# block 1

<file path="config.mk">
export PLATFORM = sky130hd
export DESIGN_NAME = exec_unit_p
export DESIGN_NICKNAME = d
export VERILOG_FILES = /design/src/rtl/exec_unit_p.sv
export SDC_FILE = /design/constraint.sdc
export NUM_CORES = 1
export LEC_CHECK = 0
export ABC_AREA = 1
export CORE_MARGIN = 4
export CORE_UTILIZATION = 35
export CTS_CLUSTER_DIAMETER = 80
export DETAILED_ROUTE_END_ITERATION = 7
export RECOVER_POWER = 100
export SLEW_MARGIN = 20
export SYNTH_ARGS = -nofsm -noshare
export SYNTH_HDL_FRONTEND = slang
export SYNTH_SLANG_ARGS = --single-unit
</file>
<file path="constraint.sdc">
create_clock -name clk -period 6.3 [get_ports clk]
set_input_delay 0.945 -clock clk [delete_from_list [all_inputs] [get_ports clk]]
set_output_delay 0.945 -clock clk [all_outputs]
set_load 0.01 [all_outputs]
</file>
<file path="src/rtl/exec_unit_p.sv">
// exec_unit_p: second-issue-slot ALU/MEM/IO execution unit with pipelined RAM and byte FIFOs.
// Define EXEC_UNIT_P_MUL_EN to add MUL (110100) on the ALU writeback port.
module exec_unit_p #(
   parameter int unsigned RAM_LAT   = 2,
   parameter int unsigned DADDR_W   = 17,
   parameter int unsigned IN_DEPTH  = 4,
   parameter int unsigned OUT_DEPTH = 4
) (
   input  logic               clk,
   input  logic               rstn,
   input  logic [5:0]         ope,
   input  logic [31:0]        ds_val,
   input  logic [31:0]        dt_val,
   input  logic [5:0]         dd,
   input  logic [15:0]        imm,
   output logic [6:0]         is_busy,
   output logic [5:0]         alu_addr,
   output logic [31:0]        alu_dd_val,
   output logic [5:0]         mem_addr,
   output logic [31:0]        mem_dd_val,
   output logic [5:0]         io_addr,
   output logic [31:0]        io_dd_val,
   output logic [DADDR_W-1:0] d_addr,
   output logic [31:0]        d_wdata,
   input  logic [31:0]        d_rdata,
   output logic               d_en,
   output logic               d_we,
   input  logic [7:0]         io_in_data,
   input  logic               io_in_vld,
   output logic               io_in_rdy,
   output logic [7:0]         io_out_data,
   output logic               io_out_vld,
   input  logic               io_out_rdy
);

   localparam int unsigned IN_AW  = $clog2(IN_DEPTH);
   localparam int unsigned IN_CW  = $clog2(IN_DEPTH + 1);
   localparam int unsigned OUT_AW = $clog2(OUT_DEPTH);
   localparam int unsigned OUT_CW = $clog2(OUT_DEPTH + 1);

   localparam logic [5:0] OpLui  = 6'b110000;
   localparam logic [5:0] OpAdd  = 6'b001100;
   localparam logic [5:0] OpAddi = 6'b001000;
   localparam logic [5:0] OpSub  = 6'b010100;
   localparam logic [5:0] OpSll  = 6'b011100;
   localparam logic [5:0] OpSlli = 6'b011000;
   localparam logic [5:0] OpSrl  = 6'b100100;
   localparam logic [5:0] OpSrli = 6'b100000;
   localparam logic [5:0] OpSra  = 6'b101100;
   localparam logic [5:0] OpSrai = 6'b101000;
`ifdef EXEC_UNIT_P_MUL_EN
   localparam logic [5:0] OpMul  = 6'b110100;
`endif

   typedef enum logic [0:0] {StIdle, StDrain} io_state_e;

   // Decode
   logic        is_io, is_mem, is_load, is_fence, is_in, is_out;
   logic [31:0] sext_imm, op2;
   logic [4:0]  shamt;

   assign is_io    = (ope[2:0] == 3'b011);
   assign is_mem   = (ope[2:0] == 3'b111);
   assign is_load  = is_mem & ope[3];
   assign is_fence = is_io & ope[5];
   assign is_in    = is_io & ~ope[5] & ope[3];
   assign is_out   = is_io & ~ope[5] & ~ope[3];
   assign sext_imm = {{16{imm[15]}}, imm};
   assign op2      = ope[2] ? dt_val : sext_imm;
   assign shamt    = op2[4:0];

   // ALU
   logic        alu_hit;
   logic [31:0] alu_res;
   logic [5:0]  alu_addr_q;
   logic [31:0] alu_val_q;

   always_comb begin
      alu_hit = 1'b1;
      alu_res = '0;
      case (ope)
         OpLui:         alu_res = {imm, ds_val[15:0]};
         OpAdd, OpAddi: alu_res = ds_val + op2;
         OpSub:         alu_res = ds_val - op2;
         OpSll, OpSlli: alu_res = ds_val << shamt;
         OpSrl, OpSrli: alu_res = ds_val >> shamt;
         OpSra, OpSrai: alu_res = 32'($signed(ds_val) >>> shamt);
`ifdef EXEC_UNIT_P_MUL_EN
         OpMul:         alu_res = 32'($signed(ds_val) * $signed(dt_val));
`endif
         default:       alu_hit = 1'b0;
      endcase
   end

   always_ff @(posedge clk or negedge rstn) begin
      if (!rstn) begin
         alu_addr_q <= '0;
         alu_val_q  <= '0;
      end else begin
         alu_addr_q <= alu_hit ? dd : 6'd0;
         if (alu_hit && (dd != 6'd0)) alu_val_q <= alu_res;
      end
   end

   assign alu_addr   = alu_addr_q;
   assign alu_dd_val = alu_val_q;

   // Memory pipeline: stage k of ld_pipe_q carries the load's dd k cycles after d_addr is driven
   logic [DADDR_W-1:0]     mem_ea;
   logic [DADDR_W-1:0]     d_addr_q;
   logic [31:0]            d_wdata_q;
   logic                   d_we_q;
   logic [RAM_LAT:0][5:0]  ld_pipe_q;
   logic [31:0]            mem_val_q;
   logic                   mem_hit;

   assign mem_ea  = DADDR_W'(ds_val + sext_imm);
   assign mem_hit = (ld_pipe_q[RAM_LAT] != 6'd0);

   always_ff @(posedge clk or negedge rstn) begin
      if (!rstn) begin
         d_addr_q  <= '0;
         d_wdata_q <= '0;
         d_we_q    <= 1'b0;
         ld_pipe_q <= '0;
         mem_val_q <= '0;
      end else begin
         if (is_mem) begin
            d_addr_q  <= mem_ea;
            d_wdata_q <= dt_val;
            d_we_q    <= ~ope[3];
         end else begin
            d_we_q    <= 1'b0;
         end
         ld_pipe_q[0] <= is_load ? dd : 6'd0;
         for (int unsigned i = 1; i <= RAM_LAT; i++) ld_pipe_q[i] <= ld_pipe_q[i-1];
         if (mem_hit) mem_val_q <= d_rdata;
      end
   end

   assign d_addr     = d_addr_q;
   assign d_wdata    = d_wdata_q;
   assign d_we       = d_we_q;
   assign d_en       = 1'b1;
   assign mem_addr   = ld_pipe_q[RAM_LAT];
   // Load data is forwarded straight from the RAM in its result cycle, then held
   assign mem_dd_val = mem_hit ? d_rdata : mem_val_q;

   // IO control FSM
   io_state_e state_q, state_d;
   logic      busy, in_pop, out_push;
   logic [IN_CW-1:0]  in_cnt_q, in_cnt_d;
   logic [OUT_CW-1:0] out_cnt_q, out_cnt_d;

   always_comb begin
      state_d  = state_q;
      busy     = 1'b0;
      in_pop   = 1'b0;
      out_push = 1'b0;
      case (state_q)
         StIdle: begin
            if (is_fence) begin
               busy    = 1'b1;
               state_d = StDrain;
            end else if (is_in) begin
               busy   = (in_cnt_q == '0);
               in_pop = (in_cnt_q != '0);
            end else if (is_out) begin
               busy     = (out_cnt_q == OUT_CW'(OUT_DEPTH));
               out_push = (out_cnt_q != OUT_CW'(OUT_DEPTH));
            end
         end
         StDrain: begin
            if (out_cnt_q != '0) busy = 1'b1;
            else                 state_d = StIdle;
         end
         default: state_d = StIdle;
      endcase
   end

   always_ff @(posedge clk or negedge rstn) begin
      if (!rstn) state_q <= StIdle;
      else       state_q <= state_d;
   end

   assign is_busy = {6'd0, busy};

   // Input byte FIFO
   logic [7:0]       in_mem_q [IN_DEPTH];
   logic [IN_AW-1:0] in_wr_q, in_rd_q;
   logic             in_rdy_q, in_push;
   logic [7:0]       in_head;

   assign in_push = io_in_vld & in_rdy_q;
   assign in_head = in_mem_q[in_rd_q];

   always_comb begin
      in_cnt_d = in_cnt_q;
      if (in_push && !in_pop)      in_cnt_d = in_cnt_q + IN_CW'(1);
      else if (!in_push && in_pop) in_cnt_d = in_cnt_q - IN_CW'(1);
   end

   always_ff @(posedge clk or negedge rstn) begin
      if (!rstn) begin
         in_wr_q  <= '0;
         in_rd_q  <= '0;
         in_cnt_q <= '0;
         in_rdy_q <= 1'b0;
         for (int i = 0; i < int'(IN_DEPTH); i++) in_mem_q[i] <= '0;
      end else begin
         if (in_push) begin
            in_mem_q[in_wr_q] <= io_in_data;
            in_wr_q           <= in_wr_q + IN_AW'(1);
         end
         if (in_pop) in_rd_q <= in_rd_q + IN_AW'(1);
         in_cnt_q <= in_cnt_d;
         in_rdy_q <= (in_cnt_d != IN_CW'(IN_DEPTH));
      end
   end

   assign io_in_rdy = in_rdy_q;

   // Output byte FIFO
   logic [7:0]        out_mem_q [OUT_DEPTH];
   logic [OUT_AW-1:0] out_wr_q, out_rd_q;
   logic              out_pop;

   assign io_out_vld  = (out_cnt_q != '0);
   assign io_out_data = out_mem_q[out_rd_q];
   assign out_pop     = io_out_vld & io_out_rdy;

   always_comb begin
      out_cnt_d = out_cnt_q;
      if (out_push && !out_pop)      out_cnt_d = out_cnt_q + OUT_CW'(1);
      else if (!out_push && out_pop) out_cnt_d = out_cnt_q - OUT_CW'(1);
   end

   always_ff @(posedge clk or negedge rstn) begin
      if (!rstn) begin
         out_wr_q  <= '0;
         out_rd_q  <= '0;
         out_cnt_q <= '0;
         for (int i = 0; i < int'(OUT_DEPTH); i++) out_mem_q[i] <= '0;
      end else begin
         if (out_push) begin
            out_mem_q[out_wr_q] <= ds_val[7:0];
            out_wr_q            <= out_wr_q + OUT_AW'(1);
         end
         if (out_pop) out_rd_q <= out_rd_q + OUT_AW'(1);
         out_cnt_q <= out_cnt_d;
      end
   end

   // IN writeback
   logic [5:0]  io_addr_q;
   logic [31:0] io_val_q;

   always_ff @(posedge clk or negedge rstn) begin
      if (!rstn) begin
         io_addr_q <= '0;
         io_val_q  <= '0;
      end else if (in_pop) begin
         io_addr_q <= dd;
         if (dd != 6'd0) io_val_q <= {24'd0, in_head};
      end else begin
         io_addr_q <= '0;
      end
   end

   assign io_addr   = io_addr_q;
   assign io_dd_val = io_val_q;

endmodule

</file>
# block 2

**config.mk**
```make
export PLATFORM = sky130hd
export DESIGN_NAME = matrix_mac_sequencer_flat
export DESIGN_NICKNAME = d
export VERILOG_FILES = /design/src/rtl/matrix_mac_sequencer_if.sv /design/src/rtl/matrix_mac_sequencer.sv /design/src/flat_wrapper.sv
export SDC_FILE = /design/constraint.sdc
export NUM_CORES = 1
export LEC_CHECK = 0
export CORE_MARGIN = 4
export CORE_UTILIZATION = 26
export DETAILED_ROUTE_END_ITERATION = 12
export MAX_ROUTING_LAYER = met4
export PLACE_DENSITY = 0.74
export SKIP_LAST_GASP = 1
export SYNTH_ARGS = -nofsm -noshare
export SYNTH_HDL_FRONTEND = slang
export SYNTH_SLANG_ARGS = --single-unit
```
**constraint.sdc**
```tcl
create_clock -name clock -period 1.4 [get_ports clock]
set_input_delay 0.35 -clock clock [delete_from_list [all_inputs] [get_ports clock]]
set_output_delay 0.35 -clock clock [all_outputs]
set_load 0.03 [all_outputs]
```
**src/rtl/matrix_mac_sequencer_if.sv**
```systemverilog
// Bundle of the host handshake, operand memory reads, MAC control and the
// result memory write port of the matrix MAC sequencer.
interface matrix_mac_sequencer_if #(
    parameter int DATA_WIDTH = 8,
    parameter int ACC_WIDTH  = 24,
    parameter int ADDR_WIDTH = 8
);
    // host handshake
    logic                  start;
    logic                  abort;
    logic                  busy;
    logic                  done;
    // operand memory A
    logic                  a_rd_en;
    logic [ADDR_WIDTH-1:0] a_addr;
    logic [DATA_WIDTH-1:0] a_data;
    // operand memory B
    logic                  b_rd_en;
    logic [ADDR_WIDTH-1:0] b_addr;
    logic [DATA_WIDTH-1:0] b_data;
    // MAC unit
    logic                  mac_enable;
    logic                  mac_clear;
    logic [DATA_WIDTH-1:0] mac_a;
    logic [DATA_WIDTH-1:0] mac_b;
    logic [ACC_WIDTH-1:0]  mac_result;
    // result memory C
    logic                  c_wr_en;
    logic [ADDR_WIDTH-1:0] c_addr;
    logic [ACC_WIDTH-1:0]  c_data;

    // sequencer side
    modport master (
        input  start, abort, a_data, b_data, mac_result,
        output busy, done, a_rd_en, a_addr, b_rd_en, b_addr,
               mac_enable, mac_clear, mac_a, mac_b, c_wr_en, c_addr, c_data
    );

    // environment side: host, memories and MAC
    modport slave (
        output start, abort, a_data, b_data, mac_result,
        input  busy, done, a_rd_en, a_addr, b_rd_en, b_addr,
               mac_enable, mac_clear, mac_a, mac_b, c_wr_en, c_addr, c_data
    );
endinterface

```
**src/rtl/matrix_mac_sequencer.sv**
```systemverilog
// Sequencer computing C = A x B for DIM x DIM matrices on a single-accumulator
// MAC. For each output element: clear the MAC, read DIM operand pairs, let the
// last products settle, then write the dot product to C.
module matrix_mac_sequencer #(
    parameter int DATA_WIDTH = 8,
    parameter int ACC_WIDTH  = 24,
    parameter int DIM        = 4,
    parameter int ADDR_WIDTH = 8
) (
    input  logic                   clock,
    input  logic                   reset,
    matrix_mac_sequencer_if.master bus
);

    localparam int CW = (DIM > 1) ? $clog2(DIM) : 1;
    localparam logic [CW-1:0] IDX_LAST = CW'(DIM - 1);

    typedef enum logic [2:0] {
        S_IDLE,
        S_CLEAR,
        S_FEED,
        S_DRAIN1,
        S_DRAIN2,
        S_WRITE,
        S_DONE
    } state_t;

    state_t         state_q, state_d;
    logic [CW-1:0]  i_q, i_d;
    logic [CW-1:0]  j_q, j_d;
    logic [CW-1:0]  k_q, k_d;
    // operand data from the memories is valid the cycle after a FEED read
    logic           valid_q, valid_d;

    logic                  busy_o;
    logic                  done_o;
    logic                  rd_en_o;
    logic [ADDR_WIDTH-1:0] a_addr_o;
    logic [ADDR_WIDTH-1:0] b_addr_o;
    logic                  mac_clear_o;
    logic                  c_wr_en_o;
    logic [ADDR_WIDTH-1:0] c_addr_o;
    logic [ACC_WIDTH-1:0]  c_data_o;

    // state, index counters and operand-valid register
    always_ff @(posedge clock) begin
        if (reset) begin
            state_q <= S_IDLE;
            i_q     <= '0;
            j_q     <= '0;
            k_q     <= '0;
            valid_q <= 1'b0;
        end else begin
            state_q <= state_d;
            i_q     <= i_d;
            j_q     <= j_d;
            k_q     <= k_d;
            valid_q <= valid_d;
        end
    end

    // next-state, counter advance and strobe decode
    always_comb begin
        state_d     = state_q;
        i_d         = i_q;
        j_d         = j_q;
        k_d         = k_q;
        valid_d     = 1'b0;
        busy_o      = 1'b0;
        done_o      = 1'b0;
        rd_en_o     = 1'b0;
        a_addr_o    = '0;
        b_addr_o    = '0;
        mac_clear_o = 1'b0;
        c_wr_en_o   = 1'b0;
        c_addr_o    = '0;
        c_data_o    = '0;

        case (state_q)
            S_IDLE: begin
                if (bus.start) begin
                    state_d = S_CLEAR;
                    i_d     = '0;
                    j_d     = '0;
                end
            end
            S_CLEAR: begin
                busy_o      = 1'b1;
                mac_clear_o = 1'b1;
                k_d         = '0;
                state_d     = S_FEED;
            end
            S_FEED: begin
                busy_o   = 1'b1;
                rd_en_o  = 1'b1;
                valid_d  = 1'b1;
                // index products are truncated to the address width
                a_addr_o = ADDR_WIDTH'(int'(i_q) * DIM + int'(k_q));
                b_addr_o = ADDR_WIDTH'(int'(k_q) * DIM + int'(j_q));
                if (k_q == IDX_LAST) begin
                    k_d     = '0;
                    state_d = S_DRAIN1;
                end else begin
                    k_d = k_q + 1'b1;
                end
            end
            S_DRAIN1: begin
                busy_o  = 1'b1;
                state_d = S_DRAIN2;
            end
            S_DRAIN2: begin
                busy_o  = 1'b1;
                state_d = S_WRITE;
            end
            S_WRITE: begin
                busy_o    = 1'b1;
                c_wr_en_o = 1'b1;
                c_addr_o  = ADDR_WIDTH'(int'(i_q) * DIM + int'(j_q));
                c_data_o  = bus.mac_result;
                state_d   = S_CLEAR;
                if (j_q == IDX_LAST) begin
                    j_d = '0;
                    if (i_q == IDX_LAST) begin
                        i_d     = '0;
                        state_d = S_DONE;
                    end else begin
                        i_d = i_q + 1'b1;
                    end
                end else begin
                    j_d = j_q + 1'b1;
                end
            end
            S_DONE: begin
                done_o  = 1'b1;
                state_d = S_IDLE;
            end
            default: begin
                state_d = S_IDLE;
            end
        endcase

        // abort cancels from any busy state; a coinciding WRITE still
        // completes because its strobe is already decoded this cycle
        if (busy_o && bus.abort) begin
            state_d = S_IDLE;
            valid_d = 1'b0;
        end
    end

    assign bus.busy       = busy_o;
    assign bus.done       = done_o;
    assign bus.a_rd_en    = rd_en_o;
    assign bus.b_rd_en    = rd_en_o;
    assign bus.a_addr     = a_addr_o;
    assign bus.b_addr     = b_addr_o;
    assign bus.mac_clear  = mac_clear_o;
    assign bus.mac_enable = valid_q;
    // operands are gated so the MAC inputs idle at zero
    assign bus.mac_a      = valid_q ? bus.a_data : '0;
    assign bus.mac_b      = valid_q ? bus.b_data : '0;
    assign bus.c_wr_en    = c_wr_en_o;
    assign bus.c_addr     = c_addr_o;
    assign bus.c_data     = c_data_o;

endmodule
```
**src/flat_wrapper.sv**
```systemverilog
// flat-port wrapper written by rule: the top's interface ports become plain ports
module matrix_mac_sequencer_flat 
#(
    parameter int DATA_WIDTH = 8,
    parameter int ACC_WIDTH  = 24,
    parameter int DIM        = 4,
    parameter int ADDR_WIDTH = 8
)
  (clock, reset, bus_start, bus_abort, bus_a_data, bus_b_data, bus_mac_result, bus_busy, bus_done, bus_a_rd_en, bus_a_addr, bus_b_rd_en, bus_b_addr, bus_mac_enable, bus_mac_clear, bus_mac_a, bus_mac_b, bus_c_wr_en, bus_c_addr, bus_c_data);
  matrix_mac_sequencer_if #(.DATA_WIDTH(DATA_WIDTH), .ACC_WIDTH(ACC_WIDTH), .ADDR_WIDTH(ADDR_WIDTH)) bus_i ();
  input  logic clock;
  input  logic reset;
  input wire logic [$bits(bus_i.start)-1:0] bus_start;
  input wire logic [$bits(bus_i.abort)-1:0] bus_abort;
  input wire logic [$bits(bus_i.a_data)-1:0] bus_a_data;
  input wire logic [$bits(bus_i.b_data)-1:0] bus_b_data;
  input wire logic [$bits(bus_i.mac_result)-1:0] bus_mac_result;
  output wire logic [$bits(bus_i.busy)-1:0] bus_busy;
  output wire logic [$bits(bus_i.done)-1:0] bus_done;
  output wire logic [$bits(bus_i.a_rd_en)-1:0] bus_a_rd_en;
  output wire logic [$bits(bus_i.a_addr)-1:0] bus_a_addr;
  output wire logic [$bits(bus_i.b_rd_en)-1:0] bus_b_rd_en;
  output wire logic [$bits(bus_i.b_addr)-1:0] bus_b_addr;
  output wire logic [$bits(bus_i.mac_enable)-1:0] bus_mac_enable;
  output wire logic [$bits(bus_i.mac_clear)-1:0] bus_mac_clear;
  output wire logic [$bits(bus_i.mac_a)-1:0] bus_mac_a;
  output wire logic [$bits(bus_i.mac_b)-1:0] bus_mac_b;
  output wire logic [$bits(bus_i.c_wr_en)-1:0] bus_c_wr_en;
  output wire logic [$bits(bus_i.c_addr)-1:0] bus_c_addr;
  output wire logic [$bits(bus_i.c_data)-1:0] bus_c_data;
  assign bus_i.start = bus_start;
  assign bus_i.abort = bus_abort;
  assign bus_i.a_data = bus_a_data;
  assign bus_i.b_data = bus_b_data;
  assign bus_i.mac_result = bus_mac_result;
  assign bus_busy = bus_i.busy;
  assign bus_done = bus_i.done;
  assign bus_a_rd_en = bus_i.a_rd_en;
  assign bus_a_addr = bus_i.a_addr;
  assign bus_b_rd_en = bus_i.b_rd_en;
  assign bus_b_addr = bus_i.b_addr;
  assign bus_mac_enable = bus_i.mac_enable;
  assign bus_mac_clear = bus_i.mac_clear;
  assign bus_mac_a = bus_i.mac_a;
  assign bus_mac_b = bus_i.mac_b;
  assign bus_c_wr_en = bus_i.c_wr_en;
  assign bus_c_addr = bus_i.c_addr;
  assign bus_c_data = bus_i.c_data;
  matrix_mac_sequencer #(.DATA_WIDTH(DATA_WIDTH), .ACC_WIDTH(ACC_WIDTH), .DIM(DIM), .ADDR_WIDTH(ADDR_WIDTH)) u_core (.clock(clock), .reset(reset), .bus(bus_i));
endmodule
```

==> gallery <==
Supply network.
Pins as bars on the die edge. Tap cells in gray.
panel A
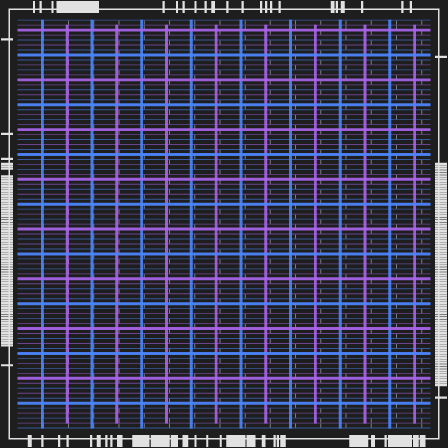
panel B
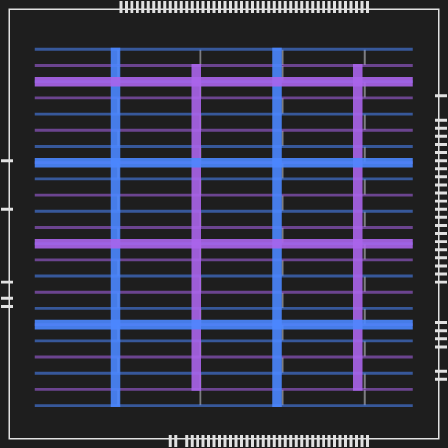
For block 1, see panel A.
For block 2, see panel B.
The one with the most pins is panel A.

Key to panel B:
| color | net |
|---|---|
| purple | VDD |
| blue | VSS |
met1 rails: 23
signal pins: 115
rows: 22

Figure 1. The clock network (block 2).
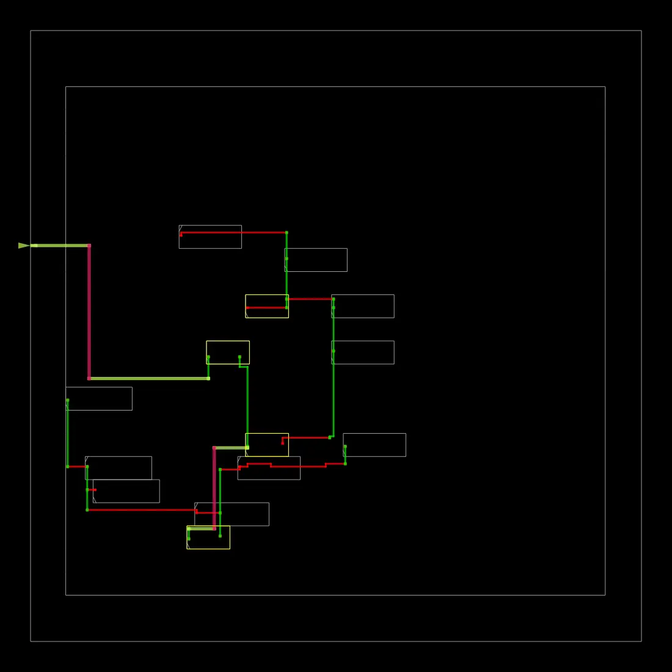
P_clk: 0.000366 W
Flops: 10

==> reports/metrics.cfg, block 2 <==
[run_status]
status=finished with violations
violations=negative setup slack

[finish]
final-nonclk-buf-share_pct=52.1
fill_cells=312
seq_share_pct=8.47
syn2layout_area_growth_pct=131
comb_share_pct=34.4
top_register=u_core.state_q
nets=303
antennaDiodeCount=0

[global_routing]
track_usage_pct=13.6
grt_max_degree=34
overflow=0
grtUsageMet3_pct=2.66

[hold_path]
hp-class=register to register
hold_end=u_core.i_q[1]$_SDFFE_PP0P_
worstHoldStart=u_core.i_q[1]$_SDFFE_PP0P_

[pwr]
powerDensity_mw_per_mm2=539
p_seq_share_pct=24.2
p_seq_w=0.000319
peakVddDrop_mv=0.566
switching_share_pct=32.0

[synthesis]
ys_cells=135
synthArstFlopShare_pct=0
yosysWarningCount=0
netlist_area_mm2=0.00106
synth-main-ff-cell=dfxtp_1
ys.flops=10

[clock_network]
cts.sinks=10
numCtsBuffers=3
clockBufferDepth=2
cts_htree_levels=1

[worst_setup_path]
crit_cells=5
path_cells=buf_6 > and3b_2 > buf_12 > and2_4 > buf_4
arrival_ps=1440
cp-end-kind=output port
timing.rr.start=u_core.state_q[1]$_SDFFE_PP0P_
critPathMaxStageDelay_ps=320
critPathSlowestCell=dfxtp_2

[detailed_routing]
vias=1285
wl_um=4040
drt.antenna.violating_nets=0

[sta]
slew_violations=0
setup_violations=46
postLayoutSetupSlackWorst_ps=-389
hold_ws_ps=499
fin_crit_ps=1790

[die]
core_area_mm2=0.00380
die_y_um=71.9

[block 2: cell usage in the layout (no fill, tap or decap), types with 2 or more instances in the layout]
master	netlist	layout
nand3_1	3	2
dlygate4sd2_1	0	16
dfxtp_2	0	3
buf_6	1	49
ha_1	4	4
buf_4	15	34
and2_1	53	15
conb_1	1	12
nor3_1	3	3
a21oi_1	2	2
clkdlybuf4s50_1	0	27
nor2_1	4	4
and2_4	0	37
clkbuf_8	0	4
nor3b_4	0	2
dfxtp_1	10	6
o211ai_1	2	2
inv_1	2	2
nand2_1	4	4
a32o_1	3	3
[block 2: per-stage QoR]
stage	instances	TNS (ps)	setup slack, ps	total power (W)
after floorplan	146	-452	-124	0.000646
after global placement	287	-6480	-346	0.000868
after detailed placement	287	-6900	-348	0.000872
after CTS	292	-15050	-402	0.00127
after global routing	302	-16640	-447	0.00139
final	302	-14180	-389	0.00132
[block 2: cells by family after synthesis]
kind of cell,after synthesis,synth area share (%)
buffers and inverters,27,16.4
adders and majority gates,4,4.72
DFF,10,18.9
and+or+nand+nor,80,48.6
other,1,0.353
AOI/OAI and AO/OA,13,11.1
Figure 2. Gate-type map (block 1).
Bar = 50 um.
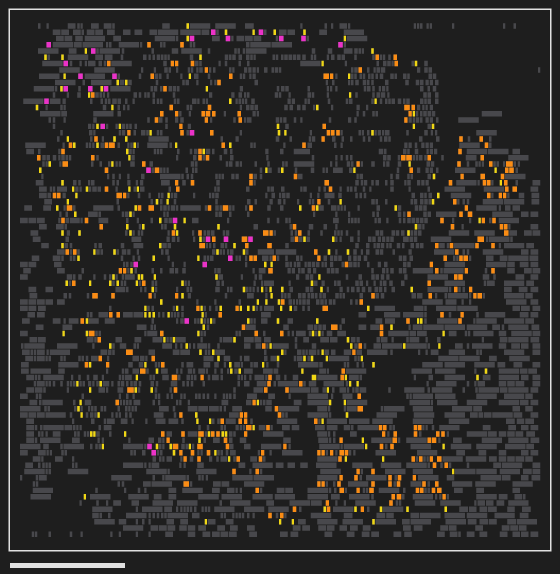
| color | family | cells | most used |
|---|---|---|---|
| orange | aoi and oai cells | 313 | o21ai_0 |
| yellow | inv cells | 253 | inv_1 |
| magenta | and/or cells | 29 | or2_2 |

Figure 3. The clock network (block 1).
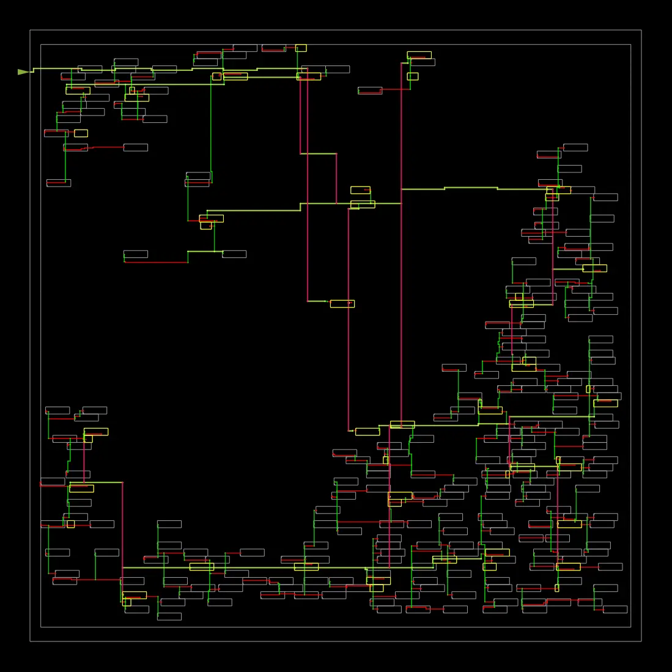
CTS sink cnt: 232
P_clk: 0.00163 W

==> reports/metrics.cfg, block 1 <==
[sta]
fin_crit_ps=5500
slew_violations=217
finalHoldViolCount=0

[die]
die_y_um=234
chipArea_mm2=0.0548
tap_cells=672
initial_core_util_pct=35.5
die.size.x_um=234
pin_count=318

[synthesis]
yosys_area_mm2=0.0179
synth-main-ff-cell=dfrtp_1
area_leaders=dfrtp_1 32%, nand2_1 18%, nand3_1 11%, inv_1 5.1%, nor2_1 5.1%
synth_area_leader_cell=dfrtp_1

[run]
cap_violations=4

[finish]
ff_latch_area_mm2=0.00581
antennaDiodeCount=4
seq_share_pct=26.5
clock_buffers=40
finish.instance_area_mm2=0.0219
final-nonclk-buf-share_pct=13.8
layout_top_cells=881 x nand2_1, 390 x nand3_1, 245 x inv_1

[place]
gp_congestion=1.01
dp.cells=3591
io_buffer_count=286

[global_routing]
grt_pass1_vias=18500
grt_max_degree=153
track_usage_pct=27.5
overflow=0

[detailed_routing]
drc_errors=0
wl_met1_um=33100
maxUsedRoutingLayer=met5

[run_status]
status=finished with violations
violations=max-capacitance violations, max-slew violations

[pwr]
power.share.clock_pct=26.0
powerDensity_mw_per_mm2=284
power_w=0.00624
peakVddDrop_mv=0.209
pwr-share-comb_pct=39.6
p_sw_w=0.00243
top_power_group=combinational logic

[clock_network]
clkSlewWorstSetupHoldPaths_ps=60
cts_tree=done

[worst_setup_path]
cp-end-kind=register
cp_num_buf_inv=5

[block 1: kinds of logic (layout without fill, tap and decap cells)]
kind of cell | Yosys count | in the layout | share of synthesized area [%]
AND-OR/OR-AND | 319 | 319 | 9.72
flip-flops | 232 | 232 | 32.5
multiplexers | 41 | 41 | 2.58
buffers and inverters | 393 | 614 | 9.65
other | 2 | 35 | 0.0420
XOR/XNOR | 52 | 52 | 2.55
adder cells (fa/ha/maj) | 64 | 64 | 4.60
AND/OR/NAND/NOR | 1617 | 1617 | 38.4
[block 1: worst paths after layout]
kind,from,to,slack (ps),depth (start not counted)
max reg2reg,out_cnt_q[0]$_DFFE_PN0P_,out_cnt_q[2]$_DFFE_PN0P_,3810,8
min reg2reg,ld_pipe_q[7]$_DFF_PN0_,mem_addr[1]$_DFF_PN0_,320,0
min in group asynchronous,rstn,mem_val_q[1]$_DFF_PN0_,1980,1
max,ope[3],alu_dd_val[8]$_DFFE_PN0P_,800,18
min,ld_pipe_q[7]$_DFF_PN0_,mem_addr[1]$_DFF_PN0_,320,0
max in group asynchronous,rstn,d_wdata[13]$_DFFE_PN0N_,1730,1

# block 3

Figure 4. Clock distribution (block 3).
Bar = 20 um.
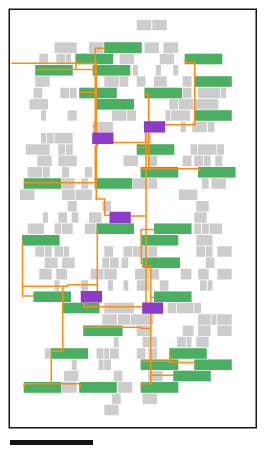

$ cat config.mk
export PLATFORM = sky130hd
export DESIGN_NAME = chan_array_block
export DESIGN_NICKNAME = d
export VERILOG_FILES = /design/src/rtl/chan_array_pkg.sv /design/src/rtl/chan_cell.sv /design/src/rtl/chan_array_block.sv
export SDC_FILE = /design/constraint.sdc
export NUM_CORES = 1
export LEC_CHECK = 0
export CAP_MARGIN = 40
export CORE_ASPECT_RATIO = 1.75
export CORE_MARGIN = 2
export CORE_UTILIZATION = 35
export DETAILED_ROUTE_END_ITERATION = 12
export PLACE_DENSITY_LB_ADDON = 0.05
export SYNTH_ARGS = -nofsm -noshare
export SYNTH_HDL_FRONTEND = slang
export SYNTH_HIERARCHICAL = 1
export SYNTH_SLANG_ARGS = --single-unit
$ cat constraint.sdc
create_clock -name clk -period 6.9 [get_ports clk]
set_input_delay 1.38 -clock clk [delete_from_list [all_inputs] [get_ports clk]]
set_output_delay 1.38 -clock clk [all_outputs]
set_load 0.01 [all_outputs]
$ cat src/rtl/chan_array_pkg.sv
// chan_array_pkg
//   Shared definitions for chan_array_block and chan_cell:
//   - calc_ch_w    : width of a channel index, never less than one bit
//   - rr_reset_ptr : round-robin pointer reset value, chosen so that channel 0
//                    is the first channel considered after reset
//   - flush_st_e   : state of the flush sequencer
package chan_array_pkg;

    function automatic int unsigned calc_ch_w(input int unsigned num_ch);
        return (num_ch > 1) ? $clog2(num_ch) : 1;
    endfunction

    // The grant search starts one past the pointer, so resetting it to the
    // last channel makes channel 0 the first candidate.
    function automatic int unsigned rr_reset_ptr(input int unsigned num_ch);
        return num_ch - 1;
    endfunction

    typedef enum logic [0:0] {
        FlushIdle,
        FlushPend
    } flush_st_e;

endpackage

$ cat src/rtl/chan_cell.sv
// chan_cell
//   One event counter channel with saturation and threshold request.
//   Ports:
//     clk, rst   : clock, asynchronous active-high reset
//     event_i    : one-cycle event pulse
//     en_i       : count enable; when low, events are ignored
//     clr_i      : readout of this channel happens at this edge
//     cnt_o      : registered count
//     sat_o      : an event arrived while the count was all-ones (sticky)
//     req_thr_o  : registered count has reached THRESH
module chan_cell #(
    parameter int unsigned CNT_W  = 8,
    parameter int unsigned THRESH = 16
) (
    input  logic             clk,
    input  logic             rst,
    input  logic             event_i,
    input  logic             en_i,
    input  logic             clr_i,
    output logic [CNT_W-1:0] cnt_o,
    output logic             sat_o,
    output logic             req_thr_o
);

    localparam logic [CNT_W-1:0] CntMax  = '1;
    localparam logic [CNT_W-1:0] ThreshC = CNT_W'(THRESH);

    logic [CNT_W-1:0] cnt_q, cnt_d;
    logic             sat_q, sat_d;
    logic             inc;

    always_comb begin
        inc   = event_i & en_i;
        cnt_d = cnt_q;
        sat_d = sat_q;
        if (clr_i) begin
            // An event coinciding with readout starts the next count at 1.
            cnt_d = inc ? CNT_W'(1) : '0;
            sat_d = 1'b0;
        end else if (inc) begin
            if (cnt_q == CntMax) begin
                sat_d = 1'b1;
            end else begin
                cnt_d = cnt_q + CNT_W'(1);
            end
        end
    end

    always_ff @(posedge clk or posedge rst) begin
        if (rst) begin
            cnt_q <= '0;
            sat_q <= 1'b0;
        end else begin
            cnt_q <= cnt_d;
            sat_q <= sat_d;
        end
    end

    assign cnt_o     = cnt_q;
    assign sat_o     = sat_q;
    assign req_thr_o = (cnt_q >= ThreshC);

endmodule

$ cat src/rtl/chan_array_block.sv
// chan_array_block
//   NUM_CH event-counting channels on one clock, drained by a round-robin
//   arbiter into a registered valid/ready readout stream.
//   Ports:
//     clk, rst       : shared clock, asynchronous active-high reset
//     ch_event_i     : per-channel event pulse
//     ch_en_i        : per-channel count enable
//     flush_i        : pulse; drains every nonzero channel
//     out_valid_o    : readout entry valid
//     out_ready_i    : consumer accepts the entry
//     out_ch_o       : channel index of the entry
//     out_count_o    : count snapshot
//     out_sat_o      : channel saturated since its last readout
//     flush_done_o   : one-cycle pulse when a flush completes
module chan_array_block
    import chan_array_pkg::*;
#(
    parameter int unsigned NUM_CH = 2,
    parameter int unsigned CNT_W  = 8,
    parameter int unsigned THRESH = 16,
    localparam int unsigned CH_W  = calc_ch_w(NUM_CH)
) (
    input  logic              clk,
    input  logic              rst,
    input  logic [NUM_CH-1:0] ch_event_i,
    input  logic [NUM_CH-1:0] ch_en_i,
    input  logic              flush_i,
    output logic              out_valid_o,
    input  logic              out_ready_i,
    output logic [CH_W-1:0]   out_ch_o,
    output logic [CNT_W-1:0]  out_count_o,
    output logic              out_sat_o,
    output logic              flush_done_o
);

    localparam logic [CH_W-1:0] RR_RESET_PTR = CH_W'(rr_reset_ptr(NUM_CH));

    typedef struct packed {
        logic [CH_W-1:0]  ch;
        logic [CNT_W-1:0] count;
        logic             sat;
    } rd_entry_t;

    logic [CNT_W-1:0]  cnt [NUM_CH];
    logic [NUM_CH-1:0] sat;
    logic [NUM_CH-1:0] req_thr;
    logic [NUM_CH-1:0] req;
    logic [NUM_CH-1:0] clr;

    logic              all_zero;
    logic              flush_pend;
    logic              load;
    logic              grant_found;
    logic [CH_W-1:0]   grant_idx;
    logic [CH_W-1:0]   cand;

    rd_entry_t         entry_q, entry_d;
    logic              out_valid_q;
    logic [CH_W-1:0]   rr_ptr_q;
    flush_st_e         flush_st_q;
    logic              flush_done_q;

    // Channels
    for (genvar i = 0; i < NUM_CH; i++) begin : g_ch
        chan_cell #(
            .CNT_W  (CNT_W),
            .THRESH (THRESH)
        ) u_cell (
            .clk       (clk),
            .rst       (rst),
            .event_i   (ch_event_i[i]),
            .en_i      (ch_en_i[i]),
            .clr_i     (clr[i]),
            .cnt_o     (cnt[i]),
            .sat_o     (sat[i]),
            .req_thr_o (req_thr[i])
        );
    end

    assign flush_pend = (flush_st_q == FlushPend);

    // Requests and the all-zero condition, both from registered counts.
    always_comb begin
        req      = '0;
        all_zero = 1'b1;
        for (int i = 0; i < NUM_CH; i++) begin
            req[i] = req_thr[i] | (flush_pend & (cnt[i] != '0));
            if (cnt[i] != '0) begin
                all_zero = 1'b0;
            end
        end
    end

    // Round-robin grant: first requester after rr_ptr_q, wrapping.
    always_comb begin
        grant_found = 1'b0;
        grant_idx   = '0;
        cand        = '0;
        for (int unsigned k = 1; k <= NUM_CH; k++) begin
            cand = CH_W'((32'(rr_ptr_q) + k) % NUM_CH);
            if (!grant_found && req[cand]) begin
                grant_found = 1'b1;
                grant_idx   = cand;
            end
        end
    end

    assign load = (!out_valid_q || out_ready_i) && grant_found;

    always_comb begin
        clr = '0;
        if (load) begin
            clr[grant_idx] = 1'b1;
        end
    end

    always_comb begin
        entry_d = entry_q;
        if (load) begin
            entry_d.ch    = grant_idx;
            entry_d.count = cnt[grant_idx];
            entry_d.sat   = sat[grant_idx];
        end
    end

    // Output register and arbitration pointer
    always_ff @(posedge clk or posedge rst) begin
        if (rst) begin
            entry_q     <= '0;
            out_valid_q <= 1'b0;
            rr_ptr_q    <= RR_RESET_PTR;
        end else begin
            entry_q <= entry_d;
            if (load) begin
                out_valid_q <= 1'b1;
                rr_ptr_q    <= grant_idx;
            end else if (out_ready_i) begin
                out_valid_q <= 1'b0;
            end
        end
    end

    // Flush sequencer. A flush seen while already pending is absorbed;
    // completion waits for all counts to be zero with no load in flight.
    always_ff @(posedge clk or posedge rst) begin
        if (rst) begin
            flush_st_q   <= FlushIdle;
            flush_done_q <= 1'b0;
        end else begin
            flush_done_q <= 1'b0;
            unique case (flush_st_q)
                FlushIdle: begin
                    if (flush_i) begin
                        flush_st_q <= FlushPend;
                    end
                end
                FlushPend: begin
                    if (all_zero && !load) begin
                        flush_st_q   <= FlushIdle;
                        flush_done_q <= 1'b1;
                    end
                end
                default: flush_st_q <= FlushIdle;
            endcase
        end
    end

    assign out_valid_o  = out_valid_q;
    assign out_ch_o     = entry_q.ch;
    assign out_count_o  = entry_q.count;
    assign out_sat_o    = entry_q.sat;
    assign flush_done_o = flush_done_q;

endmodule

# block 4

==> config.mk <==
export PLATFORM = sky130hd
export DESIGN_NAME = inst_fetch_unit
export DESIGN_NICKNAME = d
export VERILOG_FILES = /design/src/rtl/inst_fetch_unit.sv
export SDC_FILE = /design/constraint.sdc
export NUM_CORES = 1
export LEC_CHECK = 0
export ABC_AREA = 1
export CORE_ASPECT_RATIO = 0.9
export CORE_MARGIN = 2
export CORE_UTILIZATION = 40
export DETAILED_ROUTE_END_ITERATION = 8
export PLACE_DENSITY = 0.66
export SYNTH_ARGS = -nofsm -noshare
export SYNTH_HDL_FRONTEND = slang
export SYNTH_SLANG_ARGS = --single-unit
export TNS_END_PERCENT = 5
==> constraint.sdc <==
create_clock -name clk -period 2.1 [get_ports clk]
set_clock_uncertainty 0.1 [all_clocks]
set_input_delay 0.315 -clock clk [delete_from_list [all_inputs] [get_ports clk]]
set_output_delay 0.315 -clock clk [all_outputs]
set_load 0.01 [all_outputs]
==> src/rtl/inst_fetch_unit.sv <==
// Fetch stage: owns the PC, addresses the instruction memory and registers each word with its PC.
// Latency: an instruction appears on inst_o/pc_o one cycle after its PC drives imem_addr.
// Backpressure: a single-entry output register; while out_valid & !out_ready, pc and outputs hold.
module inst_fetch_unit #(
  parameter int          ADDR_W    = 12,
  parameter logic [31:0] RESET_VEC = 32'h0000_0000,
  parameter logic [31:0] NOP_INST  = 32'h0000_0013
) (
  input  logic              clk,
  input  logic              rst_n,
  output logic [ADDR_W-1:0] imem_addr,
  input  logic [31:0]       imem_dout,
  input  logic              redirect_valid,
  input  logic [31:0]       redirect_pc,
  input  logic              halt_i,
  output logic              out_valid,
  input  logic              out_ready,
  output logic [31:0]       inst_o,
  output logic [31:0]       pc_o,
  output logic              fault,
  output logic [31:0]       fault_pc
);

  typedef enum logic [1:0] {
    S_WAIT,
    S_RUN,
    S_HALT,
    S_FAULT
  } state_t;

  state_t      state, state_nxt;
  logic [31:0] pc, pc_nxt;
  logic        valid_nxt;
  logic [31:0] inst_nxt, pc_o_nxt;
  logic        fault_nxt;
  logic [31:0] fault_pc_nxt;

  logic accept;
  logic slot_free;

  // An address is unusable if it is not word aligned or lies beyond the memory depth.
  function automatic logic is_bad(input logic [31:0] a);
    return (a[1:0] != 2'b00) || (a[31:ADDR_W+2] != '0);
  endfunction

  assign imem_addr = pc[ADDR_W+1:2];
  assign accept    = out_valid & out_ready;
  assign slot_free = !out_valid | accept;

  // State register and all architectural registers.
  always_ff @(posedge clk or negedge rst_n) begin
    if (!rst_n) begin
      state     <= S_WAIT;
      pc        <= RESET_VEC;
      out_valid <= 1'b0;
      inst_o    <= NOP_INST;
      pc_o      <= 32'h0;
      fault     <= 1'b0;
      fault_pc  <= 32'h0;
    end else begin
      state     <= state_nxt;
      pc        <= pc_nxt;
      out_valid <= valid_nxt;
      inst_o    <= inst_nxt;
      pc_o      <= pc_o_nxt;
      fault     <= fault_nxt;
      fault_pc  <= fault_pc_nxt;
    end
  end

  // Next-state logic: redirect beats fault detection beats halt beats capture.
  always_comb begin
    state_nxt    = state;
    pc_nxt       = pc;
    valid_nxt    = out_valid;
    inst_nxt     = inst_o;
    pc_o_nxt     = pc_o;
    fault_nxt    = fault;
    fault_pc_nxt = fault_pc;

    case (state)
      S_WAIT: begin
        state_nxt = S_RUN;
      end

      S_RUN: begin
        if (redirect_valid) begin
          // Flush whatever is held, even if it is being accepted right now.
          pc_nxt    = redirect_pc;
          valid_nxt = 1'b0;
          if (is_bad(redirect_pc)) begin
            state_nxt    = S_FAULT;
            fault_nxt    = 1'b1;
            fault_pc_nxt = redirect_pc;
          end
        end else if (is_bad(pc)) begin
          // A held instruction is still good; let the consumer take it.
          state_nxt    = S_FAULT;
          fault_nxt    = 1'b1;
          fault_pc_nxt = pc;
          if (slot_free) valid_nxt = 1'b0;
        end else if (halt_i) begin
          state_nxt = S_HALT;
          if (accept) valid_nxt = 1'b0;
        end else if (slot_free) begin
          inst_nxt  = imem_dout;
          pc_o_nxt  = pc;
          valid_nxt = 1'b1;
          pc_nxt    = pc + 32'd4;
        end
      end

      S_HALT: begin
        if (redirect_valid) begin
          pc_nxt    = redirect_pc;
          valid_nxt = 1'b0;
        end else if (accept) begin
          valid_nxt = 1'b0;
        end
        if (redirect_valid && is_bad(redirect_pc)) begin
          state_nxt    = S_FAULT;
          fault_nxt    = 1'b1;
          fault_pc_nxt = redirect_pc;
        end else if (!halt_i) begin
          state_nxt = S_RUN;
        end
      end

      S_FAULT: begin
        if (accept) valid_nxt = 1'b0;
      end

      default: begin
        state_nxt = S_WAIT;
      end
    endcase
  end

endmodule

# block 5

[src/rtl/dom_share_feeder.sv]
// Input masking stage feeding a first-order DOM AND gadget.
// Splits two unmasked operands into Boolean share pairs using fresh randomness
// from a Galois LFSR, and provides an extra resharing mask Z. The PRNG has to
// be seeded before any operand is accepted. After RESEED_INTERVAL transactions
// the PRNG must be reseeded. LFSR_W must be at least 3*DATA_W so that the
// m0/m1/z slices fit inside the state.
module dom_share_feeder #(
  parameter int                 DATA_W          = 8,
  parameter int                 LFSR_W          = 32,
  parameter logic [LFSR_W-1:0]  LFSR_TAPS       = LFSR_W'(32'h80200003),
  parameter int                 RESEED_INTERVAL = 256
) (
  input  logic              clk_i,
  input  logic              rst_i,
  // seed channel
  input  logic              seed_valid_i,
  output logic              seed_ready_o,
  input  logic [LFSR_W-1:0] seed_i,
  output logic              seed_err_o,
  output logic              reseed_req_o,
  // operand channel
  input  logic              in_valid_i,
  output logic              in_ready_o,
  input  logic [DATA_W-1:0] a_i,
  input  logic [DATA_W-1:0] b_i,
  // share bundle channel
  output logic              out_valid_o,
  input  logic              out_ready_i,
  output logic [DATA_W-1:0] X0_o,
  output logic [DATA_W-1:0] X1_o,
  output logic [DATA_W-1:0] Y0_o,
  output logic [DATA_W-1:0] Y1_o,
  output logic [DATA_W-1:0] Z_o
);

  // Each transaction consumes three DATA_W slices of PRNG state.
  localparam int STEPS = 3 * DATA_W;
  // A count of zero for RESEED_INTERVAL means "never exhaust". Keep the
  // counter at least one bit wide so the declarations stay legal.
  localparam int CNT_W = (RESEED_INTERVAL > 0) ? $clog2(RESEED_INTERVAL + 1) : 1;
  localparam logic [CNT_W-1:0] CNT_MAX = CNT_W'(RESEED_INTERVAL);

  typedef enum logic [1:0] {
    ST_UNSEEDED  = 2'd0,
    ST_RUN       = 2'd1,
    ST_EXHAUSTED = 2'd2
  } state_t;

  state_t              state_q, state_d;
  logic [LFSR_W-1:0]   lfsr_q, lfsr_d;
  logic [CNT_W-1:0]    cnt_q, cnt_d;
  logic                out_valid_q, out_valid_d;
  logic                seed_err_q, seed_err_d;
  logic [DATA_W-1:0]   x0_q, x0_d;
  logic [DATA_W-1:0]   x1_q, x1_d;
  logic [DATA_W-1:0]   y0_q, y0_d;
  logic [DATA_W-1:0]   y1_q, y1_d;
  logic [DATA_W-1:0]   z_q, z_d;

  logic [LFSR_W-1:0]   lfsr_adv;
  logic [DATA_W-1:0]   m0, m1, zmask;
  logic                seed_acc;
  logic                seed_zero;
  logic                txn_acc;
  logic                drain;

  // Mask slices are taken from the PRNG state before it advances.
  assign m0    = lfsr_q[DATA_W-1:0];
  assign m1    = lfsr_q[2*DATA_W-1:DATA_W];
  assign zmask = lfsr_q[3*DATA_W-1:2*DATA_W];

  // Handshakes. A seed is only taken while the output slot is empty, so a
  // reseed never races with a bundle that is still waiting to be consumed.
  assign seed_ready_o = !out_valid_q;
  assign in_ready_o   = (state_q == ST_RUN) && (!out_valid_q || out_ready_i);
  assign reseed_req_o = (state_q != ST_RUN);
  assign seed_acc     = seed_valid_i && !out_valid_q;
  assign seed_zero    = (seed_i == '0);
  assign txn_acc      = in_valid_i && in_ready_o;
  assign drain        = out_valid_q && out_ready_i;

  // Galois right-shift LFSR unrolled for all steps of one transaction.
  always_comb begin
    logic [LFSR_W-1:0] s;
    s = lfsr_q;
    for (int i = 0; i < STEPS; i++) begin
      if (s[0]) s = (s >> 1) ^ LFSR_TAPS;
      else      s = s >> 1;
    end
    lfsr_adv = s;
  end

  // Next-state logic: transaction accept first, then a seed accept overrides
  // the PRNG and counter updates so a same-cycle reseed takes priority.
  always_comb begin
    state_d     = state_q;
    lfsr_d      = lfsr_q;
    cnt_d       = cnt_q;
    out_valid_d = out_valid_q;
    seed_err_d  = 1'b0;
    x0_d        = x0_q;
    x1_d        = x1_q;
    y0_d        = y0_q;
    y1_d        = y1_q;
    z_d         = z_q;

    if (drain) begin
      out_valid_d = 1'b0;
    end

    if (txn_acc) begin
      out_valid_d = 1'b1;
      x0_d        = a_i ^ m0;
      x1_d        = m0;
      y0_d        = b_i ^ m1;
      y1_d        = m1;
      z_d         = zmask;
      lfsr_d      = lfsr_adv;
      if (RESEED_INTERVAL != 0) begin
        if (cnt_q != CNT_MAX) begin
          cnt_d = cnt_q + CNT_W'(1);
        end
        if (cnt_q + CNT_W'(1) == CNT_MAX) begin
          state_d = ST_EXHAUSTED;
        end
      end
    end

    if (seed_acc) begin
      if (seed_zero) begin
        // An all-zero seed would lock the LFSR; drop it and flag the error.
        seed_err_d = 1'b1;
      end else begin
        lfsr_d  = seed_i;
        cnt_d   = '0;
        state_d = ST_RUN;
      end
    end
  end

  // State, PRNG, counter and share registers.
  always_ff @(posedge clk_i or negedge rst_i) begin
    if (!rst_i) begin
      state_q     <= ST_UNSEEDED;
      lfsr_q      <= '0;
      cnt_q       <= '0;
      out_valid_q <= 1'b0;
      seed_err_q  <= 1'b0;
      x0_q        <= '0;
      x1_q        <= '0;
      y0_q        <= '0;
      y1_q        <= '0;
      z_q         <= '0;
    end else begin
      state_q     <= state_d;
      lfsr_q      <= lfsr_d;
      cnt_q       <= cnt_d;
      out_valid_q <= out_valid_d;
      seed_err_q  <= seed_err_d;
      x0_q        <= x0_d;
      x1_q        <= x1_d;
      y0_q        <= y0_d;
      y1_q        <= y1_d;
      z_q         <= z_d;
    end
  end

  assign out_valid_o = out_valid_q;
  assign seed_err_o  = seed_err_q;
  assign X0_o        = x0_q;
  assign X1_o        = x1_q;
  assign Y0_o        = y0_q;
  assign Y1_o        = y1_q;
  assign Z_o         = z_q;

endmodule

[config.mk]
export PLATFORM = sky130hd
export DESIGN_NAME = dom_share_feeder
export DESIGN_NICKNAME = d
export VERILOG_FILES = /design/src/rtl/dom_share_feeder.sv
export SDC_FILE = /design/constraint.sdc
export NUM_CORES = 1
export LEC_CHECK = 0
export CAP_MARGIN = 25
export CORE_AREA = 2 2 107 161
export DETAILED_ROUTE_END_ITERATION = 12
export DIE_AREA = 0 0 109 163
export GPL_TIMING_DRIVEN = 0
export PLACE_DENSITY_LB_ADDON = 0.1
export REMOVE_ABC_BUFFERS = 1
export SLEW_MARGIN = 20
export SYNTH_ARGS = -nofsm -noshare
export SYNTH_HDL_FRONTEND = slang
export SYNTH_SLANG_ARGS = --single-unit
[constraint.sdc]
create_clock -name clk_i -period 7 [get_ports clk_i]
set_clock_uncertainty 0.2 [all_clocks]
set_input_delay 1.4 -clock clk_i [delete_from_list [all_inputs] [get_ports clk_i]]
set_output_delay 1.4 -clock clk_i [all_outputs]
set_load 0.05 [all_outputs]
Figure 5. Supply network (block 4).
Pins as bars on the die edge. Tap cells in gray.
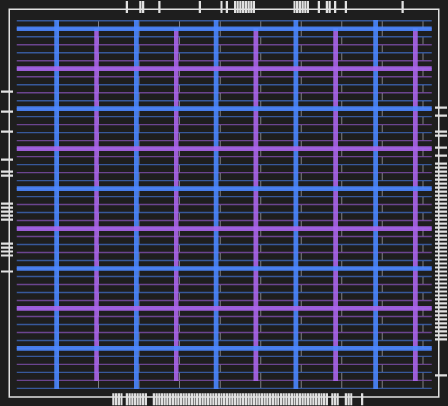
| color | net |
|---|---|
| purple | VDD |
| blue | VSS |
signal pins: 179
rows: 46
met5 straps: 9

==> reports/metrics.cfg, block 4 <==
[run_status]
status=complete, no violations

[global_routing]
track_usage_pct=24.0
grtUsageMet3_pct=4.38
grt_pass1_wl_um=36300

[detailed_routing]
drt_iter0_markers=702
drt.antenna.violating_nets=0
wire_per_inst_um=15.3
maxUsedRoutingLayer=met4

[synthesis]
area_leaders=dfrtp_1 45%, nand2_1 15%, nor2_1 7.7%, inv_1 5.6%, nand3_1 3.9%
top_cell_area_share_pct=44.7
synth_area_leader_cell=dfrtp_1
ys_cells=1006
synth_top_cell_by_count=nand2_1
netlist_area_mm2=0.00723

[clock_network]
clockBufferDepth=2
cts_tree=done
cts.sinks=132
cts.repair.resized=0
clkSlewWorstSetupHoldPaths_ps=60
cts_setup_buffers=0

[finish]
syn2layout_area_growth_pct=43.0
drive_gt1_share_pct=12.1
final-nonclk-buf-share_pct=24.4
nets=1299
seq_cells=132
comb_area_mm2=0.00312
clk_share_pct=5.88

[sta]
slew_violations=0
worstMarginPinSlew_ps=524
setup_violations=0
rsz0062_at_grt=no
finalHoldViolCount=0

[worst_setup_path]
startpoint_type=register
r2r_slack_ps=140
cp-end-kind=register
arrival_ps=2210
cp_max_fo=21
cp-endpoint=fault_pc[18]$_DFFE_PN0P_
reg2reg_depth=8
r2r_end=fault_pc[18]$_DFFE_PN0P_
cp.required_ps=2360

[die]
chipArea_mm2=0.0192
initial_core_util_pct=40.9

[place]
gp_congestion=0.967

[hold_path]
worstHoldStart=imem_dout[1]

-- block 4: critical path: stages (launching register included) --
cell,delay (ps)
dfrtp_1,410
inv_1,90
ha_2,260
nor2_4,180
buf_4,280
nor2_1,90
a21oi_1,250
nand4_1,140
nand2_1,80
-- block 4: placed cells by master (no fill, tap or decap), drive strengths merged, types with 18 or more instances in the layout --
master / instances
clkdlybuf4s50: 177
inv: 128
buf: 79
a21oi: 45
nand2: 290
nand4: 36
clkbuf: 18
nand3: 61
dfrtp: 129
nor2: 156
o21ai: 71
-- block 4: stage by stage --
step	setup WS (ps)	util, %	hold slack, ps	instances	cell area (um^2)
floorplan	242	-	-80.6	1006	7230
global placement	-106	54.9	217	1444	9710
detailed placement	-134	54.9	225	1444	9710
CTS	16.8	58.4	291	1475	10300
global route	2.58	58.5	309	1475	10300
finish	145	58.5	300	1475	10300
-- block 4: cell families after synthesis --
family          share of synthesized area, %
buf+inv                                 11.4
simple gates                            32.3
compound gates                          9.00
xor+xnor                               0.242
flops                                   45.8
mux                                    0.277
fa+ha+maj                               1.04
-- block 4: state kept, by name (all words and copies together), names as in the netlist --
signal	cells
fault_pc	32
inst_o	32
pc	32
pc_o	32
state	2
fault	1
out_valid	1
Figure 6. The clock network (block 3).
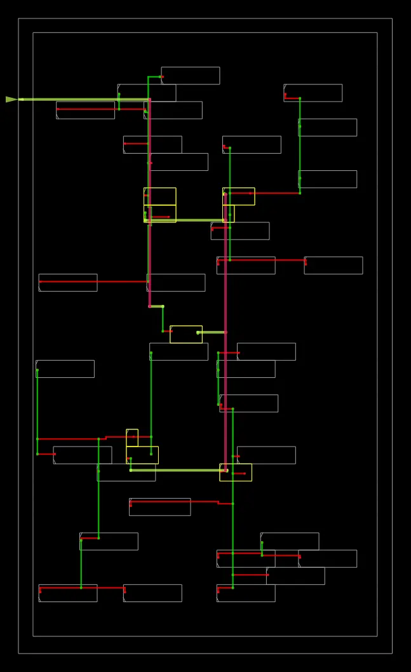
clock latency (worst-skew pair): 290 ps
CTS sink cnt: 32
Clock buffer cells: 6
Setup Skew: 6.21 ps

Figure 7. Supply network (block 3).
Pins as bars on the die edge. Tap cells in gray.
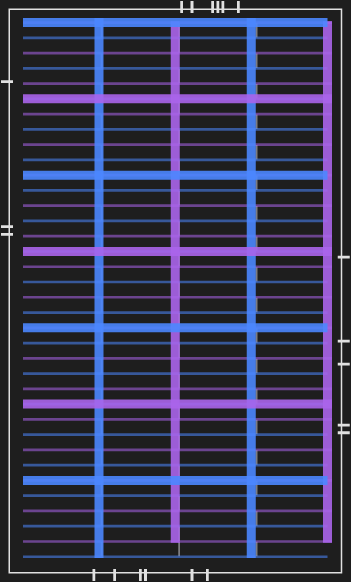
| color | net |
|---|---|
| blue | VSS |
| purple | VDD |
tap cells: 55
met4 straps: 4
met5 straps: 7
met1 rails: 36
Die Span Y: 100 um
die width: 58.9 um
Core ar.: 0.00517 mm^2

Notes on Figure 4 above:
[orange] clock wires | length: 464 um
[green] flip-flops | count: 32
[purple] clock-net drivers | count: 5
routed clock nets: 6

==> reports/metrics.cfg, block 3 <==
[global_routing]
antenna_found_initial=0
grt_pass1_wl_um=7620

[synthesis]
mux_share_pct=3.92
synthSimpleGateAreaFrac_pct=23.6
yosysUniqueCellTypes=37
synth_cells=176
logic_family=simple AND/OR/NAND/NOR gates
ys_sh_adder_pct=2.71
area_leaders=dfrtp_1 42%, a221o_1 4.9%, buf_6 3.7%, and2_1 3.0%, a41oi_1 2.8%

[finish]
largest_class=logic gates
comb_share_pct=43.9
clk_share_pct=4.33

[worst_setup_path]
cp_num_buf_inv=1
critPathSlowestCell=a31oi_1
cp_max_fo=11

[detailed_routing]
drt.antenna.violating_nets=0
drt_pre_antenna_iters=4

[sta]
fin_crit_ps=2900

[run_status]
status=complete, no violations

[place]
dp_slack_ps=3680
dpl_cell_area_mm2=0.00204
gp_congestion=0.761

[die]
pin_count=20
chipArea_mm2=0.00590

-- block 3: worst paths after layout --
path                       cells after the start                                  end                                start
max                                            6           out_count_o[3]$_DFFE_PP0P_                          out_ready_i
max reg2reg                                    5  g_ch[0].u_cell/cnt_o[3]$_DFFE_PP0P_  g_ch[1].u_cell/cnt_o[6]$_DFFE_PP0P_
min                                            1                 out_ch_o$_DFFE_PP0P_                 out_ch_o$_DFFE_PP0P_
max in group asynchronous                      2           out_count_o[4]$_DFFE_PP0P_                                  rst
min reg2reg                                    1                 out_ch_o$_DFFE_PP0P_                 out_ch_o$_DFFE_PP0P_
min in group asynchronous                      2  g_ch[1].u_cell/cnt_o[4]$_DFFE_PP0P_                                  rst
-- block 3: sequential cells by signal, indices dropped and copies added (netlist names) --
name / count
flush_done_o: 1
out_ch_o: 1
out_count_o: 8
out_valid_o: 1
g_ch.u_cell/sat_o: 2
g_ch.u_cell/cnt_o: 16
rr_ptr_q: 1
out_sat_o: 1
flush_pend: 1
-- block 3: metrics by stage --
stage	cells	hold slack [ps]
6_report	250	491
5_1_grt	250	523
4_1_cts	250	499
3_5_place_dp	242	484
3_3_place_gp	241	478
2_1_floorplan	176	467
Figure 8. Clock distribution (block 5).
Bar = 20 um.
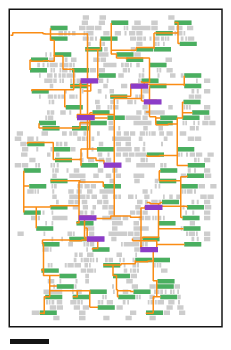
[green] flip-flops | count: 85
[orange] clock wires | length: 1,350 um
[purple] clock-net drivers | count: 9
flops lie: widely spread
clock latency (worst-skew pair): 340 ps

==> reports/metrics.cfg, block 5 <==
[clock_network]
clkSlewWorstSetupHoldPaths_ps=60
clock-root-buffer=clkbuf_16
cts_setup_buffers=0
cts.sinks=85

[finish]
finish.instance_area_mm2=0.00640
antennaDiodeCount=0
num-nonclk-inverters=7
utilization_pct=38.9
signal_buffers=106
comb_area_mm2=0.00256
ff_latch_area_mm2=0.00213

[global_routing]
gr-usage-met2_pct=27.1
grt-busiest-layer=met2
antenna_found_initial=0
grt_pass1_wl_um=21200
grtUsageMet3_pct=2.52

[synthesis]
synthArstFlopShare_pct=100
logic_family=XOR/XNOR gates
ys_top_cells_by_count=128 x nand2_1, 85 x dfrtp_1, 64 x xnor2_1, 28 x clkbuf_1, 28 x nor2_1
area_leaders=dfrtp_1 44%, xnor2_1 12%, nand2_1 9.9%, xor2_1 4.3%, o21ai_0 2.8%
edf_count=0
synthSimpleGateAreaFrac_pct=17.8
synth-compound-area-share_pct=10.1
avgSynthCellArea_um2=9.34
xor_share_pct=22.9
synth_top_cell_by_count=nand2_1
synth_seq_share_pct=43.8
yosysWarningCount=0
yosys_area_mm2=0.00486

[die]
chipArea_mm2=0.0178
tap_cells=210
pin_count=98

[run_status]
status=complete, no violations

[worst_setup_path]
critPathMaxStageDelay_ps=800
path_cells=clkdlybuf4s50_1 > nor2b_1 > nor2_1 > clkdlybuf4s50_1
cpMostUsedCell=clkdlybuf4s50_1
cp-end-kind=output port

[sta]
finalCritPeriodShare_pct=63.4
rsz0062_at_grt=no
fin_tns_setup_ps=0
slew_headroom_pct=56.5
finalHoldViolCount=0

[place]
hpwl_um=9730
dp_slack_ps=2290

[detailed_routing]
avgViaCountPerCell=4.67
vias=3803

-- block 5: final timing paths --
| path | from | endpoint | depth (start not counted) |
|---|---|---|---|
| worst min-delay path | X1_o[7]$_DFFE_PN0P_ | X1_o[7]$_DFFE_PN0P_ | 2 |
| worst max-delay path | out_ready_i | in_ready_o | 4 |
| worst max register to register | lfsr_q[0]$_DFF_PN0_ | lfsr_q[16]$_DFF_PN0_ | 6 |
| worst min register to register | X1_o[7]$_DFFE_PN0P_ | X1_o[7]$_DFFE_PN0P_ | 2 |
| max in group asynchronous | rst_i | lfsr_q[4]$_DFF_PN0_ | 2 |
| min in group asynchronous | rst_i | Y1_o[5]$_DFFE_PN0P_ | 1 |
-- block 5: state kept, by name (all words and copies together), names as in the netlist --
signal / flops
Z_o: 8
seed_err_o: 1
Y1_o: 8
X1_o: 8
out_valid_o: 1
lfsr_q: 32
Y0_o: 8
state_q: 2
cnt_q: 9
X0_o: 8
-- block 5: routing by layer --
layer  part of all wire, %  vias up
li1                      -     1886
met1                    42     1826
met2                    52       76
met3                   3.5       15
met4                   1.7        0
met5                     0        -

==> layout pictures side by side <==
Gate-type map.
(a)
Bar = 20 um.
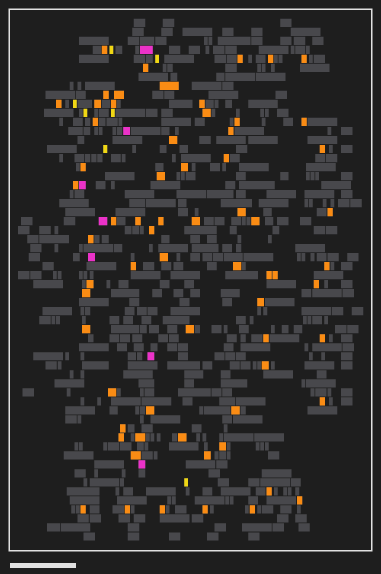
(b)
Bar = 20 um.
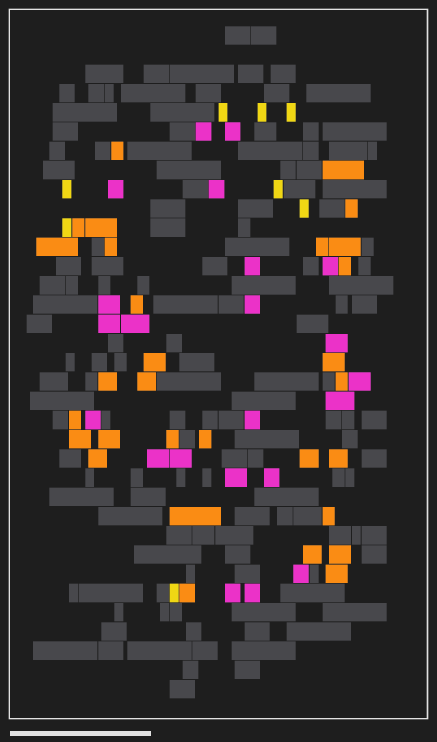
(c)
Bar = 50 um.
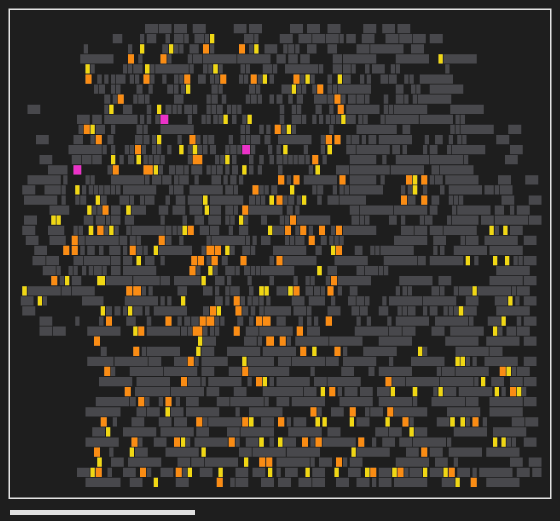
Of these, most cells: (c)
Of these, fewest cells: (b)
(c): block 4
(b): block 3
(a): block 5



==> gallery <==
Cell classes on the final placement.
image #1
Bar = 20 um.
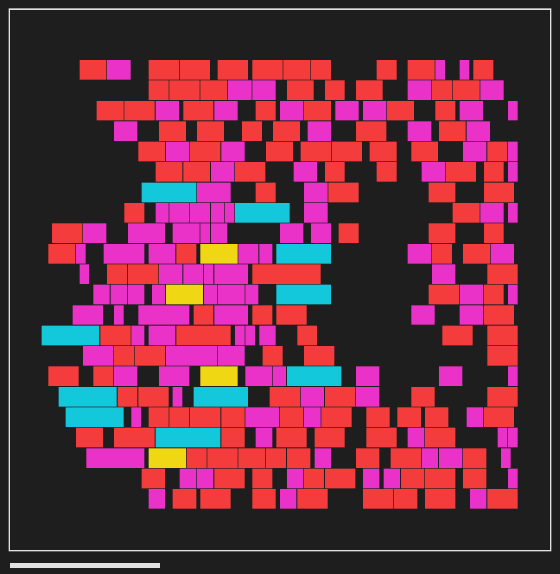
image #2
Bar = 20 um.
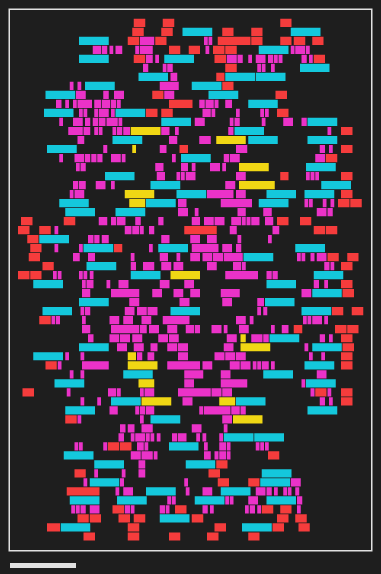
image #3
Bar = 20 um.
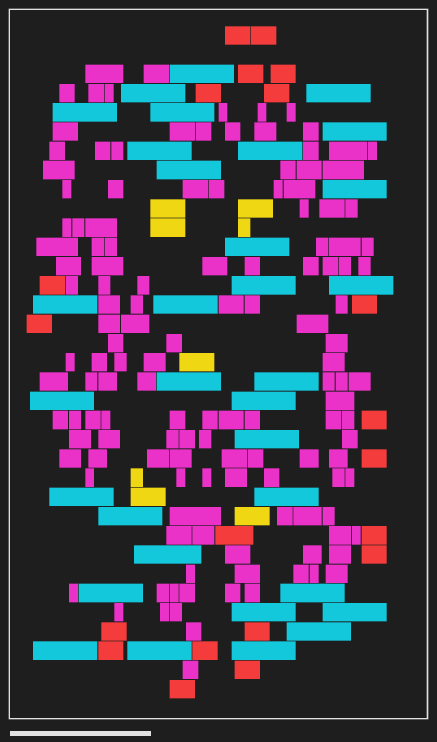
image #4
Bar = 50 um.
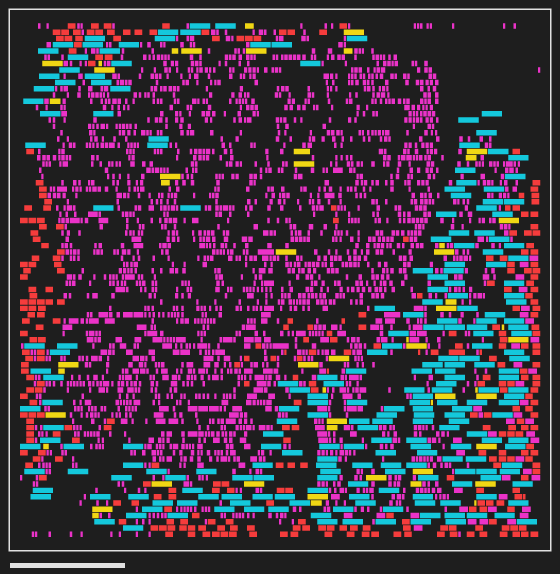
image #5
Bar = 50 um.
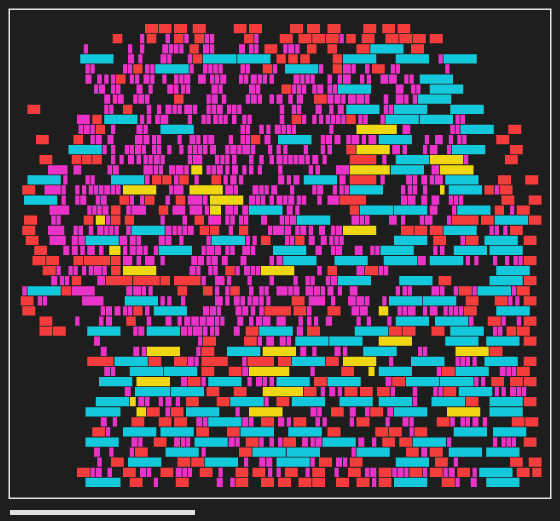
For block 5, see image #2.
For block 1, see image #4.
For block 4, see image #5.
For block 2, see image #1.
For block 3, see image #3.

Key to image #1:
| color | class | cells | share of their area |
|---|---|---|---|
| red | remaining buffers and delay cells | 129 | 53% |
| cyan | registers | 10 | 8.7% |
| magenta | remaining logic cells | 111 | 36% |
| yellow | clock drivers and dummy loads | 4 | 2.3% |


==> layout pictures side by side <==
Clock distribution.
picture 1
Bar = 50 um.
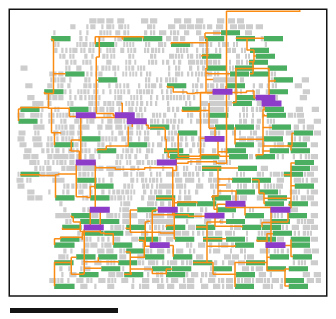
picture 2
Bar = 20 um.
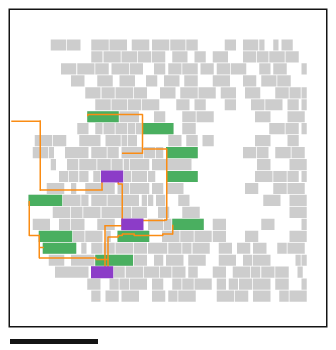
picture 3
Bar = 50 um.
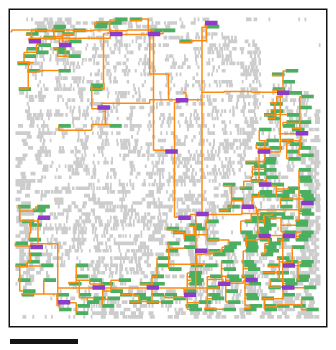
Of these, largest die: picture 3
picture 2: block 2
picture 1: block 4
picture 3: block 1

Key to picture 1:
[orange] clock wires | length: 1,870 um
[purple] clock-net drivers | count: 17
[green] flip-flops | count: 132
flops lie: widely spread
routed clock nets: 18

No activity file was given, so power comes from the tool's default toggle rates.
